# block 1

Block 1, wiring heat map:
25 x 34 tiles, from dark blue (low) to red (high), scaled to the fullest tile. Values are wire area over tile area, all layers added.
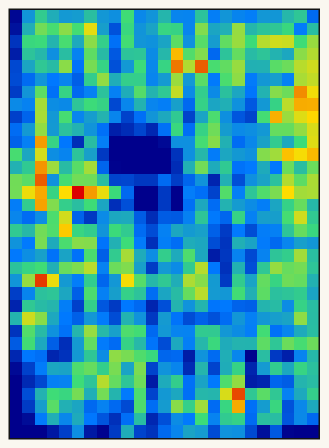
Block 1, wiring by layer:
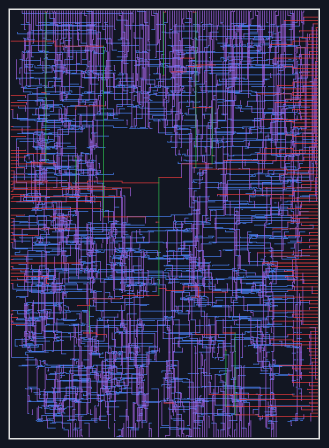
Block 1, clock routing:
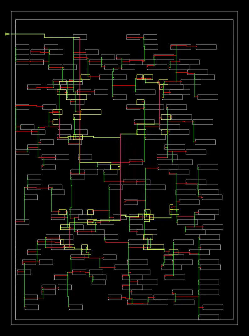
===== src/rtl/cpu_mem_arbiter.sv =====
// Shares one memory port between the CPU fetch and load/store channels.
// One transaction in flight at a time; ties alternate between channels.
module cpu_mem_arbiter #(
    parameter int ADDR_W = 32,
    parameter int DATA_W = 32
) (
    input  logic                  clk,
    input  logic                  rst,

    input  logic [ADDR_W-1:0]     PC,
    input  logic                  Inst_Req_Valid,
    output logic                  Inst_Req_Ready,
    output logic [DATA_W-1:0]     Instruction,
    output logic                  Inst_Valid,
    input  logic                  Inst_Ready,

    input  logic [ADDR_W-1:0]     Address,
    input  logic                  MemWrite,
    input  logic                  MemRead,
    input  logic [DATA_W/8-1:0]   Write_strb,
    input  logic [DATA_W-1:0]     Write_data,
    output logic                  Mem_Req_Ack,
    output logic [DATA_W-1:0]     Read_data,
    output logic                  Read_data_Valid,
    input  logic                  Read_data_Ready,

    output logic                  mem_req_valid,
    input  logic                  mem_req_ready,
    output logic                  mem_req_wen,
    output logic [ADDR_W-1:0]     mem_req_addr,
    output logic [DATA_W/8-1:0]   mem_req_wstrb,
    output logic [DATA_W-1:0]     mem_req_wdata,

    input  logic                  mem_rsp_valid,
    output logic                  mem_rsp_ready,
    input  logic [DATA_W-1:0]     mem_rsp_data,

    output logic [31:0]           inst_grant_cnt,
    output logic [31:0]           data_grant_cnt
);

    localparam int STRB_W = DATA_W / 8;

    typedef enum logic [1:0] {
        IDLE     = 2'd0,
        ISSUE    = 2'd1,
        WAIT_RSP = 2'd2,
        DELIVER  = 2'd3
    } state_t;

    state_t              state_p0;
    state_t              state_nxt;
    logic                owner_p0;
    logic                last_grant_p0;
    logic [31:0]         inst_cnt_p0;
    logic [31:0]         data_cnt_p0;
    logic [DATA_W-1:0]   rsp_buf_p0;

    logic [ADDR_W-1:0]   req_addr_p0;
    logic                req_wen_p0;
    logic [STRB_W-1:0]   req_wstrb_p0;
    logic [DATA_W-1:0]   req_wdata_p0;

    logic                inst_pend;
    logic                data_pend;
    logic                grant_inst;
    logic                grant_data;
    logic                owner_rdy;
    logic                in_issue;

    function automatic logic [31:0] cnt_inc(input logic [31:0] cnt);
        return cnt + 32'd1;
    endfunction

    assign inst_pend = Inst_Req_Valid;
    assign data_pend = MemWrite | MemRead;
    assign owner_rdy = owner_p0 ? Read_data_Ready : Inst_Ready;

    always_comb begin
        state_nxt  = state_p0;
        grant_inst = 1'b0;
        grant_data = 1'b0;
        case (state_p0)
            IDLE: begin
                // On a tie the channel not served last time wins.
                if (!rst) begin
                    if (data_pend && (!inst_pend || !last_grant_p0)) begin
                        grant_data = 1'b1;
                    end else if (inst_pend) begin
                        grant_inst = 1'b1;
                    end
                end
                if (grant_inst || grant_data) begin
                    state_nxt = ISSUE;
                end
            end
            ISSUE: begin
                if (mem_req_ready) begin
                    state_nxt = req_wen_p0 ? IDLE : WAIT_RSP;
                end
            end
            WAIT_RSP: begin
                if (mem_rsp_valid) begin
                    state_nxt = DELIVER;
                end
            end
            DELIVER: begin
                if (owner_rdy) begin
                    state_nxt = IDLE;
                end
            end
            default: state_nxt = IDLE;
        endcase
    end

    // Control state, counters and the response buffer
    always_ff @(posedge clk) begin
        if (rst) begin
            state_p0      <= IDLE;
            owner_p0      <= 1'b0;
            last_grant_p0 <= 1'b0;
            inst_cnt_p0   <= '0;
            data_cnt_p0   <= '0;
            rsp_buf_p0    <= '0;
        end else begin
            state_p0 <= state_nxt;
            if (grant_data) begin
                owner_p0      <= 1'b1;
                last_grant_p0 <= 1'b1;
                data_cnt_p0   <= cnt_inc(data_cnt_p0);
            end else if (grant_inst) begin
                owner_p0      <= 1'b0;
                last_grant_p0 <= 1'b0;
                inst_cnt_p0   <= cnt_inc(inst_cnt_p0);
            end
            if (state_p0 == WAIT_RSP && mem_rsp_valid) begin
                rsp_buf_p0 <= mem_rsp_data;
            end
        end
    end

    // Request payload; a simultaneous write and read is issued as a write
    always_ff @(posedge clk) begin
        if (grant_data) begin
            req_addr_p0  <= Address;
            req_wen_p0   <= MemWrite;
            req_wstrb_p0 <= Write_strb;
            req_wdata_p0 <= Write_data;
        end else if (grant_inst) begin
            req_addr_p0  <= PC;
            req_wen_p0   <= 1'b0;
            req_wstrb_p0 <= '0;
            req_wdata_p0 <= '0;
        end
    end

    assign in_issue = (state_p0 == ISSUE);

    assign Inst_Req_Ready  = grant_inst;
    assign Mem_Req_Ack     = grant_data;

    assign mem_req_valid   = in_issue;
    assign mem_req_wen     = in_issue ? req_wen_p0   : 1'b0;
    assign mem_req_addr    = in_issue ? req_addr_p0  : '0;
    assign mem_req_wstrb   = in_issue ? req_wstrb_p0 : '0;
    assign mem_req_wdata   = in_issue ? req_wdata_p0 : '0;
    assign mem_rsp_ready   = (state_p0 == WAIT_RSP);

    assign Inst_Valid      = (state_p0 == DELIVER) && !owner_p0;
    assign Read_data_Valid = (state_p0 == DELIVER) && owner_p0;
    assign Instruction     = rsp_buf_p0;
    assign Read_data       = rsp_buf_p0;

    assign inst_grant_cnt  = inst_cnt_p0;
    assign data_grant_cnt  = data_cnt_p0;

endmodule


===== config.mk =====
export PLATFORM = sky130hd
export DESIGN_NAME = cpu_mem_arbiter
export DESIGN_NICKNAME = d
export VERILOG_FILES = /design/src/rtl/cpu_mem_arbiter.sv
export SDC_FILE = /design/constraint.sdc
export NUM_CORES = 1
export LEC_CHECK = 0
export CAP_MARGIN = 40
export CORE_ASPECT_RATIO = 1.4
export CORE_MARGIN = 2
export CORE_UTILIZATION = 40
export CTS_BUF_LIST = sky130_fd_sc_hd__clkbuf_4 sky130_fd_sc_hd__clkbuf_8
export CTS_CLUSTER_DIAMETER = 50
export DETAILED_ROUTE_END_ITERATION = 6
export HOLD_SLACK_MARGIN = 0.03
export PLACE_DENSITY_LB_ADDON = 0.08
export SYNTH_ARGS = -nofsm -noshare
export SYNTH_HDL_FRONTEND = slang
export SYNTH_SLANG_ARGS = --single-unit

===== constraint.sdc =====
create_clock -name clk -period 5.8 [get_ports clk]
set_clock_uncertainty 0.15 [all_clocks]
set_input_delay 1.16 -clock clk [delete_from_list [all_inputs] [get_ports clk]]
set_output_delay 1.16 -clock clk [all_outputs]
set_load 0.01 [all_outputs]

==> results.txt <==
yosys + openroad results -> leakage dissipation=4.19 nW, fraction of area in clock buffers and inverters=3.61%, Seq share, synth=51.2%, relative slew slack=55.2%, total routed wire length on the met1 layer=9890 um, Synth async-reset ratio=0%, met2 track utilization from global routing=37.9%, Top Layer Used=met4, via count of the first global-routing pass=6473, number of enable flip-flop cells=69, CP Launch Type=input port, largest fanout of any net on the critical path=36, Yosys Warn Count=0, net count after synthesis=1012, sw power=672 uW, result of the run=completed, crit-path cells=clkdlybuf4s50_1 > a2bb2oi_2 > nand2_1 > inv_2 > clkdlybuf4s50_1, global-route track usage on met3=7.07%, Placement Cell Area=11300 um2, detailed router's first-iteration violation count=471, cell area after layout=11700 um2, area of the multi-input gates=3340 um2, setup repair after global routing missed its margin=no, met2 wire len=12100 um, number of buffers added to fix hold violations after cts=0, number of standard cells after synthesis=869, setup ws final=1.38 ns, worst hold endpoint=Instruction[26]$_SDFFE_PP0P_, Placement Setup Slack=1.37 ns, Clock Power Share=34.3%, clock network power consumption=901 uW, number of well taps=248, delay-heaviest family, CP=buffers and inverters, r2r endpoint=data_grant_cnt[31]$_SDFFE_PP0P_, Storage cell area=4050 um2, number of ports placed on the die boundary=344, post-route non-filler standard cell count=1412, Final HPWL DP=17500 um, reported sequential group power=1.31 mW, buffering overhead=30.4%, crit path capture type=output pin, measured slew at the worst slew-check pin=0.671 ns
Notes on 'wiring heat map' of block 1 above:
nearly empty tiles: 4.1%
mean over tiles: 0.19
fullest tile: 0.52
tiles over half the peak: 23%
overall routed net length: 24400 um
wire length per cell: 17.3 um

Notes on 'wiring by layer' of block 1 above:
[purple] M2 | wire length: 12100 um
[blue] M1 | wire length: 9890 um
[green] M4 | wire length: 360 um
[red] M3 | wire length: 2060 um
aggregate global-route resource usage: 22.6%
detailed-route via count: 7138

Notes on 'clock routing' of block 1 above:
# clk buffers: 17
CTS Sinks: 168


# block 2

Block 2, wiring by layer:
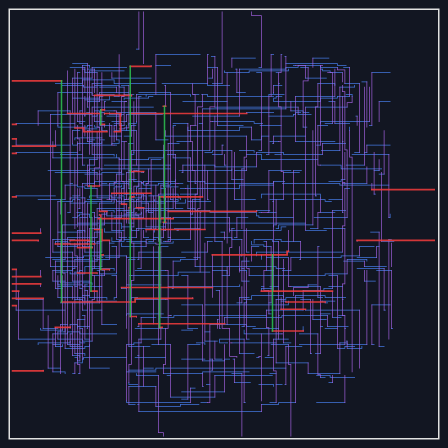
Block 2, ports around the boundary:
Pins as bars across the die edge, other pins in grey.
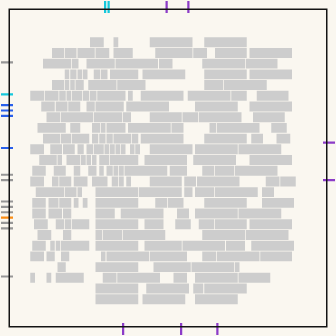
Block 2, clock routing:
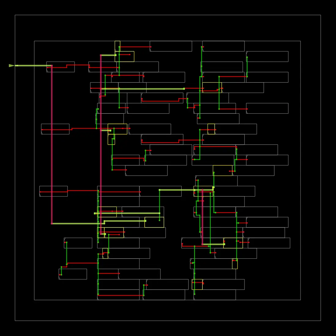
[src/rtl/controle_de_sequencia_pkg.sv]
// rtl/controle_de_sequencia_pkg.sv - state encoding and default sizes; LIMITE_TENTATIVAS_EN adds BLOQUEADO
package controle_de_sequencia_pkg;

    localparam int MAX_CODIGOS = 8;
    localparam int LARGURA     = 7;

    typedef enum logic [2:0] {
        OCIOSO      = 3'd0,
        PROGRAMANDO = 3'd1,
        VERIFICANDO = 3'd2,
        ACERTO      = 3'd3,
        ERRO        = 3'd4
`ifdef LIMITE_TENTATIVAS_EN
        , BLOQUEADO = 3'd5
`endif
    } estado_t;

endpackage

[src/rtl/controle_de_sequencia_if.sv]
// rtl/controle_de_sequencia_if.sv - user-side control/code bus of the sequence checker
interface controle_de_sequencia_if #(
    parameter int MAX_CODIGOS = controle_de_sequencia_pkg::MAX_CODIGOS,
    parameter int LARGURA     = controle_de_sequencia_pkg::LARGURA
);
    localparam int IW = $clog2(MAX_CODIGOS);

    logic               programar;
    logic               verificar;
    logic               concluir;
    logic               entrada_valida;
    logic [LARGURA-1:0] codigo;
    logic               ocupado;
    logic               acerto;
    logic               erro;
    logic [IW-1:0]      indice;
    logic [IW:0]        tamanho;
    logic               bloqueado;

    modport master (
        output programar, verificar, concluir, entrada_valida, codigo,
        input  ocupado, acerto, erro, indice, tamanho, bloqueado
    );

    modport slave (
        input  programar, verificar, concluir, entrada_valida, codigo,
        output ocupado, acerto, erro, indice, tamanho, bloqueado
    );

endinterface

[src/rtl/comparador_de_igualdade.sv]
// rtl/comparador_de_igualdade.sv - combinational equality compare of two codes
module comparador_de_igualdade #(
    parameter int LARGURA = 7
) (
    input  logic [LARGURA-1:0] a,
    input  logic [LARGURA-1:0] b,
    output logic               igual
);

    assign igual = (a == b);

endmodule

[src/rtl/controle_de_sequencia.sv]
// rtl/controle_de_sequencia.sv - code-sequence programming and checking FSM; LIMITE_TENTATIVAS_EN enables lockout
module controle_de_sequencia
    import controle_de_sequencia_pkg::*;
#(
    parameter int MAX_CODIGOS = controle_de_sequencia_pkg::MAX_CODIGOS,
    parameter int LARGURA     = controle_de_sequencia_pkg::LARGURA
) (
    input  logic                   clock,
    input  logic                   reset,
    controle_de_sequencia_if.slave bus
);

    localparam int            IW    = $clog2(MAX_CODIGOS);
    localparam logic [IW:0]   CHEIO = (IW+1)'(MAX_CODIGOS);
    localparam logic [IW:0]   UM_T  = (IW+1)'(1);
    localparam logic [IW-1:0] UM_I  = IW'(1);

    estado_t            estado;
    estado_t            estado_prox;
    logic [LARGURA-1:0] mem [MAX_CODIGOS];
    logic [IW:0]        tamanho_q;
    logic [IW-1:0]      indice_q;
    logic               igual;
    logic               ultimo_prog;
    logic               ultimo_ver;
    logic               ocupado_c;
    logic               acerto_c;
    logic               erro_c;
    logic               bloqueado_c;

    comparador_de_igualdade #(.LARGURA(LARGURA)) u_comparador (
        .a     (bus.codigo),
        .b     (mem[indice_q]),
        .igual (igual)
    );

    assign ultimo_prog = (tamanho_q + UM_T) == CHEIO;
    assign ultimo_ver  = ({1'b0, indice_q} + UM_T) == tamanho_q;

`ifdef LIMITE_TENTATIVAS_EN
    logic [1:0] falhas_q;

    always_ff @(posedge clock) begin
        if (reset)                 falhas_q <= '0;
        else if (estado == ERRO)   falhas_q <= falhas_q + 2'd1;
        else if (estado == ACERTO) falhas_q <= '0;
    end
`endif

    always_ff @(posedge clock) begin
        if (reset) estado <= OCIOSO;
        else       estado <= estado_prox;
    end

    always_comb begin
        estado_prox = estado;
        case (estado)
            OCIOSO: begin
                if (bus.programar)      estado_prox = PROGRAMANDO;
                else if (bus.verificar) estado_prox = (tamanho_q == '0) ? ERRO : VERIFICANDO;
            end
            PROGRAMANDO: begin
                if (bus.concluir || (bus.entrada_valida && ultimo_prog)) estado_prox = OCIOSO;
            end
            VERIFICANDO: begin
                if (bus.concluir)            estado_prox = OCIOSO;
                else if (bus.entrada_valida) estado_prox = !igual ? ERRO : (ultimo_ver ? ACERTO : VERIFICANDO);
            end
            ACERTO: estado_prox = OCIOSO;
`ifdef LIMITE_TENTATIVAS_EN
            // falhas_q still holds the count before this erro, so 2 means third in a row
            ERRO:      estado_prox = (falhas_q == 2'd2) ? BLOQUEADO : OCIOSO;
            BLOQUEADO: estado_prox = BLOQUEADO;
`else
            ERRO:      estado_prox = OCIOSO;
`endif
            default:   estado_prox = OCIOSO;
        endcase
    end

    always_comb begin
        ocupado_c   = (estado != OCIOSO);
        acerto_c    = (estado == ACERTO);
        erro_c      = (estado == ERRO);
        bloqueado_c = 1'b0;
`ifdef LIMITE_TENTATIVAS_EN
        bloqueado_c = (estado == BLOQUEADO);
`endif
    end

    always_ff @(posedge clock) begin
        if ((estado == PROGRAMANDO) && bus.entrada_valida) mem[tamanho_q[IW-1:0]] <= bus.codigo;
    end

    always_ff @(posedge clock) begin
        if (reset) begin
            tamanho_q <= '0;
            indice_q  <= '0;
        end else begin
            case (estado)
                OCIOSO: begin
                    if (bus.programar)      tamanho_q <= '0;
                    else if (bus.verificar) indice_q  <= '0;
                end
                PROGRAMANDO: begin
                    if (bus.entrada_valida) tamanho_q <= tamanho_q + UM_T;
                end
                VERIFICANDO: begin
                    if (bus.concluir)                         indice_q <= '0;
                    else if (bus.entrada_valida && igual && !ultimo_ver) indice_q <= indice_q + UM_I;
                    else if (bus.entrada_valida)              indice_q <= '0;
                end
                default: ;
            endcase
        end
    end

    assign bus.ocupado   = ocupado_c;
    assign bus.acerto    = acerto_c;
    assign bus.erro      = erro_c;
    assign bus.bloqueado = bloqueado_c;
    assign bus.indice    = indice_q;
    assign bus.tamanho   = tamanho_q;

endmodule

[src/flat_wrapper.sv]
// flat-port wrapper written by rule: the top's interface ports become plain ports
module controle_de_sequencia_flat import controle_de_sequencia_pkg::*;
#(
    parameter int MAX_CODIGOS = controle_de_sequencia_pkg::MAX_CODIGOS,
    parameter int LARGURA     = controle_de_sequencia_pkg::LARGURA
)
  (clock, reset, bus_programar, bus_verificar, bus_concluir, bus_entrada_valida, bus_codigo, bus_ocupado, bus_acerto, bus_erro, bus_indice, bus_tamanho, bus_bloqueado);
  controle_de_sequencia_if #(.MAX_CODIGOS(MAX_CODIGOS), .LARGURA(LARGURA)) bus_i ();
  input  logic clock;
  input  logic reset;
  input wire logic [$bits(bus_i.programar)-1:0] bus_programar;
  input wire logic [$bits(bus_i.verificar)-1:0] bus_verificar;
  input wire logic [$bits(bus_i.concluir)-1:0] bus_concluir;
  input wire logic [$bits(bus_i.entrada_valida)-1:0] bus_entrada_valida;
  input wire logic [$bits(bus_i.codigo)-1:0] bus_codigo;
  output wire logic [$bits(bus_i.ocupado)-1:0] bus_ocupado;
  output wire logic [$bits(bus_i.acerto)-1:0] bus_acerto;
  output wire logic [$bits(bus_i.erro)-1:0] bus_erro;
  output wire logic [$bits(bus_i.indice)-1:0] bus_indice;
  output wire logic [$bits(bus_i.tamanho)-1:0] bus_tamanho;
  output wire logic [$bits(bus_i.bloqueado)-1:0] bus_bloqueado;
  assign bus_i.programar = bus_programar;
  assign bus_i.verificar = bus_verificar;
  assign bus_i.concluir = bus_concluir;
  assign bus_i.entrada_valida = bus_entrada_valida;
  assign bus_i.codigo = bus_codigo;
  assign bus_ocupado = bus_i.ocupado;
  assign bus_acerto = bus_i.acerto;
  assign bus_erro = bus_i.erro;
  assign bus_indice = bus_i.indice;
  assign bus_tamanho = bus_i.tamanho;
  assign bus_bloqueado = bus_i.bloqueado;
  controle_de_sequencia #(.MAX_CODIGOS(MAX_CODIGOS), .LARGURA(LARGURA)) u_core (.clock(clock), .reset(reset), .bus(bus_i));
endmodule
[config.mk]
export PLATFORM = sky130hd
export DESIGN_NAME = controle_de_sequencia_flat
export DESIGN_NICKNAME = d
export VERILOG_FILES = /design/src/rtl/controle_de_sequencia_pkg.sv /design/src/rtl/controle_de_sequencia_if.sv /design/src/rtl/comparador_de_igualdade.sv /design/src/rtl/controle_de_sequencia.sv /design/src/flat_wrapper.sv
export SDC_FILE = /design/constraint.sdc
export NUM_CORES = 1
export LEC_CHECK = 0
export ABC_CLOCK_PERIOD_IN_PS = 7700
export CAP_MARGIN = 20
export CORE_MARGIN = 5
export CORE_UTILIZATION = 62
export CTS_CLUSTER_SIZE = 28
export DETAILED_ROUTE_END_ITERATION = 10
export PLACE_DENSITY = 0.87
export SYNTH_ARGS = -nofsm -noshare
export SYNTH_HDL_FRONTEND = slang
export SYNTH_HIERARCHICAL = 1
export SYNTH_SLANG_ARGS = --single-unit
[constraint.sdc]
create_clock -name clock -period 7.7 [get_ports clock]
set_clock_uncertainty 0.05 [all_clocks]
set_input_delay 0.77 -clock clock [delete_from_list [all_inputs] [get_ports clock]]
set_output_delay 0.77 -clock clock [all_outputs]
set_load 0.01 [all_outputs]
==> results.txt <==
yosys + openroad results -> result of the run=completed, most crowded layer after global routing=met2, leading post-synthesis cells by cell area=sky130_fd_sc_hd__edfxtp_1 (55%), sky130_fd_sc_hd__dfxtp_1 (8.5%), sky130_fd_sc_hd__mux4_2 (7.4%), sky130_fd_sc_hd__mux4_1 (3.4%), sky130_fd_sc_hd__mux2_2 (2.6%), Hold Fails Final Rpt=0, Antenna Violating Nets Remaining=0, Yosys chip area=3060 um2, Biggest Area Class=registers, yosys stat cell total=196, maximum number of pins on one net before global-route repair=15, post-route non-filler standard cell count=290, delay-heaviest family, CP=simple AND/OR/NAND/NOR gates, reg2reg path depth=9, total of flip-flops plus latches after synthesis=69, setup repair after global routing missed its margin=no, number of vias per cell=6.16, Worst Path Class, Setup=reg -> reg, Clock Power Share=34.6%, total combinational power=32.7 uW, number of setup violations in the final report=0, Reg2Reg Setup Slack=4.05 ns, Synth async-reset ratio=0%, leakage dissipation=1.07 nW, detailed router's first-iteration violation count=172, global-route track usage on met3=3.81%, area of the multi-input gates=1000 um2
## Picture notes: 'wiring by layer' of block 2
[red] M3 | wire length: 338 um
[green] M4 | wire length: 181 um
[purple] M2 | wire length: 2860 um
[blue] M1 | wire length: 2320 um
wire length per cell: 19.6 um
detailed-route via count: 1786
overall routed net length: 5700 um
aggregate global-route resource usage: 20.0%

## Picture notes: 'ports around the boundary' of block 2
[purple] bus_codigo | pins: 7 | direction: input | edge: 3 bottom, 2 right, 2 top
[orange] bus_ocupado | pins: 1 | direction: output | edge: left
[blue] bus_tamanho | pins: 4 | direction: output | edge: left
[cyan] bus_indice | pins: 3 | direction: output | edge: 2 top, 1 left
all pins by edge: 15 left, 4 top, 3 bottom, 2 right
number of buffer cells added on primary ports: 22
Die W: 80.3 um

## Picture notes: 'clock routing' of block 2
worst skew pair latency: 0.33 ns
clock network power consumption: 234 uW
CTS Sinks: 69
CTS Buf Count: 9


# block 3

**config.mk**
```make
export PLATFORM = sky130hd
export DESIGN_NAME = mux_tree_pipe
export DESIGN_NICKNAME = d
export VERILOG_FILES = /design/src/rtl/mux_tree_pipe_pkg.sv /design/src/rtl/mux_tree_stage.sv /design/src/rtl/mux_tree_pipe.sv
export SDC_FILE = /design/constraint.sdc
export NUM_CORES = 1
export LEC_CHECK = 0
export CAP_MARGIN = 10
export CORE_AREA = 2 2 39 41
export DETAILED_ROUTE_END_ITERATION = 10
export DIE_AREA = 0 0 41 43
export DONT_BUFFER_PORTS = 1
export PLACE_DENSITY = 0.71
export RECOVER_POWER = 100
export SETUP_SLACK_MARGIN = 0.5
export SLEW_MARGIN = 15
export SYNTH_ARGS = -nofsm -noshare
export SYNTH_HDL_FRONTEND = slang
export SYNTH_SLANG_ARGS = --single-unit
export TNS_END_PERCENT = 50
```
**constraint.sdc**
```tcl
create_clock -name clk -period 1.45 [get_ports clk]
set_input_delay 0.145 -clock clk [delete_from_list [all_inputs] [get_ports clk]]
set_output_delay 0.145 -clock clk [all_outputs]
set_load 0.005 [all_outputs]
```
**src/rtl/mux_tree_pipe_pkg.sv**
```systemverilog
// Shared helpers for the pipelined mux tree: constant log2 and power-of-2 test.
package mux_tree_pipe_pkg;

  // Ceiling log2, usable in parameter expressions.
  function automatic int clog2(input int v);
    int r;
    r = 0;
    while ((1 << r) < v) r++;
    return r;
  endfunction

  // True for 2, 4, 8, ... (1 is rejected: a tree needs at least one level).
  function automatic bit is_pow2(input int v);
    return (v >= 2) && ((v & (v - 1)) == 0);
  endfunction

endpackage

```
**src/rtl/mux_tree_stage.sv**
```systemverilog
// One registered 2:1 tree level: halves the channel vector using the tag bit
// that belongs to this level, and forwards the full select tag and valid.
module mux_tree_stage
  import mux_tree_pipe_pkg::*;
#(
  parameter int IN_CNT = 2,
  parameter int DATA_W = 1,
  parameter int SEL_W  = 1
) (
  input  logic                             clk,
  input  logic                             rst_n,
  input  logic [IN_CNT-1:0][DATA_W-1:0]    in_vec,
  input  logic [SEL_W-1:0]                 in_tag,
  input  logic                             in_valid,
  output logic [IN_CNT/2-1:0][DATA_W-1:0]  out_vec,
  output logic [SEL_W-1:0]                 out_tag,
  output logic                             out_valid
);

  // Level index follows from how many channels are still left: the first
  // level sees N_IN channels and consumes tag bit 0.
  localparam int LVL = SEL_W - clog2(IN_CNT);

  logic [IN_CNT/2-1:0][DATA_W-1:0] nxt_vec;

  // Pair j keeps element 2j+1 when this level's tag bit is set, else 2j.
  always_comb begin
    nxt_vec = '0;
    for (int j = 0; j < IN_CNT/2; j++)
      nxt_vec[j] = in_tag[LVL] ? in_vec[2*j+1] : in_vec[2*j];
  end

  // Level register; bubbles still load data, only valid marks it as junk.
  always_ff @(posedge clk or negedge rst_n) begin
    if (!rst_n) begin
      out_vec   <= '0;
      out_tag   <= '0;
      out_valid <= 1'b0;
    end else begin
      out_vec   <= nxt_vec;
      out_tag   <= in_tag;
      out_valid <= in_valid;
    end
  end

endmodule

```
**src/rtl/mux_tree_pipe.sv**
```systemverilog
// Pipelined N_IN:1 mux tree, one register per level, with a select tag that
// travels alongside the data and an optional auto-scan select source.
module mux_tree_pipe
  import mux_tree_pipe_pkg::*;
#(
  parameter int N_IN   = 8,
  parameter int DATA_W = 1,
  localparam int SEL_W = clog2(N_IN)
) (
  input  logic                     clk,
  input  logic                     rst_n,
  input  logic [N_IN*DATA_W-1:0]   in_data,
  input  logic [SEL_W-1:0]         in_sel,
  input  logic                     in_valid,
  input  logic                     scan_en,
  output logic [DATA_W-1:0]        out_data,
  output logic [SEL_W-1:0]         out_sel,
  output logic                     out_valid,
  output logic [SEL_W-1:0]         scan_ptr
);

  if (!is_pow2(N_IN)) begin : g_bad_n_in
    $error("mux_tree_pipe: N_IN=%0d is not a power of 2 >= 2", N_IN);
  end

  logic [SEL_W-1:0]            eff_sel;
  logic [SEL_W:0]              vld_pipe;
  logic [SEL_W:0][SEL_W-1:0]   tag_pipe;

  assign eff_sel     = scan_en ? scan_ptr : in_sel;
  assign vld_pipe[0] = in_valid;
  assign tag_pipe[0] = eff_sel;

  // Scan pointer advances only on accepted scan samples; natural wrap.
  always_ff @(posedge clk or negedge rst_n) begin
    if (!rst_n)                  scan_ptr <= '0;
    else if (scan_en && in_valid) scan_ptr <= scan_ptr + SEL_W'(1);
  end

  for (genvar k = 0; k < SEL_W; k++) begin : g_lvl
    localparam int IN_CNT = N_IN >> k;

    logic [IN_CNT-1:0][DATA_W-1:0]   vin;
    logic [IN_CNT/2-1:0][DATA_W-1:0] vout;

    if (k == 0) begin : g_src
      assign vin = in_data;
    end else begin : g_chain
      assign vin = g_lvl[k-1].vout;
    end

    mux_tree_stage #(
      .IN_CNT (IN_CNT),
      .DATA_W (DATA_W),
      .SEL_W  (SEL_W)
    ) u_stage (
      .clk       (clk),
      .rst_n     (rst_n),
      .in_vec    (vin),
      .in_tag    (tag_pipe[k]),
      .in_valid  (vld_pipe[k]),
      .out_vec   (vout),
      .out_tag   (tag_pipe[k+1]),
      .out_valid (vld_pipe[k+1])
    );

    if (k == SEL_W-1) begin : g_out
      assign out_data = vout[0];
    end
  end

  assign out_sel   = tag_pipe[SEL_W];
  assign out_valid = vld_pipe[SEL_W];

endmodule
```
Block 3, register map, names as in the netlist:
Other sequential cells in the stronger grey, the rest of the logic in the fainter grey.
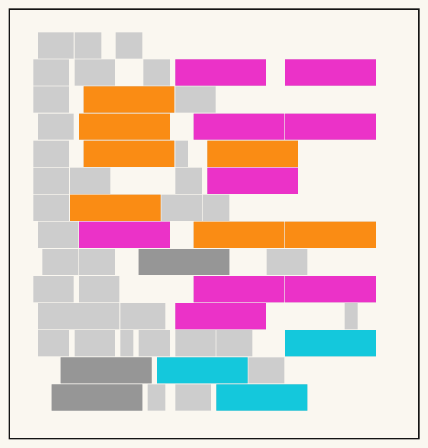
[cyan] g_lvl.u_stage.out_valid | placed flops: 3
[magenta] g_lvl.u_stage.out_tag | placed flops: 9
[orange] g_lvl.u_stage.out_vec | placed flops: 7

==> results.txt <==
yosys + openroad results -> result of the run=completed, area leader, netlist=sky130_fd_sc_hd__dfrtp_1, area of the placeable core=1380 um2, setup ws final=0.260 ns, worst skew pair latency=0.28 ns, number of well taps=16, Die W=41 um, wire length per cell=12.7 um, area share of and/or/nand/nor cells after synthesis=1.22%, count of unique library cells instantiated by Yosys=9, Yosys Warn Count=0, most used standard cells in the synthesized netlist=sky130_fd_sc_hd__dfrtp_1 (22), sky130_fd_sc_hd__mux2_2 (6), sky130_fd_sc_hd__mux2_1 (4), sky130_fd_sc_hd__xnor2_1 (2), aggregate global-route resource usage=14.0%, min cycle time layout=1.19 ns, Biggest Area Class=registers, largest registers=g_lvl.u_stage.out_tag: 9 flops, g_lvl.u_stage.out_vec: 7 flops, setup skew after layout=0.00471 ns, Min-Delay Startpoint=scan_en, Area Growth Syn to Fin=26.4%, overall routed net length=929 um

# block 4

Block 4, register map, names as in the netlist:
Other sequential cells in the stronger grey, the rest of the logic in the fainter grey.
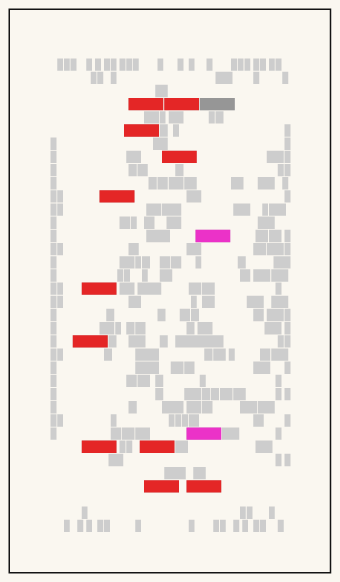
--- src/rtl/pipeline_control_if.sv ---
// Handshake bundle between the LC-3b pipeline datapath and its stall/flush sequencer.
// master = sequencer (drives load/flush), slave = datapath (drives hazard/memory status).
interface pipeline_control_if;
  logic imem_read;
  logic imem_resp;
  logic dmem_req;
  logic dmem_resp;
  logic mispredict;
  logic load_use;
  logic cc_write;

  logic load_pc;
  logic load_if_id;
  logic load_id_ex;
  logic load_ex_mem;
  logic load_mem_wb;
  logic load_cc_mem_wb;
  logic flush_if_id;
  logic flush_id_ex;
  logic flush_ex_mem;

  modport master (
    input  imem_read, imem_resp, dmem_req, dmem_resp, mispredict, load_use, cc_write,
    output load_pc, load_if_id, load_id_ex, load_ex_mem, load_mem_wb, load_cc_mem_wb,
           flush_if_id, flush_id_ex, flush_ex_mem
  );

  modport slave (
    output imem_read, imem_resp, dmem_req, dmem_resp, mispredict, load_use, cc_write,
    input  load_pc, load_if_id, load_id_ex, load_ex_mem, load_mem_wb, load_cc_mem_wb,
           flush_if_id, flush_id_ex, flush_ex_mem
  );
endinterface

--- src/rtl/pipeline_control.sv ---
// Stall/flush sequencer for the 5-stage LC-3b pipeline with a memory-stall watchdog.
// Optional performance counters are enabled by defining PIPE_PERF_CNT_EN.
module pipeline_control #(
  parameter int TIMEOUT = 1024
) (
  input  logic                 clk,
  input  logic                 reset,
  pipeline_control_if.master   bus,
  output logic                 hang_err,
  output logic [1:0]           ctl_state,
  output logic [31:0]          stall_cycles,
  output logic [31:0]          flush_count,
  output logic [31:0]          bubble_count
);

  localparam int CW = $clog2(TIMEOUT + 1);
  localparam logic [CW-1:0] WAIT_MAX = CW'(TIMEOUT);

  typedef enum logic [1:0] {
    RUN      = 2'd0,
    MEM_WAIT = 2'd1,
    HUNG     = 2'd2
  } state_e;

  typedef enum logic [2:0] {
    ACT_IDLE,
    ACT_FREEZE,
    ACT_FLUSH,
    ACT_BUBBLE,
    ACT_ADVANCE
  } act_e;

  state_e        state_q, state_d;
  logic [CW-1:0] wait_cnt_q, wait_cnt_d;
  logic          hang_err_q, hang_err_d;
  logic          mem_busy;
  act_e          resolved_act;
  act_e          act;

  assign mem_busy = (bus.imem_read & ~bus.imem_resp) | (bus.dmem_req & ~bus.dmem_resp);

  // Hazard choice once memory is quiet: a mispredict squashes any bubble target.
  always_comb begin
    resolved_act = ACT_ADVANCE;
    if (bus.mispredict) begin
      resolved_act = ACT_FLUSH;
    end else if (bus.load_use) begin
      resolved_act = ACT_BUBBLE;
    end
  end

  always_comb begin
    state_d    = state_q;
    wait_cnt_d = wait_cnt_q;
    hang_err_d = hang_err_q;
    act        = ACT_IDLE;
    unique case (state_q)
      RUN: begin
        if (mem_busy) begin
          act        = ACT_FREEZE;
          state_d    = MEM_WAIT;
          wait_cnt_d = CW'(1);
        end else begin
          act = resolved_act;
        end
      end
      MEM_WAIT: begin
        if (mem_busy) begin
          act = ACT_FREEZE;
          if (wait_cnt_q == WAIT_MAX) begin
            state_d    = HUNG;
            hang_err_d = 1'b1;
          end else begin
            wait_cnt_d = wait_cnt_q + CW'(1);
          end
        end else begin
          act        = resolved_act;
          state_d    = RUN;
          wait_cnt_d = '0;
        end
      end
      HUNG: begin
        act = ACT_IDLE;
      end
      default: begin
        state_d = RUN;
      end
    endcase
    if (reset) begin
      act = ACT_IDLE;
    end
  end

  always_ff @(posedge clk) begin
    if (reset) begin
      state_q    <= RUN;
      wait_cnt_q <= '0;
      hang_err_q <= 1'b0;
    end else begin
      state_q    <= state_d;
      wait_cnt_q <= wait_cnt_d;
      hang_err_q <= hang_err_d;
    end
  end

  logic load_pc, load_if_id, load_id_ex, load_ex_mem, load_mem_wb;
  logic flush_if_id, flush_id_ex, flush_ex_mem;

  // Freeze and idle both hold every register; they differ only in what the counters see.
  always_comb begin
    load_pc      = 1'b0;
    load_if_id   = 1'b0;
    load_id_ex   = 1'b0;
    load_ex_mem  = 1'b0;
    load_mem_wb  = 1'b0;
    flush_if_id  = 1'b0;
    flush_id_ex  = 1'b0;
    flush_ex_mem = 1'b0;
    unique case (act)
      ACT_FLUSH: begin
        load_pc      = 1'b1;
        load_if_id   = 1'b1;
        load_id_ex   = 1'b1;
        load_ex_mem  = 1'b1;
        load_mem_wb  = 1'b1;
        flush_if_id  = 1'b1;
        flush_id_ex  = 1'b1;
        flush_ex_mem = 1'b1;
      end
      ACT_BUBBLE: begin
        load_id_ex  = 1'b1;
        flush_id_ex = 1'b1;
        load_ex_mem = 1'b1;
        load_mem_wb = 1'b1;
      end
      ACT_ADVANCE: begin
        load_pc     = 1'b1;
        load_if_id  = 1'b1;
        load_id_ex  = 1'b1;
        load_ex_mem = 1'b1;
        load_mem_wb = 1'b1;
      end
      default: begin
        load_pc = 1'b0;
      end
    endcase
  end

  assign bus.load_pc        = load_pc;
  assign bus.load_if_id     = load_if_id;
  assign bus.load_id_ex     = load_id_ex;
  assign bus.load_ex_mem    = load_ex_mem;
  assign bus.load_mem_wb    = load_mem_wb;
  assign bus.load_cc_mem_wb = load_mem_wb & bus.cc_write;
  assign bus.flush_if_id    = flush_if_id;
  assign bus.flush_id_ex    = flush_id_ex;
  assign bus.flush_ex_mem   = flush_ex_mem;

  assign hang_err  = hang_err_q;
  assign ctl_state = state_q;

`ifdef PIPE_PERF_CNT_EN
  logic [31:0] stall_cycles_q, stall_cycles_d;
  logic [31:0] flush_count_q, flush_count_d;
  logic [31:0] bubble_count_q, bubble_count_d;

  always_comb begin
    stall_cycles_d = stall_cycles_q + {31'd0, act == ACT_FREEZE};
    flush_count_d  = flush_count_q + {31'd0, act == ACT_FLUSH};
    bubble_count_d = bubble_count_q + {31'd0, act == ACT_BUBBLE};
  end

  always_ff @(posedge clk) begin
    if (reset) begin
      stall_cycles_q <= '0;
      flush_count_q  <= '0;
      bubble_count_q <= '0;
    end else begin
      stall_cycles_q <= stall_cycles_d;
      flush_count_q  <= flush_count_d;
      bubble_count_q <= bubble_count_d;
    end
  end

  assign stall_cycles = stall_cycles_q;
  assign flush_count  = flush_count_q;
  assign bubble_count = bubble_count_q;
`else
  assign stall_cycles = '0;
  assign flush_count  = '0;
  assign bubble_count = '0;
`endif

endmodule

--- src/flat_wrapper.sv ---
// flat-port wrapper written by rule: the top's interface ports become plain ports
module pipeline_control_flat 
#(
  parameter int TIMEOUT = 1024
)
  (clk, reset, hang_err, ctl_state, stall_cycles, flush_count, bubble_count, bus_imem_read, bus_imem_resp, bus_dmem_req, bus_dmem_resp, bus_mispredict, bus_load_use, bus_cc_write, bus_load_pc, bus_load_if_id, bus_load_id_ex, bus_load_ex_mem, bus_load_mem_wb, bus_load_cc_mem_wb, bus_flush_if_id, bus_flush_id_ex, bus_flush_ex_mem);
  pipeline_control_if bus_i ();
  input  logic clk;
  input  logic reset;
  output logic hang_err;
  output logic [1:0] ctl_state;
  output logic [31:0] stall_cycles;
  output logic [31:0] flush_count;
  output logic [31:0] bubble_count;
  input wire logic [$bits(bus_i.imem_read)-1:0] bus_imem_read;
  input wire logic [$bits(bus_i.imem_resp)-1:0] bus_imem_resp;
  input wire logic [$bits(bus_i.dmem_req)-1:0] bus_dmem_req;
  input wire logic [$bits(bus_i.dmem_resp)-1:0] bus_dmem_resp;
  input wire logic [$bits(bus_i.mispredict)-1:0] bus_mispredict;
  input wire logic [$bits(bus_i.load_use)-1:0] bus_load_use;
  input wire logic [$bits(bus_i.cc_write)-1:0] bus_cc_write;
  output wire logic [$bits(bus_i.load_pc)-1:0] bus_load_pc;
  output wire logic [$bits(bus_i.load_if_id)-1:0] bus_load_if_id;
  output wire logic [$bits(bus_i.load_id_ex)-1:0] bus_load_id_ex;
  output wire logic [$bits(bus_i.load_ex_mem)-1:0] bus_load_ex_mem;
  output wire logic [$bits(bus_i.load_mem_wb)-1:0] bus_load_mem_wb;
  output wire logic [$bits(bus_i.load_cc_mem_wb)-1:0] bus_load_cc_mem_wb;
  output wire logic [$bits(bus_i.flush_if_id)-1:0] bus_flush_if_id;
  output wire logic [$bits(bus_i.flush_id_ex)-1:0] bus_flush_id_ex;
  output wire logic [$bits(bus_i.flush_ex_mem)-1:0] bus_flush_ex_mem;
  assign bus_i.imem_read = bus_imem_read;
  assign bus_i.imem_resp = bus_imem_resp;
  assign bus_i.dmem_req = bus_dmem_req;
  assign bus_i.dmem_resp = bus_dmem_resp;
  assign bus_i.mispredict = bus_mispredict;
  assign bus_i.load_use = bus_load_use;
  assign bus_i.cc_write = bus_cc_write;
  assign bus_load_pc = bus_i.load_pc;
  assign bus_load_if_id = bus_i.load_if_id;
  assign bus_load_id_ex = bus_i.load_id_ex;
  assign bus_load_ex_mem = bus_i.load_ex_mem;
  assign bus_load_mem_wb = bus_i.load_mem_wb;
  assign bus_load_cc_mem_wb = bus_i.load_cc_mem_wb;
  assign bus_flush_if_id = bus_i.flush_if_id;
  assign bus_flush_id_ex = bus_i.flush_id_ex;
  assign bus_flush_ex_mem = bus_i.flush_ex_mem;
  pipeline_control #(.TIMEOUT(TIMEOUT)) u_core (.clk(clk), .reset(reset), .bus(bus_i), .hang_err(hang_err), .ctl_state(ctl_state), .stall_cycles(stall_cycles), .flush_count(flush_count), .bubble_count(bubble_count));
endmodule
--- config.mk ---
export PLATFORM = sky130hd
export DESIGN_NAME = pipeline_control_flat
export DESIGN_NICKNAME = d
export VERILOG_FILES = /design/src/rtl/pipeline_control_if.sv /design/src/rtl/pipeline_control.sv /design/src/flat_wrapper.sv
export SDC_FILE = /design/constraint.sdc
export NUM_CORES = 1
export LEC_CHECK = 0
export CORE_AREA = 8 8 58 108
export CTS_CLUSTER_DIAMETER = 50
export CTS_CLUSTER_SIZE = 25
export DETAILED_ROUTE_END_ITERATION = 8
export DIE_AREA = 0 0 66 116
export GPL_TIMING_DRIVEN = 1
export PLACE_DENSITY_LB_ADDON = 0.12
export RECOVER_POWER = 25
export SYNTH_ARGS = -nofsm -noshare
export SYNTH_HDL_FRONTEND = slang
export SYNTH_SLANG_ARGS = --single-unit
--- constraint.sdc ---
create_clock -name clk -period 2.7 [get_ports clk]
set_clock_uncertainty 0.2 [all_clocks]
set_input_delay 0.27 -clock clk [delete_from_list [all_inputs] [get_ports clk]]
set_output_delay 0.27 -clock clk [all_outputs]
set_load 0.02 [all_outputs]
==> results.txt <==
yosys + openroad results -> detailed-route via count=1219, average size of a mapped cell=7.82 um2, Die W=66 um, largest fanout of any net on the critical path=3, switching share of total power=40.2%, cell at the root of the clock tree=sky130_fd_sc_hd__clkbuf_8, comb_multi_in=175, combined area of all synthesized cells=1640 um2, setup ws final=0.204 ns, Hold Fails Final Rpt=0, VDD IR max=0.232 mV, leakage dissipation=0.717 nW, Yosys Warn Count=0, worst hold endpoint=u_core.hang_err$_SDFFE_PP0P_, global-route track usage on met3=1.84%, Stages on worst setup path=6, top logic cells by instance count in the layout=sky130_fd_sc_hd__conb_1 (96), sky130_fd_sc_hd__clkdlybuf4s50_1 (17), sky130_fd_sc_hd__dfxtp_1 (14), met2 track utilization from global routing=20.0%, overall routed net length=4120 um, number of iterations in the first detailed-routing pass=4, Reg2Reg Setup Slack=0.44 ns, count of max-cap constraint violations=0, Clock Power Share=33.1%, CTS Sinks=14, number of ports placed on the die boundary=117, Net count, final=246, sw power=257 uW, number of buffer cells added on primary ports=20, number of well taps=57, area leader, netlist=sky130_fd_sc_hd__buf_4, total combinational power=217 uW, count of unique library cells instantiated by Yosys=42, maximum cell stage delay along the critical path=0.65 ns, Seq pwr share=33.0%, Placement Cell Area=1570 um2, cell internal pwr=383 uW, tool warning count=27, xor+xnor area frac=0%, fraction of area in clock buffers and inverters=3.38%, aggregate global-route resource usage=9.84%, most frequent logic cell in the layout=sky130_fd_sc_hd__conb_1, number of enable flip-flop cells=0, DIE HEIGHT=116 um, result of the run=completed
Notes on 'register map, names as in the netlist' of block 4 above:
[red] u_core.wait_cnt_q | placed flops: 11
[magenta] u_core.ctl_state | placed flops: 2
not coloured: 1
reported sequential group power: 211 uW
final core occ: 33.4%
proportion of cell area occupied by registers: 17.2%
Storage cell area: 280 um2


# block 5

**src/rtl/cpu_pkg.sv**
```systemverilog
// Shared definitions for the 16-bit CPU execute path: sizes, ALU opcodes,
// sequencer state encoding and opcode classification.
package cpu_pkg;

  localparam int CPU_WIDTH = 16;
  localparam int CPU_AW    = 3;

  localparam logic [2:0] OP_ADD = 3'b000;
  localparam logic [2:0] OP_SUB = 3'b001;
  localparam logic [2:0] OP_AND = 3'b010;
  localparam logic [2:0] OP_OR  = 3'b011;
  localparam logic [2:0] OP_XOR = 3'b100;
  localparam logic [2:0] OP_NOT = 3'b101;
  localparam logic [2:0] OP_SHL = 3'b110;
  localparam logic [2:0] OP_MOV = 3'b111;

  typedef enum logic [2:0] {
    S_IDLE = 3'd0,
    S_RDA  = 3'd1,
    S_RDB  = 3'd2,
    S_EXEC = 3'd3,
    S_WB   = 3'd4
  } state_e;

  // Unary ops (NOT, SHL, MOV) occupy the top of the opcode space and skip the B read.
  function automatic logic is_unary(input logic [2:0] op);
    return op >= OP_NOT;
  endfunction

endpackage

```
**src/rtl/alu16.sv**
```systemverilog
// Combinational ALU for the execute sequencer. The carry output and its
// extra result bit exist only when ALU_FLAGS_EN is defined.
module alu16
  import cpu_pkg::*;
#(
  parameter int WIDTH = CPU_WIDTH
) (
  input  logic [2:0]       op,
  input  logic [WIDTH-1:0] a,
  input  logic [WIDTH-1:0] b,
  output logic [WIDTH-1:0] result
`ifdef ALU_FLAGS_EN
  ,
  output logic             carry
`endif
);

`ifdef ALU_FLAGS_EN
  localparam int RW = WIDTH + 1;
`else
  localparam int RW = WIDTH;
`endif

  // The bit above the result is carry/borrow for ADD/SUB and the shifted-out bit for SHL.
  logic [RW-1:0] wide;

  always_comb begin
    wide = '0;
    case (op)
      OP_ADD:  wide = RW'(a) + RW'(b);
      OP_SUB:  wide = RW'(a) - RW'(b);
      OP_AND:  wide = RW'(a & b);
      OP_OR:   wide = RW'(a | b);
      OP_XOR:  wide = RW'(a ^ b);
      OP_NOT:  wide = RW'(~a);
      OP_SHL:  wide = RW'({a, 1'b0});
      OP_MOV:  wide = RW'(a);
      default: wide = '0;
    endcase
  end

  assign result = wide[WIDTH-1:0];
`ifdef ALU_FLAGS_EN
  assign carry = wide[RW-1];
`endif

endmodule

```
**src/rtl/alu_sequencer.sv**
```systemverilog
// Multicycle execute sequencer: reads operands through the shared register bank
// read port, runs alu16 and writes the result back. ALU_FLAGS_EN adds the {N,Z,C} flags port.
module alu_sequencer
  import cpu_pkg::*;
#(
  parameter int WIDTH = CPU_WIDTH,
  parameter int AW    = CPU_AW
) (
  input  logic             clk,
  input  logic             rst,
  input  logic             start,
  input  logic [2:0]       op,
  input  logic [AW-1:0]    rd_addr,
  input  logic [AW-1:0]    rs1,
  input  logic [AW-1:0]    rs2,
  output logic             busy,
  output logic             done,
  output logic [AW-1:0]    rf_pa,
  output logic             rf_rd,
  input  logic [WIDTH-1:0] rf_p,
  output logic [AW-1:0]    rf_wpa,
  output logic             rf_wr,
  output logic [WIDTH-1:0] rf_din
`ifdef ALU_FLAGS_EN
  ,
  output logic [2:0]       flags
`endif
);

  state_e           state_q, state_d;
  logic [2:0]       op_q;
  logic [AW-1:0]    rd_q, rs1_q, rs2_q;
  logic [WIDTH-1:0] a_q, b_q;
  logic [WIDTH-1:0] din_q;
  logic [AW-1:0]    wpa_q;
  logic             wr_q, done_q;
  logic [WIDTH-1:0] alu_res;

`ifdef ALU_FLAGS_EN
  logic             alu_c;
  logic [2:0]       flags_q;
`endif

  alu16 #(.WIDTH(WIDTH)) u_alu (
    .op     (op_q),
    .a      (a_q),
    .b      (b_q),
    .result (alu_res)
`ifdef ALU_FLAGS_EN
    ,
    .carry  (alu_c)
`endif
  );

  always_ff @(posedge clk) begin
    if (rst) state_q <= S_IDLE;
    else     state_q <= state_d;
  end

  always_comb begin
    state_d = state_q;
    case (state_q)
      S_IDLE:  if (start) state_d = S_RDA;
      S_RDA:   state_d = is_unary(op_q) ? S_EXEC : S_RDB;
      S_RDB:   state_d = S_EXEC;
      S_EXEC:  state_d = S_WB;
      S_WB:    state_d = S_IDLE;
      default: state_d = S_IDLE;
    endcase
  end

  // The read port is driven only during the two operand-fetch states.
  always_comb begin
    busy  = (state_q != S_IDLE);
    rf_rd = (state_q == S_RDA) || (state_q == S_RDB);
    rf_pa = '0;
    if (state_q == S_RDA)      rf_pa = rs1_q;
    else if (state_q == S_RDB) rf_pa = rs2_q;
  end

  // Operand capture, then the EXEC stage registers result/address/strobe for WB.
  always_ff @(posedge clk) begin
    if (rst) begin
      op_q   <= '0;
      rd_q   <= '0;
      rs1_q  <= '0;
      rs2_q  <= '0;
      a_q    <= '0;
      b_q    <= '0;
      din_q  <= '0;
      wpa_q  <= '0;
      wr_q   <= 1'b0;
      done_q <= 1'b0;
    end else begin
      if (state_q == S_IDLE && start) begin
        op_q  <= op;
        rd_q  <= rd_addr;
        rs1_q <= rs1;
        rs2_q <= rs2;
      end
      if (state_q == S_RDA) a_q <= rf_p;
      if (state_q == S_RDB) b_q <= rf_p;
      if (state_q == S_EXEC) begin
        din_q <= alu_res;
        wpa_q <= rd_q;
      end
      wr_q   <= (state_q == S_EXEC);
      done_q <= (state_q == S_EXEC);
    end
  end

`ifdef ALU_FLAGS_EN
  always_ff @(posedge clk) begin
    if (rst)                    flags_q <= '0;
    else if (state_q == S_EXEC) flags_q <= {alu_res[WIDTH-1], (alu_res == '0), alu_c};
  end

  assign flags = flags_q;
`endif

  assign rf_din = din_q;
  assign rf_wpa = wpa_q;
  assign rf_wr  = wr_q;
  assign done   = done_q;

endmodule

```
**config.mk**
```make
export PLATFORM = sky130hd
export DESIGN_NAME = alu_sequencer
export DESIGN_NICKNAME = d
export VERILOG_FILES = /design/src/rtl/cpu_pkg.sv /design/src/rtl/alu16.sv /design/src/rtl/alu_sequencer.sv
export SDC_FILE = /design/constraint.sdc
export NUM_CORES = 1
export LEC_CHECK = 0
export CAP_MARGIN = 10
export CORE_UTILIZATION = 45
export CTS_CLUSTER_SIZE = 14
export DETAILED_ROUTE_END_ITERATION = 8
export HOLD_SLACK_MARGIN = 0.03
export PLACE_DENSITY = 0.66
export SYNTH_ARGS = -nofsm -noshare
export SYNTH_HDL_FRONTEND = slang
export SYNTH_SLANG_ARGS = --single-unit
```
**constraint.sdc**
```tcl
create_clock -name clk -period 6.5 [get_ports clk]
set_input_delay 1.625 -clock clk [delete_from_list [all_inputs] [get_ports clk]]
set_output_delay 1.625 -clock clk [all_outputs]
set_load 0.005 [all_outputs]
```
Block 5, wiring by layer:
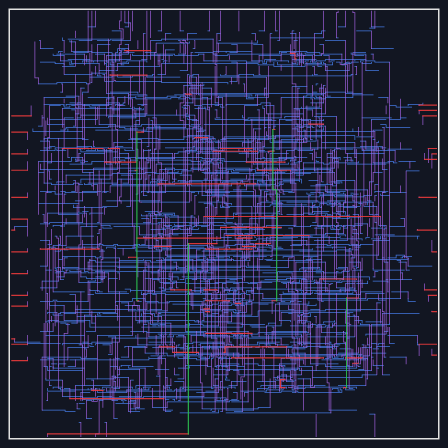
[green] M4 | wire length: 156 um
[purple] M2 | wire length: 5660 um
[red] M3 | wire length: 517 um
[blue] M1 | wire length: 6560 um
overall routed net length: 12900 um
aggregate global-route resource usage: 23.1%
detailed-route via count: 4659

==> results.txt <==
yosys + openroad results -> result of the run=completed, Seq share, synth=27.0%, combined area of all synthesized cells=4970 um2, setup repair after global routing missed its margin=no, CTS tree=built, fa+ha+maj area frac=12.5%, gpl congestion=0.850, Synth async-reset ratio=0%, Yosys chip area=4970 um2, VDD IR max=0.142 mV, number of buffers added to fix hold violations after cts=0, DIE HEIGHT=107 um, Worst Path Class, Setup=reg -> reg, reported sequential group power=503 uW, prevailing post-synth register cell=sky130_fd_sc_hd__dfxtp_1, Final HPWL DP=9300 um, met2 track utilization from global routing=34.9%, non-clock inverter total of the final layout=41

# block 6

Block 6, wiring by layer:
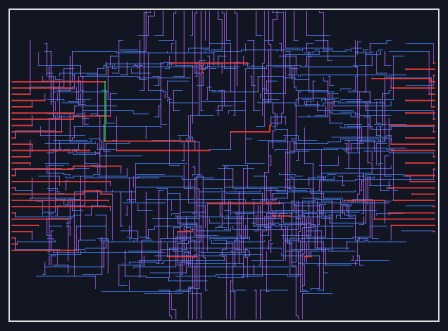
Block 6, ports around the boundary:
Pins as bars across the die edge, other pins in grey.
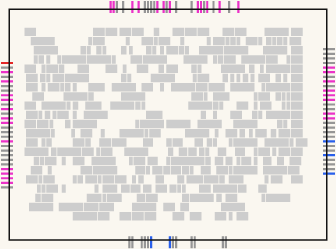
### config.mk
export PLATFORM = sky130hd
export DESIGN_NAME = regfile_dump
export DESIGN_NICKNAME = d
export VERILOG_FILES = /design/src/rtl/regfile_dump_pkg.sv /design/src/rtl/regfile_dump.sv
export SDC_FILE = /design/constraint.sdc
export NUM_CORES = 1
export LEC_CHECK = 0
export ABC_CLOCK_PERIOD_IN_PS = 2500
export CAP_MARGIN = 20
export CORE_ASPECT_RATIO = 0.7
export CORE_MARGIN = 4
export CORE_UTILIZATION = 41
export CTS_CLUSTER_SIZE = 28
export DETAILED_ROUTE_END_ITERATION = 8
export PLACE_DENSITY = 0.79
export SYNTH_ARGS = -nofsm -noshare
export SYNTH_HDL_FRONTEND = slang
export SYNTH_SLANG_ARGS = --single-unit
### constraint.sdc
create_clock -name clk -period 2.5 [get_ports clk]
set_clock_uncertainty 0.1 [all_clocks]
set_input_delay 0.5 -clock clk [delete_from_list [all_inputs] [get_ports clk]]
set_output_delay 0.5 -clock clk [all_outputs]
set_load 0.02 [all_outputs]
### src/rtl/regfile_dump_pkg.sv
// regfile_dump_pkg: state encoding and default sizes for the register-file dump engine.
package regfile_dump_pkg;
  localparam int DEF_ADDR_W = 5;
  localparam int DEF_DATA_W = 32;
  localparam int DEF_NUM_REGS = 32;
  typedef enum logic [1:0] {IDLE, READ, HOLD, DONE} state_t;
endpackage

### src/rtl/regfile_dump.sv
// regfile_dump: walks an inclusive, wrapping register index range and streams each sampled value with its index.
module regfile_dump
  import regfile_dump_pkg::*;
#(
  parameter int ADDR_W = DEF_ADDR_W,
  parameter int DATA_W = DEF_DATA_W,
  parameter int NUM_REGS = DEF_NUM_REGS
) (
  input  logic              clk,
  input  logic              rst,
  input  logic              start,
  input  logic              abort,
  input  logic [ADDR_W-1:0] first_idx,
  input  logic [ADDR_W-1:0] last_idx,
  output logic [ADDR_W-1:0] rf_addr,
  input  logic [DATA_W-1:0] rf_data,
  output logic              out_valid,
  input  logic              out_ready,
  output logic [DATA_W-1:0] out_data,
  output logic [ADDR_W-1:0] out_idx,
  output logic              out_last,
  output logic              busy,
  output logic              done
);
  state_t state;
  logic [ADDR_W-1:0] cur_idx, end_idx, nxt_idx;
  assign nxt_idx = (cur_idx == ADDR_W'(NUM_REGS - 1)) ? '0 : cur_idx + 1'b1;
  assign busy = (state == READ) || (state == HOLD);
  assign done = state == DONE;
  always_ff @(posedge clk)
    if (rst) begin
      state     <= IDLE;
      cur_idx   <= '0;
      end_idx   <= '0;
      rf_addr   <= '0;
      out_valid <= 1'b0;
      out_data  <= '0;
      out_idx   <= '0;
      out_last  <= 1'b0;
    end else if (abort) begin
      // Beat payload is left intact so a debugger can still see where the dump stopped.
      state     <= IDLE;
      out_valid <= 1'b0;
    end else
      case (state)
        IDLE:
          if (start) begin
            end_idx <= last_idx;
            cur_idx <= first_idx;
            rf_addr <= first_idx;
            state   <= READ;
          end
        READ: begin
          out_data  <= rf_data;
          out_idx   <= cur_idx;
          out_last  <= cur_idx == end_idx;
          out_valid <= 1'b1;
          state     <= HOLD;
        end
        HOLD:
          if (out_valid && out_ready) begin
            out_valid <= 1'b0;
            if (out_last) state <= DONE;
            else begin
              cur_idx <= nxt_idx;
              rf_addr <= nxt_idx;
              state   <= READ;
            end
          end
        DONE: state <= IDLE;
      endcase
endmodule
==> results.txt <==
yosys + openroad results -> detailed-routed wire length on met3=542 um, number of setup violations in the final report=0, count of instances resized after the clock tree is built=0, gpl congestion=0.726, prevailing post-synth register cell=sky130_fd_sc_hd__dfxtp_1, H-tree levels=2, CTS Buf Count=5, number of vias per cell=4.79, Yosys chip area=2080 um2, fraction of power consumed by combinational cells=17.4%, cell at the root of the clock tree=sky130_fd_sc_hd__clkbuf_8, yosys stat cell total=248, sw power=417 uW, average size of a mapped cell=8.41 um2, number of iterations in the first detailed-routing pass=4, clock edge transition at the registers on the reported setup and hold paths=0.09 ns, result of the run=completed, via count of the first global-routing pass=1832, Clock Power Share=28.2%, Antenna Violating Nets Remaining=0, slowest stage cell, crit path=sky130_fd_sc_hd__clkdlybuf4s50_1, reported sequential group power=872 uW, Hold Fails Final Rpt=0, fmax=0.423 GHz, CTS Sinks=51, CP Launch Type=register, registers=51, setup repair after global routing missed its margin=no, ant diodes=0, most crowded layer after global routing=met2, hold slack final=0.356 ns
## Picture notes: 'wiring by layer' of block 6
[green] M4 | wire length: 12.9 um
[blue] M1 | wire length: 2580 um
[purple] M2 | wire length: 2370 um
[red] M3 | wire length: 543 um
overall routed net length: 5510 um
aggregate global-route resource usage: 17.6%
wire length per cell: 13.6 um
detailed-route via count: 1944

## Picture notes: 'ports around the boundary' of block 6
[red] clk | pins: 1 | direction: input | edge: left
[blue] rf_addr | pins: 5 | direction: output | edge: 3 right, 2 bottom
[magenta] rf_data | pins: 32 | direction: input | edge: 12 top, 12 left, 8 right
all pins by edge: 28 left, 28 right, 24 top, 13 bottom


# block 7

**src/rtl/regfile_dump_reader.sv**
```systemverilog
// Sequential register-file dump master: walks indices FIRST_REG..NUM_REGS-1
// through a combinational read port and streams each word out over valid/ready.
module regfile_dump_reader #(
  parameter int NUM_REGS  = 32,
  parameter int FIRST_REG = 0,
  parameter int ADDR_W    = 5,
  parameter int DATA_W    = 32
) (
  input  logic              clk,
  input  logic              reset,
  input  logic              start,
  input  logic              abort,
  output logic [ADDR_W-1:0] rd_addr,
  input  logic [DATA_W-1:0] rd_data,
  output logic              out_valid,
  input  logic              out_ready,
  output logic [DATA_W-1:0] out_data,
  output logic [ADDR_W-1:0] out_index,
  output logic              busy,
  output logic              done
);

  typedef enum logic [1:0] {
    S_IDLE,
    S_READ,
    S_HOLD,
    S_DONE
  } state_t;

  localparam logic [ADDR_W-1:0] FIRST_IDX = ADDR_W'(FIRST_REG);
  localparam logic [ADDR_W-1:0] LAST_IDX  = ADDR_W'(NUM_REGS - 1);

  state_t            r_state;
  state_t            w_state_next;
  logic [ADDR_W-1:0] r_idx;
  logic [ADDR_W-1:0] w_idx_next;
  logic              r_out_valid;
  logic              w_out_valid_next;
  logic [DATA_W-1:0] r_out_data;
  logic [ADDR_W-1:0] r_out_index;
  logic              w_capture;

  always_comb begin
    w_state_next     = r_state;
    w_idx_next       = r_idx;
    w_out_valid_next = r_out_valid;
    w_capture        = 1'b0;
    case (r_state)
      S_IDLE: begin
        if (start) begin
          w_idx_next   = FIRST_IDX;
          w_state_next = S_READ;
        end
      end
      S_READ: begin
        if (abort) begin
          w_out_valid_next = 1'b0;
          w_state_next     = S_DONE;
        end else begin
          w_capture        = 1'b1;
          w_out_valid_next = 1'b1;
          w_state_next     = S_HOLD;
        end
      end
      S_HOLD: begin
        // abort outranks the handshake: the held word is dropped, not accepted
        if (abort) begin
          w_out_valid_next = 1'b0;
          w_state_next     = S_DONE;
        end else if (out_ready) begin
          w_out_valid_next = 1'b0;
          if (r_idx == LAST_IDX) begin
            w_state_next = S_DONE;
          end else begin
            w_idx_next   = r_idx + ADDR_W'(1);
            w_state_next = S_READ;
          end
        end
      end
      S_DONE: begin
        w_state_next = S_IDLE;
      end
      default: begin
        w_state_next = S_IDLE;
      end
    endcase
  end

  always_ff @(posedge clk) begin
    if (reset) begin
      r_state     <= S_IDLE;
      r_idx       <= '0;
      r_out_valid <= 1'b0;
      r_out_data  <= '0;
      r_out_index <= '0;
    end else begin
      r_state     <= w_state_next;
      r_idx       <= w_idx_next;
      r_out_valid <= w_out_valid_next;
      if (w_capture) begin
        r_out_data  <= rd_data;
        r_out_index <= r_idx;
      end
    end
  end

  assign rd_addr   = (r_state == S_READ || r_state == S_HOLD) ? r_idx : '0;
  assign out_valid = r_out_valid;
  assign out_data  = r_out_data;
  assign out_index = r_out_index;
  assign busy      = (r_state != S_IDLE);
  assign done      = (r_state == S_DONE);

endmodule

```
**config.mk**
```make
export PLATFORM = sky130hd
export DESIGN_NAME = regfile_dump_reader
export DESIGN_NICKNAME = d
export VERILOG_FILES = /design/src/rtl/regfile_dump_reader.sv
export SDC_FILE = /design/constraint.sdc
export NUM_CORES = 1
export LEC_CHECK = 0
export CAP_MARGIN = 15
export CELL_PAD_IN_SITES_DETAIL_PLACEMENT = 1
export CELL_PAD_IN_SITES_GLOBAL_PLACEMENT = 1
export CORE_MARGIN = 1
export CORE_UTILIZATION = 29
export CTS_CLUSTER_SIZE = 14
export DETAILED_ROUTE_END_ITERATION = 12
export HOLD_SLACK_MARGIN = 0.1
export PLACE_DENSITY = 0.8
export SLEW_MARGIN = 30
export SYNTH_ARGS = -nofsm -noshare
export SYNTH_HDL_FRONTEND = slang
export SYNTH_SLANG_ARGS = --single-unit
```
**constraint.sdc**
```tcl
create_clock -name clk -period 2 [get_ports clk]
set_input_delay 0.4 -clock clk [delete_from_list [all_inputs] [get_ports clk]]
set_output_delay 0.4 -clock clk [all_outputs]
set_load 0.05 [all_outputs]
```
==> results.txt <==
yosys + openroad results -> Net count, final=353, crit-path cells=inv_1 > ha_2 > and2_1 > buf_12, Stages on worst setup path=4, slowest stage cell, crit path=sky130_fd_sc_hd__dfxtp_2, fill cell count=716, PwrDens=1080 nW/um2, area leader, netlist=sky130_fd_sc_hd__dfxtp_1, detailed-route via count=1803, count of unique library cells instantiated by Yosys=30, initial core utilization=30.7%, area of the multi-input gates=887 um2, VDD IR max=0.849 mV, Biggest Area Class=non-clock buffers, r2r endpoint=r_idx[0]$_SDFFE_PP0P_, Clock Power Share=18.8%, final core occ=48.3%, comb_multi_in=166, Top Layer Used=met4, setup ws final=0.107 ns, Storage cell area=905 um2, result of the run=completed, yosys stat cell total=228, detailed-routed wire length on met3=299 um, leakage dissipation=1.06 nW, average size of a mapped cell=8.15 um2, startpoint of the most critical register-to-register path=r_idx[0]$_SDFFE_PP0P_
Block 7, gate families picked out:
Bar = 20 um.
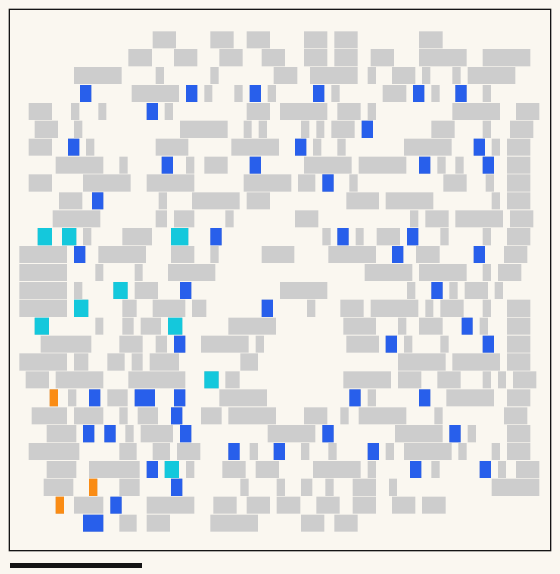
[cyan] and/or cells | cells: 9 | most used: and2_1 | where: middle left
[orange] inv cells | cells: 3 | most used: inv_1
[blue] aoi and oai cells | cells: 50 | most used: a21oi_1 | where: spread over the die
fraction of standard cell area in multi-input logic: 30.3%
most frequent logic cell in the layout: sky130_fd_sc_hd__nand2_1
post-route non-filler standard cell count: 384

Block 7, clock routing:
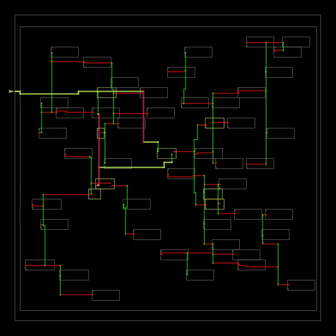
CTS Sinks: 45
# clk buffers: 6
registers: 45


# block 8

Block 8, ports around the boundary:
Pins as bars across the die edge, other pins in grey.
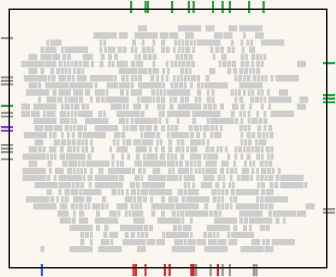
Block 8, register map, names as in the netlist:
Other sequential cells in the stronger grey, the rest of the logic in the fainter grey.
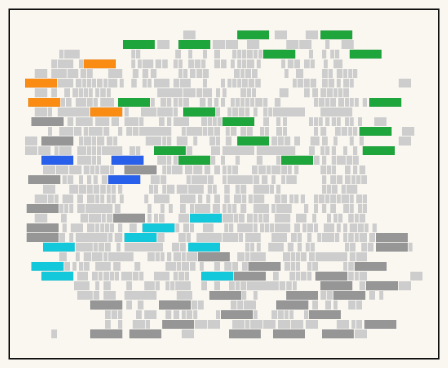
Block 8, clock routing:
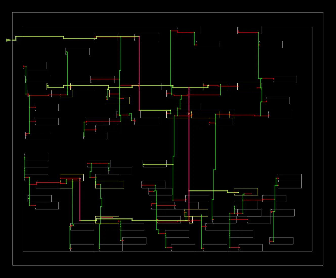
--- src/rtl/window_scan_ctrl.sv ---
// Serpentine scan sequencer for the 3x3 Sobel window buffer: fetches pixels over a
// request/valid handshake, drives fill/shift strobes and presents each window downstream.
module window_scan_ctrl #(
    parameter int IMG_W  = 8,
    parameter int IMG_H  = 8,
    parameter int ADDR_W = 16
) (
    input  logic              clk,
    input  logic              n_rst,
    input  logic              start,
    output logic              rd_req,
    output logic [ADDR_W-1:0] rd_addr,
    input  logic              rd_valid,
    output logic              start_read,
    output logic              start_shift,
    output logic [1:0]        shift_direc,
    output logic              win_valid,
    input  logic              win_ready,
    output logic [7:0]        win_row,
    output logic [7:0]        win_col,
    output logic              busy,
    output logic              done
);

    typedef enum logic [2:0] {IDLE, FILL, EMIT, SHIFT, LOAD, DONE} state_t;

    localparam logic [1:0] MV_FILL  = 2'b00;
    localparam logic [1:0] MV_RIGHT = 2'b01;
    localparam logic [1:0] MV_LEFT  = 2'b10;
    localparam logic [1:0] MV_DOWN  = 2'b11;

    localparam logic [7:0] LAST_ROW = 8'(IMG_H - 3);
    localparam logic [7:0] LAST_COL = 8'(IMG_W - 3);

    state_t      state;
    logic [7:0]  row;
    logic [7:0]  col;
    logic        dir_left;
    logic [3:0]  pix_cnt;

    logic              last_win;
    logic [ADDR_W-1:0] fill_step;
    logic [ADDR_W-1:0] load_step;
    logic [ADDR_W-1:0] load_addr;

    function automatic logic [ADDR_W-1:0] pix_addr(input logic [7:0] r, input logic [7:0] c);
        return ADDR_W'(r) * ADDR_W'(IMG_W) + ADDR_W'(c);
    endfunction

    assign start_read = rd_req & rd_valid;

    always_comb begin
        last_win  = (row == LAST_ROW) && (dir_left ? (col == 8'd0) : (col == LAST_COL));
        // Fill walks three columns, then wraps to the start of the next image row.
        fill_step = ((pix_cnt == 4'd2) || (pix_cnt == 4'd5)) ? ADDR_W'(IMG_W - 2) : ADDR_W'(1);
        load_step = (shift_direc == MV_DOWN) ? ADDR_W'(1) : ADDR_W'(IMG_W);
        // row/col are already updated to the new window when this is used in SHIFT.
        load_addr = '0;
        case (shift_direc)
            MV_RIGHT: load_addr = pix_addr(row, col + 8'd2);
            MV_LEFT:  load_addr = pix_addr(row, col);
            default:  load_addr = pix_addr(row + 8'd2, col);
        endcase
    end

    always_ff @(posedge clk or negedge n_rst) begin
        if (!n_rst) begin
            state       <= IDLE;
            row         <= '0;
            col         <= '0;
            dir_left    <= 1'b0;
            pix_cnt     <= '0;
            rd_req      <= 1'b0;
            rd_addr     <= '0;
            start_shift <= 1'b0;
            shift_direc <= MV_FILL;
            win_valid   <= 1'b0;
            win_row     <= '0;
            win_col     <= '0;
            busy        <= 1'b0;
            done        <= 1'b0;
        end else begin
            case (state)
                IDLE: begin
                    if (start) begin
                        state       <= FILL;
                        row         <= '0;
                        col         <= '0;
                        dir_left    <= 1'b0;
                        pix_cnt     <= '0;
                        rd_req      <= 1'b1;
                        rd_addr     <= '0;
                        shift_direc <= MV_FILL;
                        busy        <= 1'b1;
                    end
                end
                FILL: begin
                    if (start_read) begin
                        if (pix_cnt == 4'd8) begin
                            state     <= EMIT;
                            rd_req    <= 1'b0;
                            rd_addr   <= '0;
                            win_valid <= 1'b1;
                            win_row   <= row;
                            win_col   <= col;
                        end else begin
                            pix_cnt <= pix_cnt + 4'd1;
                            rd_addr <= rd_addr + fill_step;
                        end
                    end
                end
                EMIT: begin
                    if (win_ready) begin
                        win_valid <= 1'b0;
                        if (last_win) begin
                            state <= DONE;
                            done  <= 1'b1;
                        end else begin
                            state       <= SHIFT;
                            start_shift <= 1'b1;
                            if (!dir_left && (col < LAST_COL)) begin
                                shift_direc <= MV_RIGHT;
                                col         <= col + 8'd1;
                            end else if (dir_left && (col != 8'd0)) begin
                                shift_direc <= MV_LEFT;
                                col         <= col - 8'd1;
                            end else begin
                                shift_direc <= MV_DOWN;
                                row         <= row + 8'd1;
                                dir_left    <= ~dir_left;
                            end
                        end
                    end
                end
                SHIFT: begin
                    state       <= LOAD;
                    start_shift <= 1'b0;
                    pix_cnt     <= '0;
                    rd_req      <= 1'b1;
                    rd_addr     <= load_addr;
                end
                LOAD: begin
                    if (start_read) begin
                        if (pix_cnt == 4'd2) begin
                            state       <= EMIT;
                            rd_req      <= 1'b0;
                            rd_addr     <= '0;
                            shift_direc <= MV_FILL;
                            win_valid   <= 1'b1;
                            win_row     <= row;
                            win_col     <= col;
                        end else begin
                            pix_cnt <= pix_cnt + 4'd1;
                            rd_addr <= rd_addr + load_step;
                        end
                    end
                end
                DONE: begin
                    state    <= IDLE;
                    done     <= 1'b0;
                    busy     <= 1'b0;
                    row      <= '0;
                    col      <= '0;
                    dir_left <= 1'b0;
                    win_row  <= '0;
                    win_col  <= '0;
                end
                default: state <= IDLE;
            endcase
        end
    end

endmodule

--- config.mk ---
export PLATFORM = sky130hd
export DESIGN_NAME = window_scan_ctrl
export DESIGN_NICKNAME = d
export VERILOG_FILES = /design/src/rtl/window_scan_ctrl.sv
export SDC_FILE = /design/constraint.sdc
export NUM_CORES = 1
export LEC_CHECK = 0
export ABC_AREA = 1
export CAP_MARGIN = 10
export CORE_ASPECT_RATIO = 0.8
export CORE_MARGIN = 4
export CORE_UTILIZATION = 50
export DETAILED_ROUTE_END_ITERATION = 10
export PLACE_DENSITY = 0.76
export SYNTH_ARGS = -nofsm -noshare
export SYNTH_HDL_FRONTEND = slang
export SYNTH_SLANG_ARGS = --single-unit
--- constraint.sdc ---
create_clock -name clk -period 4.16 [get_ports clk]
set_input_delay 0.624 -clock clk [delete_from_list [all_inputs] [get_ports clk]]
set_output_delay 0.624 -clock clk [all_outputs]
set_load 0.01 [all_outputs]
==> results.txt <==
yosys + openroad results -> initial core utilization=52.0%, detailed-routed wire length on met3=912 um, Area Growth Syn to Fin=16.7%, Final HPWL DP=9800 um, Storage cell area=1580 um2, Arrival @ worst endpoint=3.40 ns, cell internal pwr=1.97 mW, maximum root-to-sink buffer count=2, result of the run=completed, clock edge transition at the registers on the reported setup and hold paths=0.06 ns, area of the multi-input gates=2980 um2, total routed wire length on the met1 layer=6130 um, overall power consumption=3.53 mW, area share of and/or/nand/nor cells after synthesis=31.3%, WP buf/inv=3, ant diodes=0, via count of the first global-routing pass=4875, DRC errors left=0, met2 wire len=5980 um
## Picture notes: 'ports around the boundary' of block 8
[purple] shift_direc | pins: 2 | direction: output | edge: left
[red] win_col | pins: 8 | direction: output | edge: bottom
[green] rd_addr | pins: 16 | direction: output | edge: 11 top, 4 right, 1 left
[blue] n_rst | pins: 1 | direction: input | edge: bottom
all pins by edge: 15 bottom, 13 left, 11 top, 6 right
number of buffer cells added on primary ports: 44
Die W: 121 um
DIE HEIGHT: 98.1 um

## Picture notes: 'register map, names as in the netlist' of block 8
[cyan] col | placed flops: 8
[orange] pix_cnt | placed flops: 4 | where: upper left
[blue] state | placed flops: 3
[green] rd_addr | placed flops: 16
not coloured: 32

## Picture notes: 'clock routing' of block 8
registers: 63
# clk buffers: 13
worst skew pair latency: 0.34 ns


# block 9

**config.mk**
```make
export PLATFORM = sky130hd
export DESIGN_NAME = rst_seq
export DESIGN_NICKNAME = d
export VERILOG_FILES = /design/src/rtl/rst_seq_pkg.sv /design/src/rtl/rst_seq_timer.sv /design/src/rtl/rst_seq.sv
export SDC_FILE = /design/constraint.sdc
export NUM_CORES = 1
export LEC_CHECK = 0
export ABC_CLOCK_PERIOD_IN_PS = 5300
export CORE_MARGIN = 1
export CORE_UTILIZATION = 30
export CTS_CLUSTER_SIZE = 8
export DETAILED_ROUTE_END_ITERATION = 16
export GPL_TIMING_DRIVEN = 0
export HOLD_SLACK_MARGIN = 0.1
export PLACE_DENSITY = 0.48
export RECOVER_POWER = 50
export SYNTH_ARGS = -nofsm -noshare
export SYNTH_HDL_FRONTEND = slang
export SYNTH_SLANG_ARGS = --single-unit
```
**constraint.sdc**
```tcl
create_clock -name clk -period 5.3 [get_ports clk]
set_clock_uncertainty 0.2 [all_clocks]
set_input_delay 1.06 -clock clk [delete_from_list [all_inputs] [get_ports clk]]
set_output_delay 1.06 -clock clk [all_outputs]
set_load 0.005 [all_outputs]
```
**src/rtl/rst_seq_pkg.sv**
```systemverilog
// Shared types and constants for the staged reset sequencer.
// Holds the FSM state encoding, reset-cause codes and counter helpers.
package rst_seq_pkg;

  localparam int CNT_W = 8;
  // Wide enough to index up to 8 stages.
  localparam int IDX_W = 3;

  localparam logic [CNT_W-1:0] CNT_MAX = '1;

  localparam logic [1:0] CAUSE_POR = 2'b00;
  localparam logic [1:0] CAUSE_SW  = 2'b01;
  localparam logic [1:0] CAUSE_WD  = 2'b10;

  typedef enum logic [1:0] {
    HOLD,
    RELEASE,
    RUN
  } state_t;

  // The soft-reset counter sticks at its maximum value instead of wrapping.
  function automatic logic [CNT_W-1:0] satInc(input logic [CNT_W-1:0] value);
    return (value == CNT_MAX) ? value : value + CNT_W'(1);
  endfunction

endpackage

```
**src/rtl/rst_seq_timer.sv**
```systemverilog
// Interval timer shared by the HOLD and RELEASE phases of the sequencer.
// Counts up from zero and flags when the count equals a runtime limit.
module rst_seq_timer
  import rst_seq_pkg::*;
(
  input  logic             clk,
  input  logic             rstn,
  input  logic             clr,
  input  logic [CNT_W-1:0] limit,
  output logic             done
);

  logic [CNT_W-1:0] count;

  // NOTE: state registers use non-blocking assignment so every flop samples
  // pre-edge values; blocking here would create order-dependent races.
  always_ff @(posedge clk) begin
    if (!rstn || clr) begin
      count <= '0;
    end else begin
      count <= count + CNT_W'(1);
    end
  end

  // The limit is always an interval length minus one, so the count never wraps.
  assign done = (count == limit);

endmodule

```
**src/rtl/rst_seq.sv**
```systemverilog
// Staged reset sequencer: releases per-subsystem resets in ascending order
// after a hold time, services soft-reset requests and records the last cause.
module rst_seq
  import rst_seq_pkg::*;
#(
  parameter int NUM_STAGES  = 3,
  parameter int HOLD_CYCLES = 8,
  parameter int STAGE_DELAY = 4
) (
  input  logic                  clk,
  input  logic                  rstn,
  input  logic                  swRstReq,
  input  logic                  wdTimeout,
  output logic [NUM_STAGES-1:0] stageRstn,
  output logic [1:0]            rstCause,
  output logic                  busy,
  output logic [CNT_W-1:0]      softRstCnt
);

  localparam logic [CNT_W-1:0] HOLD_LIM  = CNT_W'(HOLD_CYCLES - 1);
  localparam logic [CNT_W-1:0] STAGE_LIM = CNT_W'(STAGE_DELAY - 1);
  localparam logic [IDX_W-1:0] LAST_IDX  = IDX_W'(NUM_STAGES - 1);

  state_t                state;
  state_t                nextState;
  logic [IDX_W-1:0]      idx;
  logic [IDX_W-1:0]      nextIdx;
  logic [NUM_STAGES-1:0] nextStageRstn;
  logic [1:0]            nextCause;
  logic [CNT_W-1:0]      nextSoftCnt;
  logic                  softReq;
  logic                  timerClr;
  logic                  timerDone;
  logic [CNT_W-1:0]      timerLimit;

  rst_seq_timer u_timer (
    .clk   (clk),
    .rstn  (rstn),
    .clr   (timerClr),
    .limit (timerLimit),
    .done  (timerDone)
  );

  // NOTE: every signal written here gets a default first, so no path through
  // the case statement can leave one unassigned and infer a latch.
  always_comb begin
    nextState     = state;
    nextIdx       = idx;
    nextStageRstn = stageRstn;
    nextCause     = rstCause;
    nextSoftCnt   = softRstCnt;
    timerClr      = 1'b0;
    timerLimit    = (state == HOLD) ? HOLD_LIM : STAGE_LIM;

    // Software requests only count once the system is running; the watchdog
    // restarts the sequence from any state, every cycle it is asserted.
    softReq = wdTimeout | (swRstReq & (state == RUN));

    if (softReq) begin
      nextState     = HOLD;
      nextIdx       = '0;
      nextStageRstn = '0;
      nextCause     = wdTimeout ? CAUSE_WD : CAUSE_SW;
      nextSoftCnt   = satInc(softRstCnt);
      timerClr      = 1'b1;
    end else begin
      case (state)
        HOLD: begin
          if (timerDone) begin
            nextStageRstn[0] = 1'b1;
            nextIdx          = IDX_W'(1);
            timerClr         = 1'b1;
            nextState        = (NUM_STAGES == 1) ? RUN : RELEASE;
          end
        end
        RELEASE: begin
          if (timerDone) begin
            for (int k = 0; k < NUM_STAGES; k++) begin
              if (idx == IDX_W'(k)) nextStageRstn[k] = 1'b1;
            end
            nextIdx  = idx + IDX_W'(1);
            timerClr = 1'b1;
            if (idx == LAST_IDX) nextState = RUN;
          end
        end
        RUN: begin
          timerClr = 1'b1;
        end
        default: begin
          nextState = HOLD;
          timerClr  = 1'b1;
        end
      endcase
    end
  end

  // NOTE: rstn is sampled synchronously; it overrides every request and
  // returns all registers, including the soft-reset count, to POR values.
  always_ff @(posedge clk) begin
    if (!rstn) begin
      state      <= HOLD;
      idx        <= '0;
      stageRstn  <= '0;
      rstCause   <= CAUSE_POR;
      busy       <= 1'b1;
      softRstCnt <= '0;
    end else begin
      state      <= nextState;
      idx        <= nextIdx;
      stageRstn  <= nextStageRstn;
      rstCause   <= nextCause;
      busy       <= (nextState != RUN);
      softRstCnt <= nextSoftCnt;
    end
  end

endmodule
```
Block 9, ports around the boundary:
Pins as bars across the die edge, other pins in grey.
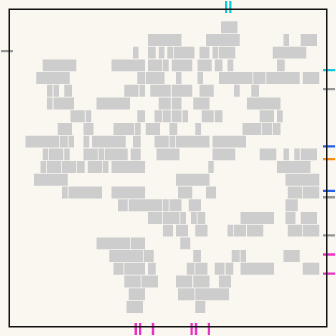
[cyan] stageRstn | pins: 3 | direction: output | edge: 2 top, 1 right
[orange] swRstReq | pins: 1 | direction: input | edge: right
[blue] rstCause | pins: 2 | direction: output | edge: right
[magenta] softRstCnt | pins: 8 | direction: output | edge: 6 bottom, 2 right

==> results.txt <==
yosys + openroad results -> most crowded layer after global routing=met2, detailed router's first-iteration violation count=31, switching share of total power=20.6%, number of iterations in the first detailed-routing pass=4, delay-heaviest family, CP=buffers and inverters, count of unique library cells instantiated by Yosys=46, result of the run=completed, hold slack final=0.247 ns, net count after synthesis=151, detailed-route via count=1028, prevailing post-synth register cell=sky130_fd_sc_hd__dfxtp_1, setup repair after global routing missed its margin=no, relative slew slack=56.4%, count of instances resized after the clock tree is built=0, type of the tightest min-delay check=reg -> reg, reg2reg path depth=5, initial core utilization=31.8%, count of max-cap constraint violations=0, fraction of standard cell area in multi-input logic=43.7%, global-route wire length before repair=4330 um, number of antenna violations at the first check in global routing=0, Seq share, synth=41.9%, Biggest Area Class=logic gates, global-route track usage on met3=4.22%, Rows=23, via count of the first global-routing pass=954, Stages on worst setup path=6, area leader, netlist=sky130_fd_sc_hd__dfxtp_1, largest fanout of any net on the critical path=8

# block 10

Block 10, register map, names as in the netlist:
Other sequential cells in the stronger grey, the rest of the logic in the fainter grey.
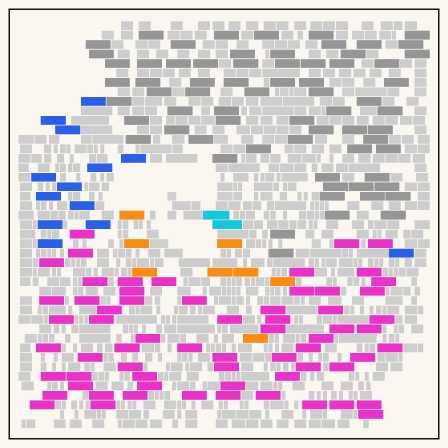
Block 10, wiring by layer:
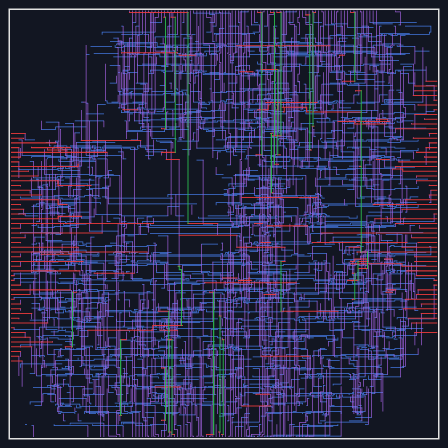
<file path="config.mk">
export PLATFORM = sky130hd
export DESIGN_NAME = rggen_avalon_width_adapter
export DESIGN_NICKNAME = d
export VERILOG_FILES = /design/src/rtl/rggen_avalon_width_adapter.sv
export SDC_FILE = /design/constraint.sdc
export NUM_CORES = 1
export LEC_CHECK = 0
export CORE_MARGIN = 2
export CORE_UTILIZATION = 43
export DETAILED_ROUTE_END_ITERATION = 10
export GPL_TIMING_DRIVEN = 0
export PLACE_DENSITY = 0.82
export SKIP_LAST_GASP = 1
export SYNTH_ARGS = -nofsm -noshare
export SYNTH_HDL_FRONTEND = slang
export SYNTH_SLANG_ARGS = --single-unit
</file>
<file path="constraint.sdc">
create_clock -name i_clk -period 2.08 [get_ports i_clk]
set_input_delay 0.312 -clock i_clk [delete_from_list [all_inputs] [get_ports i_clk]]
set_output_delay 0.312 -clock i_clk [all_outputs]
set_load 0.005 [all_outputs]
</file>
<file path="src/rtl/rggen_avalon_width_adapter.sv">
// rggen_avalon_width_adapter: splits wide Avalon-MM accesses into narrower downstream beats
module rggen_avalon_width_adapter #(
    parameter int ADDRESS_WIDTH   = 16,
    parameter int HOST_BUS_WIDTH  = 64,
    parameter int AGENT_BUS_WIDTH = 32,
    parameter int ABORT_ON_ERROR  = 1
) (
    input  logic                         i_clk,
    input  logic                         i_rst_n,
    input  logic                         i_read,
    input  logic                         i_write,
    input  logic [ADDRESS_WIDTH-1:0]     i_address,
    input  logic [HOST_BUS_WIDTH/8-1:0]  i_byteenable,
    input  logic [HOST_BUS_WIDTH-1:0]    i_writedata,
    output logic                         o_waitrequest,
    output logic [1:0]                   o_response,
    output logic [HOST_BUS_WIDTH-1:0]    o_readdata,
    output logic                         o_ds_read,
    output logic                         o_ds_write,
    output logic [ADDRESS_WIDTH-1:0]     o_ds_address,
    output logic [AGENT_BUS_WIDTH/8-1:0] o_ds_byteenable,
    output logic [AGENT_BUS_WIDTH-1:0]   o_ds_writedata,
    input  logic                         i_ds_waitrequest,
    input  logic [1:0]                   i_ds_response,
    input  logic [AGENT_BUS_WIDTH-1:0]   i_ds_readdata
);
    localparam int RATIO = HOST_BUS_WIDTH / AGENT_BUS_WIDTH;
    localparam int HB    = HOST_BUS_WIDTH / 8;
    localparam int AB    = AGENT_BUS_WIDTH / 8;
    localparam int AS    = $clog2(AB);
    localparam int IW    = (RATIO > 1) ? $clog2(RATIO) : 1;
    localparam logic [ADDRESS_WIDTH-1:0] ALIGN_MASK = ~ADDRESS_WIDTH'(HB - 1);

    typedef enum logic [1:0] {IDLE, ACCESS, RESPOND} state_e;

    state_e                      state_q, state_d;
    logic                        write_q, write_d;
    logic [ADDRESS_WIDTH-1:0]    addr_q, addr_d;
    logic [HB-1:0]               be_q, be_d;
    logic [HOST_BUS_WIDTH-1:0]   wd_q, wd_d;
    logic [HOST_BUS_WIDTH-1:0]   rdata_q, rdata_d;
    logic [1:0]                  resp_q, resp_d;
    logic [IW-1:0]               idx_q, idx_d;
    logic [RATIO-1:0]            lane_en_new, lane_en_cur;
    logic [IW-1:0]               first_lane, next_lane;
    logic                        has_next;
    logic [1:0]                  ds_resp;
    logic                        access;

    assign ds_resp = (i_ds_response == 2'b01) ? 2'b10 : i_ds_response;
    assign access  = (state_q == ACCESS);

    // lanes that carry at least one enabled byte, for a new request and for the latched one
    always_comb begin
        lane_en_new = '0;
        lane_en_cur = '0;
        for (int j = 0; j < RATIO; j++) begin
            lane_en_new[j] = |i_byteenable[j*AB +: AB];
            lane_en_cur[j] = |be_q[j*AB +: AB];
        end
    end

    // lowest enabled lane of a new request and the next enabled lane after the current beat
    always_comb begin
        first_lane = '0;
        next_lane  = '0;
        has_next   = 1'b0;
        for (int j = RATIO - 1; j >= 0; j--) begin
            if (lane_en_new[j]) first_lane = IW'(j);
            if (lane_en_cur[j] && j > int'(idx_q)) begin
                next_lane = IW'(j);
                has_next  = 1'b1;
            end
        end
    end

    // command capture, beat sequencing, read assembly and response merge
    always_comb begin
        state_d = state_q;
        write_d = write_q;
        addr_d  = addr_q;
        be_d    = be_q;
        wd_d    = wd_q;
        rdata_d = rdata_q;
        resp_d  = resp_q;
        idx_d   = idx_q;
        case (state_q)
            IDLE: if (i_read || i_write) begin
                write_d = i_write;
                addr_d  = i_address & ALIGN_MASK;
                be_d    = i_byteenable;
                wd_d    = i_writedata;
                rdata_d = '0;
                resp_d  = 2'b00;
                idx_d   = first_lane;
                if (i_read && i_write) begin
                    resp_d  = 2'b11;
                    state_d = RESPOND;
                end else begin
                    state_d = (|i_byteenable) ? ACCESS : RESPOND;
                end
            end
            ACCESS: if (!i_ds_waitrequest) begin
                if (!write_q) rdata_d[idx_q*AGENT_BUS_WIDTH +: AGENT_BUS_WIDTH] = i_ds_readdata;
                if (resp_q == 2'b00) resp_d = ds_resp;
                idx_d   = next_lane;
                state_d = (!has_next || (ABORT_ON_ERROR != 0 && ds_resp != 2'b00)) ? RESPOND : ACCESS;
            end
            RESPOND: begin
                state_d = IDLE;
                rdata_d = '0;
                resp_d  = 2'b00;
            end
            default: state_d = IDLE;
        endcase
    end

    // state registers with synchronous active-low reset
    always_ff @(posedge i_clk) begin
        if (!i_rst_n) begin
            state_q <= IDLE;
            write_q <= 1'b0;
            addr_q  <= '0;
            be_q    <= '0;
            wd_q    <= '0;
            rdata_q <= '0;
            resp_q  <= 2'b00;
            idx_q   <= '0;
        end else begin
            state_q <= state_d;
            write_q <= write_d;
            addr_q  <= addr_d;
            be_q    <= be_d;
            wd_q    <= wd_d;
            rdata_q <= rdata_d;
            resp_q  <= resp_d;
            idx_q   <= idx_d;
        end
    end

    assign o_waitrequest   = (state_q != RESPOND);
    assign o_response      = resp_q;
    assign o_readdata      = rdata_q;
    assign o_ds_read       = access && !write_q;
    assign o_ds_write      = access && write_q;
    assign o_ds_address    = access ? addr_q + (ADDRESS_WIDTH'(idx_q) << AS) : '0;
    assign o_ds_byteenable = access ? be_q[idx_q*AB +: AB] : '0;
    assign o_ds_writedata  = access ? wd_q[idx_q*AGENT_BUS_WIDTH +: AGENT_BUS_WIDTH] : '0;
endmodule
</file>
==> results.txt <==
yosys + openroad results -> share of synthesized cell area in and-or and or-and compound cells=20.2%, leakage dissipation=3.82 nW, result of the run=completed, overall overflow remaining after global route=0, Top Layer Used=met4, Biggest Area Class=registers, Die W=123 um, most crowded layer after global routing=met2, count of plain and timing-repair buffers in the layout=317, number of antenna violations at the first check in global routing=0, fraction of power consumed by combinational cells=29.7%, Chip Area=15100 um2, post-route setup TNS=0 ns, area leader, netlist=sky130_fd_sc_hd__dfxtp_1, prevailing post-synth register cell=sky130_fd_sc_hd__dfxtp_1, # clk buffers=21, detailed-routed wire length on met3=1340 um, number of buffer cells added on primary ports=241, Arrival @ worst endpoint=1.74 ns, fraction of synthesized cell area taken by the top area cell type=51.1%, PwrDens=1020 nW/um2
Notes on 'register map, names as in the netlist' of block 10 above:
[orange] be_q | placed flops: 8 | where: centre
[magenta] wd_q | placed flops: 64
[cyan] state_q | placed flops: 2
[blue] addr_q | placed flops: 13 | where: middle left
proportion of cell area occupied by registers: 32.1%
reported sequential group power: 3.55 mW
final core occ: 70.1%
Storage cell area: 3110 um2

Notes on 'wiring by layer' of block 10 above:
[purple] M2 | wire length: 9360 um
[green] M4 | wire length: 695 um
[blue] M1 | wire length: 7910 um
[red] M3 | wire length: 1340 um
wire length per cell: 16.8 um
detailed-route via count: 6067


# block 11

Block 11, register map, names as in the netlist:
Other sequential cells in the stronger grey, the rest of the logic in the fainter grey.
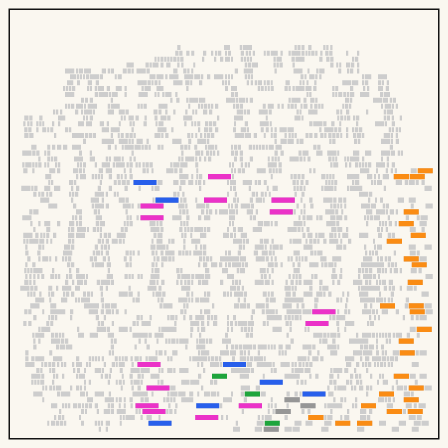
Block 11, wiring by layer:
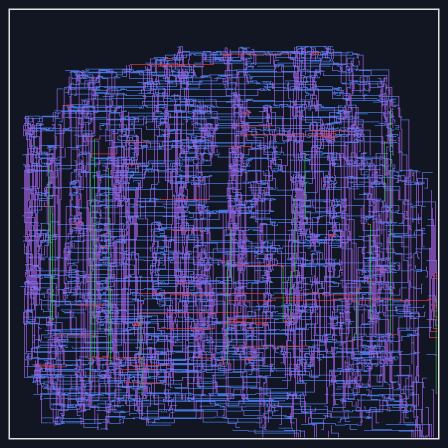
**src/rtl/polyphase_tx_filter.sv**
```systemverilog
// Polyphase pulse-shaping TX filter: N_CH binary channels, OVER_SAMP phases, N_BAUDS taps.
// Define PTF_COEF_WR_EN for a writable coefficient bank; otherwise the default table is fixed.
module polyphase_tx_filter #(
   parameter int NB_COEFF  = 10,
   parameter int NBF_COEFF = 8,
   parameter int OVER_SAMP = 8,
   parameter int N_BAUDS   = 7,
   parameter int N_CH      = 2,
   parameter int NB_OUTPUT = 13
) (
   input  logic                                   clk,
   input  logic                                   i_rst,
   input  logic                                   i_enable,
   input  logic                                   i_valid,
   input  logic [N_CH-1:0]                        i_sym,
   output logic                                   o_ready,
   input  logic                                   i_coef_we,
   input  logic [$clog2(OVER_SAMP*N_BAUDS)-1:0]   i_coef_addr,
   input  logic [NB_COEFF-1:0]                    i_coef_data,
   output logic [N_CH*NB_OUTPUT-1:0]              o_data,
   output logic                                   o_valid,
   output logic [$clog2(OVER_SAMP)-1:0]           o_phase
);

   localparam int NCOEF = OVER_SAMP * N_BAUDS;
   localparam int NA    = $clog2(NCOEF);
   localparam int NP    = $clog2(OVER_SAMP);
   localparam int NS    = NB_COEFF + $clog2(N_BAUDS) + 1;
   localparam int NW    = ((NS > NB_OUTPUT) ? NS : NB_OUTPUT) + 1;
   localparam logic signed [NW-1:0] SAT_HI = NW'((2 ** (NB_OUTPUT - 1)) - 1);
   localparam logic signed [NW-1:0] SAT_LO = NW'(-(2 ** (NB_OUTPUT - 1)));

   // Raised cosine, rolloff 0.5, centred on the table, values in 1/256 units.
   function automatic logic signed [NB_COEFF-1:0] f_rc(input int n);
      int m;
      int v;
      m = (n < NCOEF / 2) ? (NCOEF / 2 - n) : (n - NCOEF / 2);
      case (m)
         0:                  v = 256;
         1:                  v = 249;
         2:                  v = 227;
         3:                  v = 194;
         4:                  v = 154;
         5:                  v = 110;
         6:                  v = 67;
         7:                  v = 30;
         9:                  v = -20;
         10, 12:             v = -31;
         11:                 v = -34;
         13:                 v = -23;
         14:                 v = -15;
         15:                 v = -6;
         17, 20:             v = 4;
         18, 19:             v = 6;
         21:                 v = 3;
         22, 26, 27, 28:     v = 1;
         default:            v = 0;
      endcase
      return NB_COEFF'((v * (2 ** NBF_COEFF)) / 256);
   endfunction

   logic signed [NB_COEFF-1:0] w_coef [NCOEF];

`ifdef PTF_COEF_WR_EN
   logic signed [NB_COEFF-1:0] r_coef [NCOEF];

   always_ff @(posedge clk) begin
      if (i_rst) begin
         for (int i = 0; i < NCOEF; i++) r_coef[i] <= f_rc(i);
      end else if (i_coef_we && ({1'b0, i_coef_addr} < (NA + 1)'(NCOEF))) begin
         r_coef[i_coef_addr] <= i_coef_data;
      end
   end

   assign w_coef = r_coef;
`else
   logic w_unused;

   for (genvar gi = 0; gi < NCOEF; gi++) begin : g_def
      assign w_coef[gi] = f_rc(gi);
   end

   assign w_unused = ^{i_coef_we, i_coef_addr, i_coef_data};
`endif

   logic [NP-1:0]              r_phase;
   logic [N_BAUDS-1:0]         r_pres [N_CH];
   logic [N_BAUDS-1:0]         r_bit  [N_CH];
   logic [N_CH*NB_OUTPUT-1:0]  r_data;
   logic [NP-1:0]              r_oph;
   logic                       r_valid;
   logic                       w_last;
   logic                       w_shift;
   logic [N_CH*NB_OUTPUT-1:0]  w_sat;
   logic signed [NW-1:0]       w_acc  [N_CH];
   logic signed [NW-1:0]       w_term;
   logic [NA-1:0]              w_idx;

   assign w_last  = (r_phase == NP'(OVER_SAMP - 1));
   assign w_shift = i_enable && w_last;
   assign o_ready = w_last;

   always_comb begin
      w_sat  = '0;
      w_term = '0;
      w_idx  = '0;
      for (int c = 0; c < N_CH; c++) begin
         w_acc[c] = '0;
         for (int k = 0; k < N_BAUDS; k++) begin
            w_idx  = NA'(k * OVER_SAMP) + NA'(r_phase);
            w_term = NW'(w_coef[w_idx]);
            if (r_pres[c][k]) begin
               w_acc[c] = r_bit[c][k] ? (w_acc[c] - w_term) : (w_acc[c] + w_term);
            end
         end
         if (w_acc[c] > SAT_HI) begin
            w_sat[c*NB_OUTPUT +: NB_OUTPUT] = SAT_HI[NB_OUTPUT-1:0];
         end else if (w_acc[c] < SAT_LO) begin
            w_sat[c*NB_OUTPUT +: NB_OUTPUT] = SAT_LO[NB_OUTPUT-1:0];
         end else begin
            w_sat[c*NB_OUTPUT +: NB_OUTPUT] = w_acc[c][NB_OUTPUT-1:0];
         end
      end
   end

   // Sum uses the pre-shift register, so the new symbol enters at phase 0.
   always_ff @(posedge clk) begin
      if (i_rst) begin
         r_phase <= '0;
         r_data  <= '0;
         r_oph   <= '0;
         r_valid <= 1'b0;
         for (int c = 0; c < N_CH; c++) begin
            r_pres[c] <= '0;
            r_bit[c]  <= '0;
         end
      end else begin
         r_valid <= i_enable;
         if (i_enable) begin
            r_phase <= r_phase + 1'b1;
            r_data  <= w_sat;
            r_oph   <= r_phase;
         end
         if (w_shift) begin
            for (int c = 0; c < N_CH; c++) begin
               r_pres[c] <= {r_pres[c][N_BAUDS-2:0], i_valid};
               r_bit[c]  <= {r_bit[c][N_BAUDS-2:0], i_sym[c] & i_valid};
            end
         end
      end
   end

   assign o_data  = r_data;
   assign o_phase = r_oph;
   assign o_valid = r_valid;

endmodule

```
**config.mk**
```make
export PLATFORM = sky130hd
export DESIGN_NAME = polyphase_tx_filter
export DESIGN_NICKNAME = d
export VERILOG_FILES = /design/src/rtl/polyphase_tx_filter.sv
export SDC_FILE = /design/constraint.sdc
export NUM_CORES = 1
export LEC_CHECK = 0
export ABC_AREA = 1
export ABC_CLOCK_PERIOD_IN_PS = 16810
export CORE_MARGIN = 2
export CORE_UTILIZATION = 35
export DETAILED_ROUTE_END_ITERATION = 10
export PLACE_DENSITY = 0.49
export SETUP_SLACK_MARGIN = 0.5
export SLEW_MARGIN = 20
export SYNTH_ARGS = -nofsm -noshare
export SYNTH_HDL_FRONTEND = slang
export SYNTH_SLANG_ARGS = --single-unit
```
**constraint.sdc**
```tcl
create_clock -name clk -period 16.81 [get_ports clk]
set_input_delay 3.362 -clock clk [delete_from_list [all_inputs] [get_ports clk]]
set_output_delay 3.362 -clock clk [all_outputs]
set_load 0.02 [all_outputs]
```
==> results.txt <==
yosys + openroad results -> ratio of cells with drive above 1 in the final layout=5.93%, Antenna Violating Nets Remaining=0, tool warning count=55, top logic cells by instance count in the layout=sky130_fd_sc_hd__nand2_1 (534), sky130_fd_sc_hd__inv_1 (275), sky130_fd_sc_hd__o21ai_0 (252), hold path cells=2, prevailing post-synth register cell=sky130_fd_sc_hd__dfxtp_1, total routed wire length on the met1 layer=19400 um, capturing instance or port of the critical path=o_data[22]$_SDFFE_PP0P_, Pwr top=combinational logic, Clock Power Share=9.3%, area of the multi-input gates=10500 um2, delay-heaviest family, CP=AND-OR/OR-AND gates, Die W=198 um, clock network power consumption=127 uW, proportion of cell area occupied by registers=9.13%, switching share of total power=53.8%, number of enable flip-flop cells=21, Seq share, synth=9.78%, slowest stage cell, crit path=sky130_fd_sc_hd__dfxtp_1, number of standard cells after synthesis=2173, Yosys chip area=13200 um2, Placement Setup Slack=5.49 ns, Net count, final=2377, reg2reg path depth=60, Area Growth Syn to Fin=7.11%, detailed router's first-iteration violation count=723, fill cell count=4090, Top Layer Used=met4, number of vias per cell=5.11, fraction of area in clock buffers and inverters=1.19%, number of well taps=511, initial core utilization=35.3%, VDD IR max=0.0403 mV, met2 wire len=22000 um, registers=54, fa+ha+maj area frac=19.3%, # clk buffers=5, startpoint of the most critical register-to-register path=r_phase[0]$_SDFFE_PP0P_, number of ports placed on the die boundary=54, Seq pwr share=11.9%, count of instances resized after the clock tree is built=0, result of the run=completed
## Picture notes: 'register map, names as in the netlist' of block 11
[orange] o_data | placed flops: 26
[green] r_phase | placed flops: 3
[blue] r_pres | placed flops: 7
[magenta] r_bit | placed flops: 14
not coloured: 4

## Picture notes: 'wiring by layer' of block 11
[red] M3 | wire length: 922 um
[blue] M1 | wire length: 19400 um
[green] M4 | wire length: 935 um
[purple] M2 | wire length: 22.0 mm
overall routed net length: 43300 um
wire length per cell: 16.2 um
aggregate global-route resource usage: 22.3%
detailed-route via count: 13600


# block 12

Block 12, clock routing:
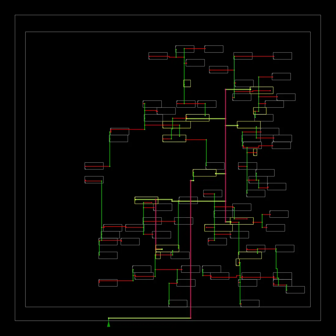
Block 12, wiring by layer:
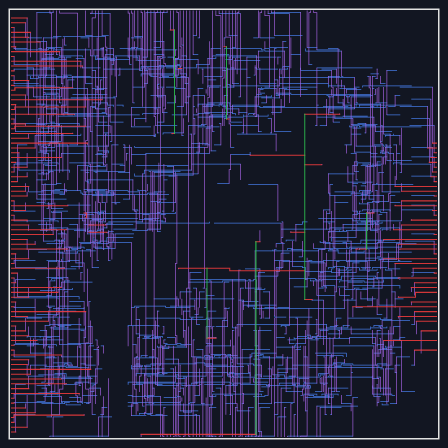
Block 12, register map, names as in the netlist:
Other sequential cells in the stronger grey, the rest of the logic in the fainter grey.
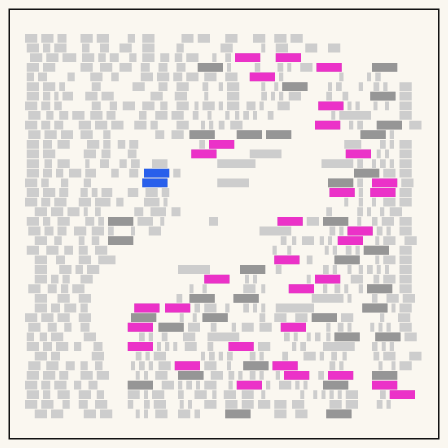
## src/rtl/mem_arbiter_pkg.sv

```systemverilog
// Shared definitions for the two-client memory arbiter: FSM encoding and
// default memory-interface widths.
package mem_arbiter_pkg;

    localparam int MEM_ADDR_W = 6;
    localparam int MEM_DATA_W = 32;

    // Client 0 wins the first tie after reset because client 1 is deemed last served.
    localparam logic LAST_GRANT_RESET = 1'b1;

    typedef enum logic [1:0] {
        IDLE   = 2'b00,
        GRANT0 = 2'b01,
        GRANT1 = 2'b10
    } arb_state_t;

endpackage

```

## src/rtl/mem_arbiter.sv

```systemverilog
// Two-client block-memory arbiter (instruction cache = client 0, data cache = client 1)
// with alternating priority on ties and busywait-handshake completion.
module mem_arbiter
    import mem_arbiter_pkg::*;
#(
    parameter int ADDR_W = MEM_ADDR_W,
    parameter int DATA_W = MEM_DATA_W
) (
    input  logic              clock,
    input  logic              reset,

    input  logic              c0_read,
    input  logic              c0_write,
    input  logic [ADDR_W-1:0] c0_address,
    input  logic [DATA_W-1:0] c0_writedata,
    output logic [DATA_W-1:0] c0_readdata,
    output logic              c0_busywait,

    input  logic              c1_read,
    input  logic              c1_write,
    input  logic [ADDR_W-1:0] c1_address,
    input  logic [DATA_W-1:0] c1_writedata,
    output logic [DATA_W-1:0] c1_readdata,
    output logic              c1_busywait,

    output logic              mem_read,
    output logic              mem_write,
    output logic [ADDR_W-1:0] mem_address,
    output logic [DATA_W-1:0] mem_writedata,
    input  logic [DATA_W-1:0] mem_readdata,
    input  logic              mem_busywait
);

    arb_state_t state;
    logic       last_grant;
    logic       seen_busy;

    logic req0;
    logic req1;
    logic done0;
    logic done1;

    assign req0 = c0_read | c0_write;
    assign req1 = c1_read | c1_write;

    // A grant only completes once memory has been observed busy and then released.
    assign done0 = (state == GRANT0) && seen_busy && !mem_busywait;
    assign done1 = (state == GRANT1) && seen_busy && !mem_busywait;

    assign c0_busywait = req0 && !done0;
    assign c1_busywait = req1 && !done1;

    // NOTE: state is updated only with non-blocking assignments so every register
    // in this block sees the pre-edge values of its peers.
    always_ff @(posedge clock) begin
        if (reset) begin
            state       <= IDLE;
            last_grant  <= LAST_GRANT_RESET;
            seen_busy   <= 1'b0;
            c0_readdata <= '0;
            c1_readdata <= '0;
        end else begin
            case (state)
                IDLE: begin
                    seen_busy <= 1'b0;
                    if (req0 && req1) begin
                        state <= last_grant ? GRANT0 : GRANT1;
                    end else if (req0) begin
                        state <= GRANT0;
                    end else if (req1) begin
                        state <= GRANT1;
                    end
                end
                GRANT0: begin
                    if (!req0) begin
                        state <= IDLE;
                    end else if (done0) begin
                        state       <= IDLE;
                        last_grant  <= 1'b0;
                        c0_readdata <= mem_readdata;
                    end else if (mem_busywait) begin
                        seen_busy <= 1'b1;
                    end
                end
                GRANT1: begin
                    if (!req1) begin
                        state <= IDLE;
                    end else if (done1) begin
                        state       <= IDLE;
                        last_grant  <= 1'b1;
                        c1_readdata <= mem_readdata;
                    end else if (mem_busywait) begin
                        seen_busy <= 1'b1;
                    end
                end
                default: state <= IDLE;
            endcase
        end
    end

    // NOTE: every output gets a default first so no path through this block infers a latch.
    always_comb begin
        mem_read      = 1'b0;
        mem_write     = 1'b0;
        mem_address   = '0;
        mem_writedata = '0;
        case (state)
            GRANT0: begin
                mem_write     = c0_write;
                mem_read      = c0_read && !c0_write;
                mem_address   = c0_address;
                mem_writedata = c0_writedata;
            end
            GRANT1: begin
                mem_write     = c1_write;
                mem_read      = c1_read && !c1_write;
                mem_address   = c1_address;
                mem_writedata = c1_writedata;
            end
            default: ;
        endcase
    end

endmodule

```

## config.mk

```make
export PLATFORM = sky130hd
export DESIGN_NAME = mem_arbiter
export DESIGN_NICKNAME = d
export VERILOG_FILES = /design/src/rtl/mem_arbiter_pkg.sv /design/src/rtl/mem_arbiter.sv
export SDC_FILE = /design/constraint.sdc
export NUM_CORES = 1
export LEC_CHECK = 0
export CAP_MARGIN = 25
export CELL_PAD_IN_SITES_DETAIL_PLACEMENT = 1
export CELL_PAD_IN_SITES_GLOBAL_PLACEMENT = 1
export CORE_MARGIN = 4
export CORE_UTILIZATION = 25
export CTS_CLUSTER_SIZE = 8
export DETAILED_ROUTE_END_ITERATION = 16
export PLACE_DENSITY = 0.86
export SYNTH_ARGS = -nofsm -noshare
export SYNTH_HDL_FRONTEND = slang
export SYNTH_SLANG_ARGS = --single-unit
```

## constraint.sdc

```tcl
create_clock -name clock -period 4.85 [get_ports clock]
set_clock_uncertainty 0.1 [all_clocks]
set_input_delay 1.2125 -clock clock [delete_from_list [all_inputs] [get_ports clock]]
set_output_delay 1.2125 -clock clock [all_outputs]
set_load 0.01 [all_outputs]
```

==> results.txt <==
yosys + openroad results -> result of the run=completed, number of well taps=168, number of iterations in the first detailed-routing pass=4, Area Growth Syn to Fin=81.3%, count of max-cap constraint violations=0, overall routed net length=13200 um, Seq share, synth=42.7%, Arrival @ worst endpoint=2.82 ns, CTS Buf Count=9, fraction of synthesized cell area taken by the top area cell type=42.7%, required arrival time at the worst endpoint=3.54 ns, total of flip-flops plus latches after synthesis=68, cell area after layout=5780 um2, switching share of total power=24.7%, number of standard cells after synthesis=414, number of enable flip-flop cells=0, overall overflow remaining after global route=0, final tally of max-slew violations=0, count of instances resized after the clock tree is built=0, net count after synthesis=533, Placement Cell Area=5460 um2, global-route wire length before repair=20800 um, clock edge transition at the registers on the reported setup and hold paths=0.05 ns, area share of and/or/nand/nor cells after synthesis=27.1%, Rows=40
## Picture notes: 'clock routing' of block 12
worst skew pair latency: 0.32 ns
registers: 68

## Picture notes: 'wiring by layer' of block 12
[red] M3 | wire length: 1040 um
[purple] M2 | wire length: 7090 um
[blue] M1 | wire length: 4900 um
[green] M4 | wire length: 186 um

## Picture notes: 'register map, names as in the netlist' of block 12
[magenta] c0_readdata | placed flops: 32
[blue] state | placed flops: 2
Storage cell area: 1360 um2
proportion of cell area occupied by registers: 23.6%
final core occ: 47.1%


# block 13

===== src/rtl/foobar_pkg.sv =====
// Shared constants and types for the foobar event counter.
// Holds default WIDTH/divisor values and the count vector type.
package foobar_pkg;

    localparam int FOOBAR_WIDTH   = 8;
    localparam int FOOBAR_FOO_DIV = 3;
    localparam int FOOBAR_BAR_DIV = 5;

    typedef logic [FOOBAR_WIDTH-1:0] foobar_cnt_t;

endpackage


===== src/rtl/foobar_detector.sv =====
// Divisibility detector: phase counter, registered pulse, pulse tally.
// Ports: clk, rst (async, active-low), en (advance), wrap (count
// about to roll over to 0), pulse (registered hit), tally (hit count).
// FOOBAR_SAT_EN: tally saturates at all-ones instead of wrapping.
module foobar_detector
    import foobar_pkg::*;
#(
    parameter int WIDTH = FOOBAR_WIDTH,
    parameter int DIV   = FOOBAR_FOO_DIV
) (
    input  logic             clk,
    input  logic             rst,
    input  logic             en,
    input  logic             wrap,
    output logic             pulse,
    output logic [WIDTH-1:0] tally
);

    localparam logic [WIDTH-1:0] LAST = WIDTH'(DIV - 1);
    localparam logic [WIDTH-1:0] ONE  = WIDTH'(1);

    logic [WIDTH-1:0] phase;
    logic [WIDTH-1:0] phase_nxt;
    logic             hit;

    // Phase mirrors count mod DIV; a count rollover to 0 re-aligns it.
    always_comb begin
        phase_nxt = phase;
        if (en) begin
            if (wrap || phase == LAST) begin
                phase_nxt = '0;
            end else begin
                phase_nxt = phase + ONE;
            end
        end
    end

    assign hit = en && (phase_nxt == '0);

    always_ff @(posedge clk or negedge rst) begin
        if (!rst) begin
            phase <= '0;
            pulse <= 1'b0;
            tally <= '0;
        end else begin
            phase <= phase_nxt;
            pulse <= hit;
`ifdef FOOBAR_SAT_EN
            if (hit && tally != '1) begin
                tally <= tally + ONE;
            end
`else
            if (hit) begin
                tally <= tally + ONE;
            end
`endif
        end
    end

endmodule


===== src/rtl/foobar.sv =====
// Enable-gated event counter with foo/bar divisibility pulses and tallies.
// Ports: clk, rst (async, active-low), en; outputs foo, bar, count,
// count_foo, count_bar. FOOBAR_SAT_EN makes the tallies saturate.
module foobar
    import foobar_pkg::*;
#(
    parameter int WIDTH   = FOOBAR_WIDTH,
    parameter int FOO_DIV = FOOBAR_FOO_DIV,
    parameter int BAR_DIV = FOOBAR_BAR_DIV
) (
    input  logic             clk,
    input  logic             rst,
    input  logic             en,
    output logic             foo,
    output logic             bar,
    output logic [WIDTH-1:0] count,
    output logic [WIDTH-1:0] count_foo,
    output logic [WIDTH-1:0] count_bar
);

    localparam logic [WIDTH-1:0] ONE = WIDTH'(1);

    logic wrap;

    // Next enabled edge rolls count over to 0.
    assign wrap = (count == '1);

    always_ff @(posedge clk or negedge rst) begin
        if (!rst) begin
            count <= '0;
        end else if (en) begin
            count <= count + ONE;
        end
    end

    foobar_detector #(
        .WIDTH (WIDTH),
        .DIV   (FOO_DIV)
    ) u_foo (
        .clk   (clk),
        .rst   (rst),
        .en    (en),
        .wrap  (wrap),
        .pulse (foo),
        .tally (count_foo)
    );

    foobar_detector #(
        .WIDTH (WIDTH),
        .DIV   (BAR_DIV)
    ) u_bar (
        .clk   (clk),
        .rst   (rst),
        .en    (en),
        .wrap  (wrap),
        .pulse (bar),
        .tally (count_bar)
    );

endmodule


===== config.mk =====
export PLATFORM = sky130hd
export DESIGN_NAME = foobar
export DESIGN_NICKNAME = d
export VERILOG_FILES = /design/src/rtl/foobar_pkg.sv /design/src/rtl/foobar_detector.sv /design/src/rtl/foobar.sv
export SDC_FILE = /design/constraint.sdc
export NUM_CORES = 1
export LEC_CHECK = 0
export CAP_MARGIN = 25
export CORE_ASPECT_RATIO = 0.7
export CORE_UTILIZATION = 54
export CTS_CLUSTER_SIZE = 10
export DETAILED_ROUTE_END_ITERATION = 12
export PLACE_DENSITY = 0.78
export SLEW_MARGIN = 30
export SYNTH_ARGS = -nofsm -noshare
export SYNTH_HDL_FRONTEND = slang
export SYNTH_SLANG_ARGS = --single-unit

===== constraint.sdc =====
create_clock -name clk -period 2.9 [get_ports clk]
set_clock_uncertainty 0.2 [all_clocks]
set_input_delay 0.87 -clock clk [delete_from_list [all_inputs] [get_ports clk]]
set_output_delay 0.87 -clock clk [all_outputs]
set_load 0.05 [all_outputs]

Block 13, wiring heat map:
16 x 11 tiles, from dark blue (low) to red (high), scaled to the fullest tile. Values are wire area over tile area, all layers added.
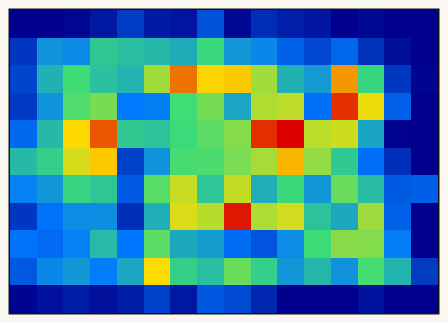
tiles over half the peak: 27%
densest ninth of the die: centre
nearly empty tiles: 13%
fullest tile: 0.49
mean over tiles: 0.17

Block 13, ports around the boundary:
Pins as bars across the die edge, other pins in grey.
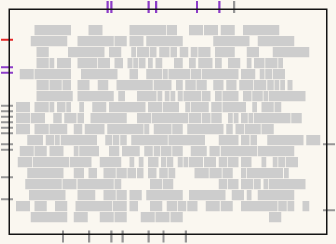
[purple] count_foo | pins: 8 | direction: output | edge: 6 top, 2 left
[red] clk | pins: 1 | direction: input | edge: left
all pins by edge: 13 left, 7 bottom, 7 top, 2 right
number of buffer cells added on primary ports: 28
DIE HEIGHT: 55.3 um

==> results.txt <==
yosys + openroad results -> leakage dissipation=1.23 nW, postcts setup bufs=0, aggregate global-route resource usage=23.8%, worst hold endpoint=u_foo.tally[7]$_DFFE_PN0P_, Net count, final=264, Chip Area=4320 um2, setup ws final=0.0493 ns, cell area after layout=2720 um2, initial core utilization=59.3%, area share of and/or/nand/nor cells after synthesis=18.8%, number of antenna violations at the first check in global routing=0, total routed wire length on the met1 layer=2310 um, clock network power consumption=381 uW, Stages on worst setup path=9, Min-Delay Startpoint=u_foo.tally[7]$_DFFE_PN0P_, proportion of cell area occupied by registers=38.7%, prevailing post-synth register cell=sky130_fd_sc_hd__dfrtp_1, post-route setup TNS=0 ns, share of synthesized area spent on multiplexers=3.14%, Placement Setup Slack=-0.276 ns, DRC errors left=0, detailed router's first-iteration violation count=106, result of the run=completed, switching share of total power=45.4%, leading post-synthesis cells by cell area=sky130_fd_sc_hd__dfrtp_1 (48%), sky130_fd_sc_hd__xnor2_1 (7.2%), sky130_fd_sc_hd__xor2_1 (4.8%), sky130_fd_sc_hd__ha_1 (4.0%), sky130_fd_sc_hd__nor2_1 (3.4%), maximum number of pins on one net before global-route repair=23, tool warning count=29, number of iterations in the first detailed-routing pass=4, # clk buffers=7, Hold Fails Final Rpt=0, count of instances resized after the clock tree is built=0, Yosys chip area=2190 um2, total of flip-flops plus latches after synthesis=42, most crowded layer after global routing=met2, met2 track utilization from global routing=36.2%, Storage cell area=1050 um2, WP buf/inv=3, via count of the first global-routing pass=1700, count leader, synth=sky130_fd_sc_hd__dfrtp_1, Seq share, synth=48.0%, global-route track usage on met3=4.96%, fmax=0.351 GHz, hold path cells=1

# block 14

**src/rtl/cymo_scheduler.sv**
```systemverilog
// Reciprocal-gate frequency scheduler: sweeps the enabled channels in turn, gating each
// for at least GATE_TIME reference cycles between signal rising edges.
module cymo_sync_lane (
   input  logic clk_fs,
   input  logic rst_n,
   input  logic sig,
   output logic rise
);
   logic s1, s2, hist;

   always_ff @(posedge clk_fs) begin
      if (!rst_n) begin
         s1   <= 1'b0;
         s2   <= 1'b0;
         hist <= 1'b0;
      end else begin
         s1   <= sig;
         s2   <= s1;
         hist <= s2;
      end
   end

   assign rise = s2 & ~hist;
endmodule

module cymo_scheduler #(
   parameter int CLK_FS    = 200_000_000,
   parameter int GATE_TIME = 100_000,
   parameter int TIMEOUT   = 400_000
) (
   input  logic        clk_fs,
   input  logic        rst_n,
   input  logic [3:0]  sig_in,
   input  logic [3:0]  ch_en,
   input  logic        start,
   input  logic        continuous,
   input  logic        stop,
   output logic        busy,
   output logic        res_valid,
   input  logic        res_ready,
   output logic [1:0]  res_ch,
   output logic [31:0] res_fx_cnt,
   output logic [31:0] res_fs_cnt,
   output logic        res_timeout,
   output logic        sweep_done
);
   localparam int NUM_CH = 4;
   localparam int PW     = 2;
   localparam logic [31:0] GATE_T = 32'(GATE_TIME);
   localparam logic [31:0] TO_T   = 32'(TIMEOUT);
   localparam logic [31:0] CMAX   = 32'hFFFF_FFFF;

   if (CLK_FS <= 0 || GATE_TIME < 2 || TIMEOUT <= GATE_TIME) begin : g_param_err
      $error("cymo_scheduler: illegal CLK_FS/GATE_TIME/TIMEOUT");
   end

   typedef enum logic [2:0] {S_IDLE, S_SELECT, S_ARM, S_GATE, S_REPORT} state_t;

   typedef struct packed {
      logic [PW-1:0] ch;
      logic [31:0]   fx;
      logic [31:0]   fs;
      logic          to;
   } res_t;

   state_t              state_q, state_n;
   logic [NUM_CH-1:0]   rise, en_q;
   logic [PW-1:0]       ptr;
   logic [31:0]         timer, fs_cnt, fx_cnt;
   logic [31:0]         timer_inc, fs_inc, fx_upd;
   logic                abort_q, abort, rise_sel, gate_close, gate_to, arm_to;
   logic [PW:0]         lo_ch, lo_en, nxt;
   res_t                res_q;

   for (genvar i = 0; i < NUM_CH; i++) begin : g_lane
      cymo_sync_lane u_lane (.clk_fs(clk_fs), .rst_n(rst_n), .sig(sig_in[i]), .rise(rise[i]));
   end

   // {found, index} of the lowest set bit of m strictly above position 'above'
   function automatic logic [PW:0] pick(input logic [NUM_CH-1:0] m, input int above);
      pick = '0;
      for (int i = NUM_CH - 1; i >= 0; i--)
         if (m[i] && i > above) pick = {1'b1, PW'(i)};
   endfunction

   always_comb begin
      rise_sel   = rise[ptr];
      timer_inc  = (timer == CMAX) ? timer : timer + 32'd1;
      fs_inc     = (fs_cnt == CMAX) ? fs_cnt : fs_cnt + 32'd1;
      fx_upd     = (rise_sel && fx_cnt != CMAX) ? fx_cnt + 32'd1 : fx_cnt;
      gate_close = rise_sel && (fs_inc >= GATE_T);
      gate_to    = !gate_close && (fs_inc >= TO_T);
      arm_to     = !rise_sel && (timer_inc >= TO_T);
      abort      = abort_q | stop;
      lo_ch      = pick(ch_en, -1);
      lo_en      = pick(en_q, -1);
      nxt        = pick(en_q, int'(ptr));
   end

   always_ff @(posedge clk_fs) begin
      if (!rst_n) state_q <= S_IDLE;
      else        state_q <= state_n;
   end

   always_comb begin
      state_n = state_q;
      case (state_q)
         S_IDLE:   if (!stop && start && |ch_en) state_n = S_SELECT;
         S_SELECT: state_n = stop ? S_IDLE : S_ARM;
         S_ARM: begin
            if (stop)          state_n = S_IDLE;
            else if (rise_sel) state_n = S_GATE;
            else if (arm_to)   state_n = S_REPORT;
         end
         S_GATE: begin
            if (stop)                      state_n = S_IDLE;
            else if (gate_close || gate_to) state_n = S_REPORT;
         end
         S_REPORT: begin
            // a stop seen while reporting lets the result drain, then idles
            if (res_ready) begin
               if (!abort && (nxt[PW] || continuous)) state_n = S_SELECT;
               else                                   state_n = S_IDLE;
            end
         end
         default: state_n = S_IDLE;
      endcase
   end

   always_ff @(posedge clk_fs) begin
      if (!rst_n) begin
         en_q       <= '0;
         ptr        <= '0;
         timer      <= '0;
         fs_cnt     <= '0;
         fx_cnt     <= '0;
         abort_q    <= 1'b0;
         res_q      <= '0;
         sweep_done <= 1'b0;
      end else begin
         sweep_done <= 1'b0;
         case (state_q)
            S_IDLE: begin
               abort_q <= 1'b0;
               if (state_n == S_SELECT) begin
                  en_q <= ch_en;
                  ptr  <= lo_ch[PW-1:0];
               end
            end
            S_SELECT: timer <= '0;
            S_ARM: begin
               timer  <= timer_inc;
               fs_cnt <= '0;
               fx_cnt <= '0;
               if (state_n == S_REPORT) res_q <= '{ch: ptr, fx: '0, fs: '0, to: 1'b1};
            end
            S_GATE: begin
               if (stop) begin
                  fs_cnt <= '0;
                  fx_cnt <= '0;
               end else begin
                  fs_cnt <= fs_inc;
                  fx_cnt <= fx_upd;
                  if (gate_close)   res_q <= '{ch: ptr, fx: fx_upd, fs: fs_inc, to: 1'b0};
                  else if (gate_to) res_q <= '{ch: ptr, fx: '0, fs: '0, to: 1'b1};
               end
            end
            S_REPORT: begin
               if (stop) abort_q <= 1'b1;
               if (res_ready) begin
                  if (!abort && nxt[PW]) begin
                     ptr <= nxt[PW-1:0];
                  end else begin
                     sweep_done <= !abort;
                     ptr        <= lo_en[PW-1:0];
                  end
               end
            end
            default: ;
         endcase
      end
   end

   assign busy        = (state_q != S_IDLE);
   assign res_valid   = (state_q == S_REPORT);
   assign res_ch      = res_q.ch;
   assign res_fx_cnt  = res_q.fx;
   assign res_fs_cnt  = res_q.fs;
   assign res_timeout = res_q.to;
endmodule
```
**config.mk**
```make
export PLATFORM = sky130hd
export DESIGN_NAME = cymo_scheduler
export DESIGN_NICKNAME = d
export VERILOG_FILES = /design/src/rtl/cymo_scheduler.sv
export SDC_FILE = /design/constraint.sdc
export NUM_CORES = 1
export LEC_CHECK = 0
export ABC_AREA = 1
export CAP_MARGIN = 20
export CORE_MARGIN = 4
export CORE_UTILIZATION = 48
export CTS_BUF_LIST = sky130_fd_sc_hd__clkbuf_16
export CTS_CLUSTER_DIAMETER = 120
export DETAILED_ROUTE_END_ITERATION = 16
export MAX_ROUTING_LAYER = met4
export PLACE_DENSITY = 0.71
export SLEW_MARGIN = 20
export SYNTH_ARGS = -nofsm -noshare
export SYNTH_HDL_FRONTEND = slang
export SYNTH_SLANG_ARGS = --single-unit
```
**constraint.sdc**
```tcl
create_clock -name clk_fs -period 3.8 [get_ports clk_fs]
set_clock_uncertainty 0.2 [all_clocks]
set_input_delay 0.95 -clock clk_fs [delete_from_list [all_inputs] [get_ports clk_fs]]
set_output_delay 0.95 -clock clk_fs [all_outputs]
set_load 0.005 [all_outputs]
```
Block 14, ports around the boundary:
Pins as bars across the die edge, other pins in grey.
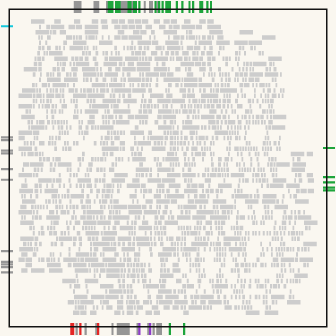
[cyan] clk_fs | pins: 1 | direction: input | edge: left
[green] res_fs_cnt | pins: 32 | direction: output | edge: 25 top, 5 right, 2 bottom
[red] sig_in | pins: 4 | direction: input | edge: bottom
[purple] res_ch | pins: 2 | direction: output | edge: bottom

==> results.txt <==
yosys + openroad results -> clock edge transition at the registers on the reported setup and hold paths=0.08 ns, worst hold endpoint=g_lane[1].u_lane.s2$_SDFF_PN0_, non-clock inverter total of the final layout=127, largest fanout of any net on the critical path=29, count of plain and timing-repair buffers in the layout=106, crit-path cells=ha_1 > nand2_2 > nor2_4 > nand2_2 > nor2_4 > nand2_2 > buf_4 > inv_2 > a21oi_1 > inv_2 > nor3_2 > nand2_1 > clkinv_1 > nor2_4 > nand3_4 > clkbuf_16 > nand3_1 > nand2_1 > nor2_1, Yosys Warn Count=0, aggregate global-route resource usage=24.8%, top logic cells by instance count in the layout=sky130_fd_sc_hd__nand2_1 (595), sky130_fd_sc_hd__nor2_1 (255), sky130_fd_sc_hd__dfxtp_1 (186), number of standard cells after synthesis=1830, Final HPWL DP=22800 um, setup repair after global routing missed its margin=no, number of setup violations in the final report=0, result of the run=completed, yosys stat cell total=1830, global-route wire length before repair=52700 um, cell internal pwr=2.88 mW
Block 14, gate families picked out:
Bar = 50 um.
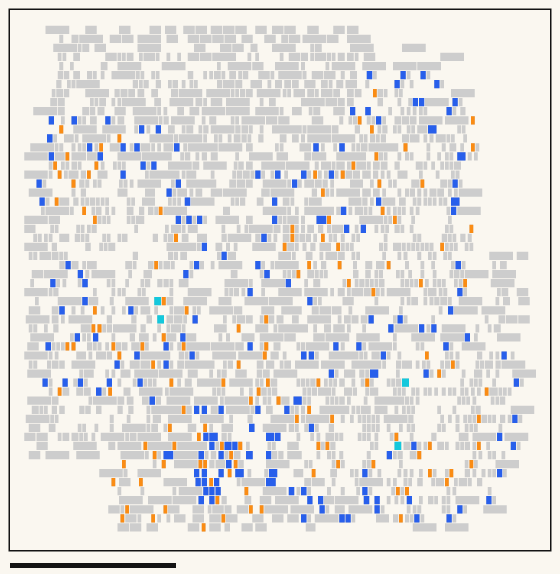
[blue] aoi and oai cells | cells: 168 | most used: a21oi_1 | where: spread over the die
[cyan] and/or cells | cells: 4 | most used: or2_2
[orange] inv cells | cells: 127 | most used: inv_1
post-route non-filler standard cell count: 2192
fraction of standard cell area in multi-input logic: 51.9%
most frequent logic cell in the layout: sky130_fd_sc_hd__nand2_1



==> notes/layouts.md <==
Pictures saved along the way, in no particular order.

Register map, names as in the netlist.
Other sequential cells in the stronger grey, the rest of the logic in the fainter grey.
shot_01.png
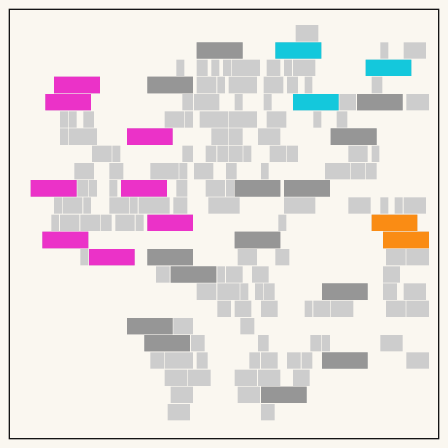
shot_02.png
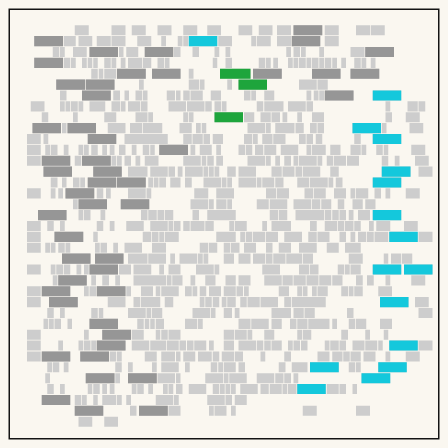
shot_03.png
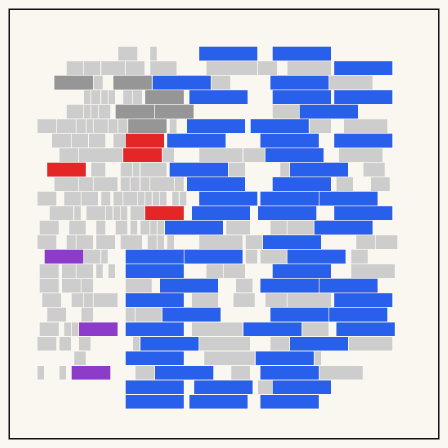
shot_04.png
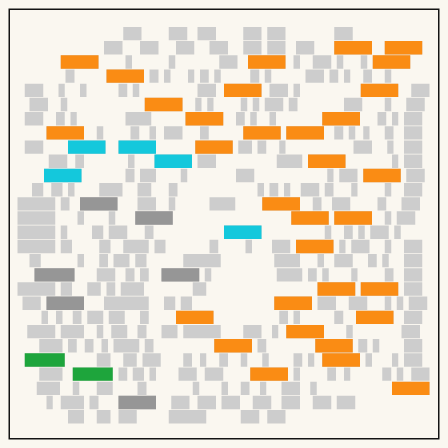
shot_05.png
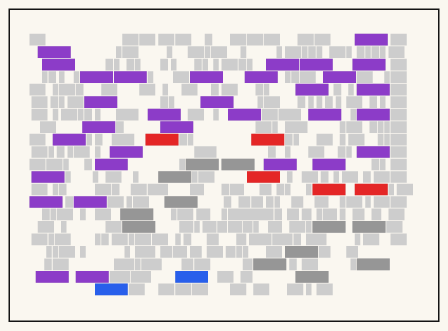
- most cells: shot_02.png
- fewest sequential cells: shot_01.png
For block 9, see shot_01.png.
For block 6, see shot_05.png.
For block 2, see shot_03.png.
For block 5, see shot_02.png.
For block 7, see shot_04.png.


==> screenshots <==
Wiring by layer.
image #1
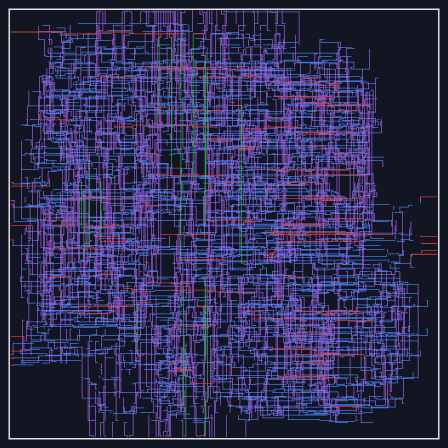
image #2
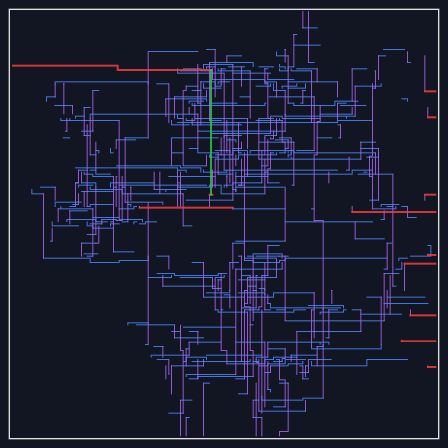
image #3
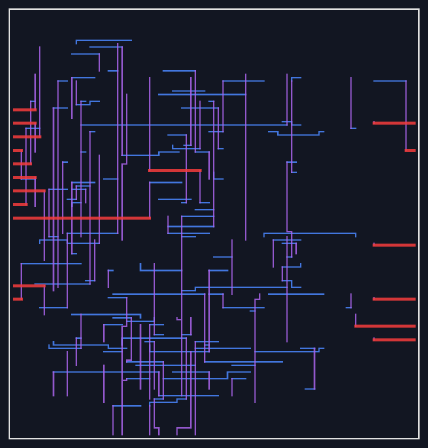
image #4
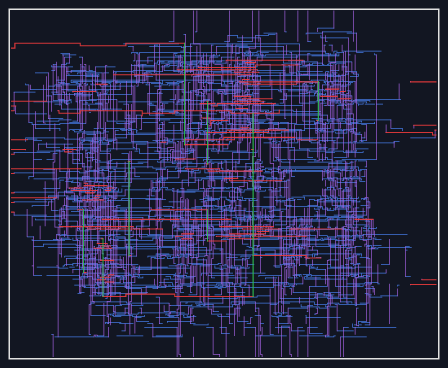
image #5
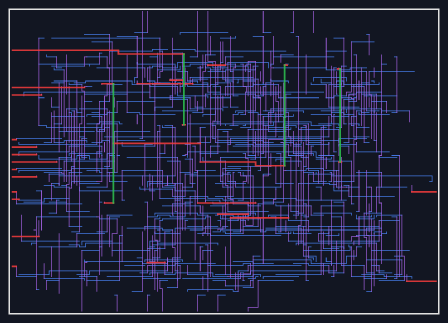
image #6
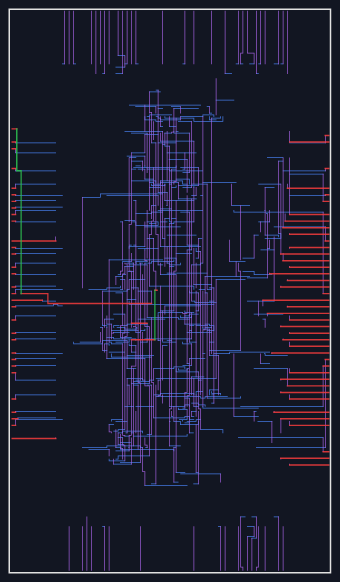
- block 8 = image #4
- block 14 = image #1
- block 9 = image #2
- block 3 = image #3
- block 13 = image #5
- block 4 = image #6
The one with the least wire is image #3.
The one with the most wire is image #1.

Key to image #6:
[red] M3 | wire length: 388 um
[blue] M1 | wire length: 1380 um
[green] M4 | wire length: 45.1 um
[purple] M2 | wire length: 2310 um

Power figures rest on the tool's default switching activity, not on a simulated workload.
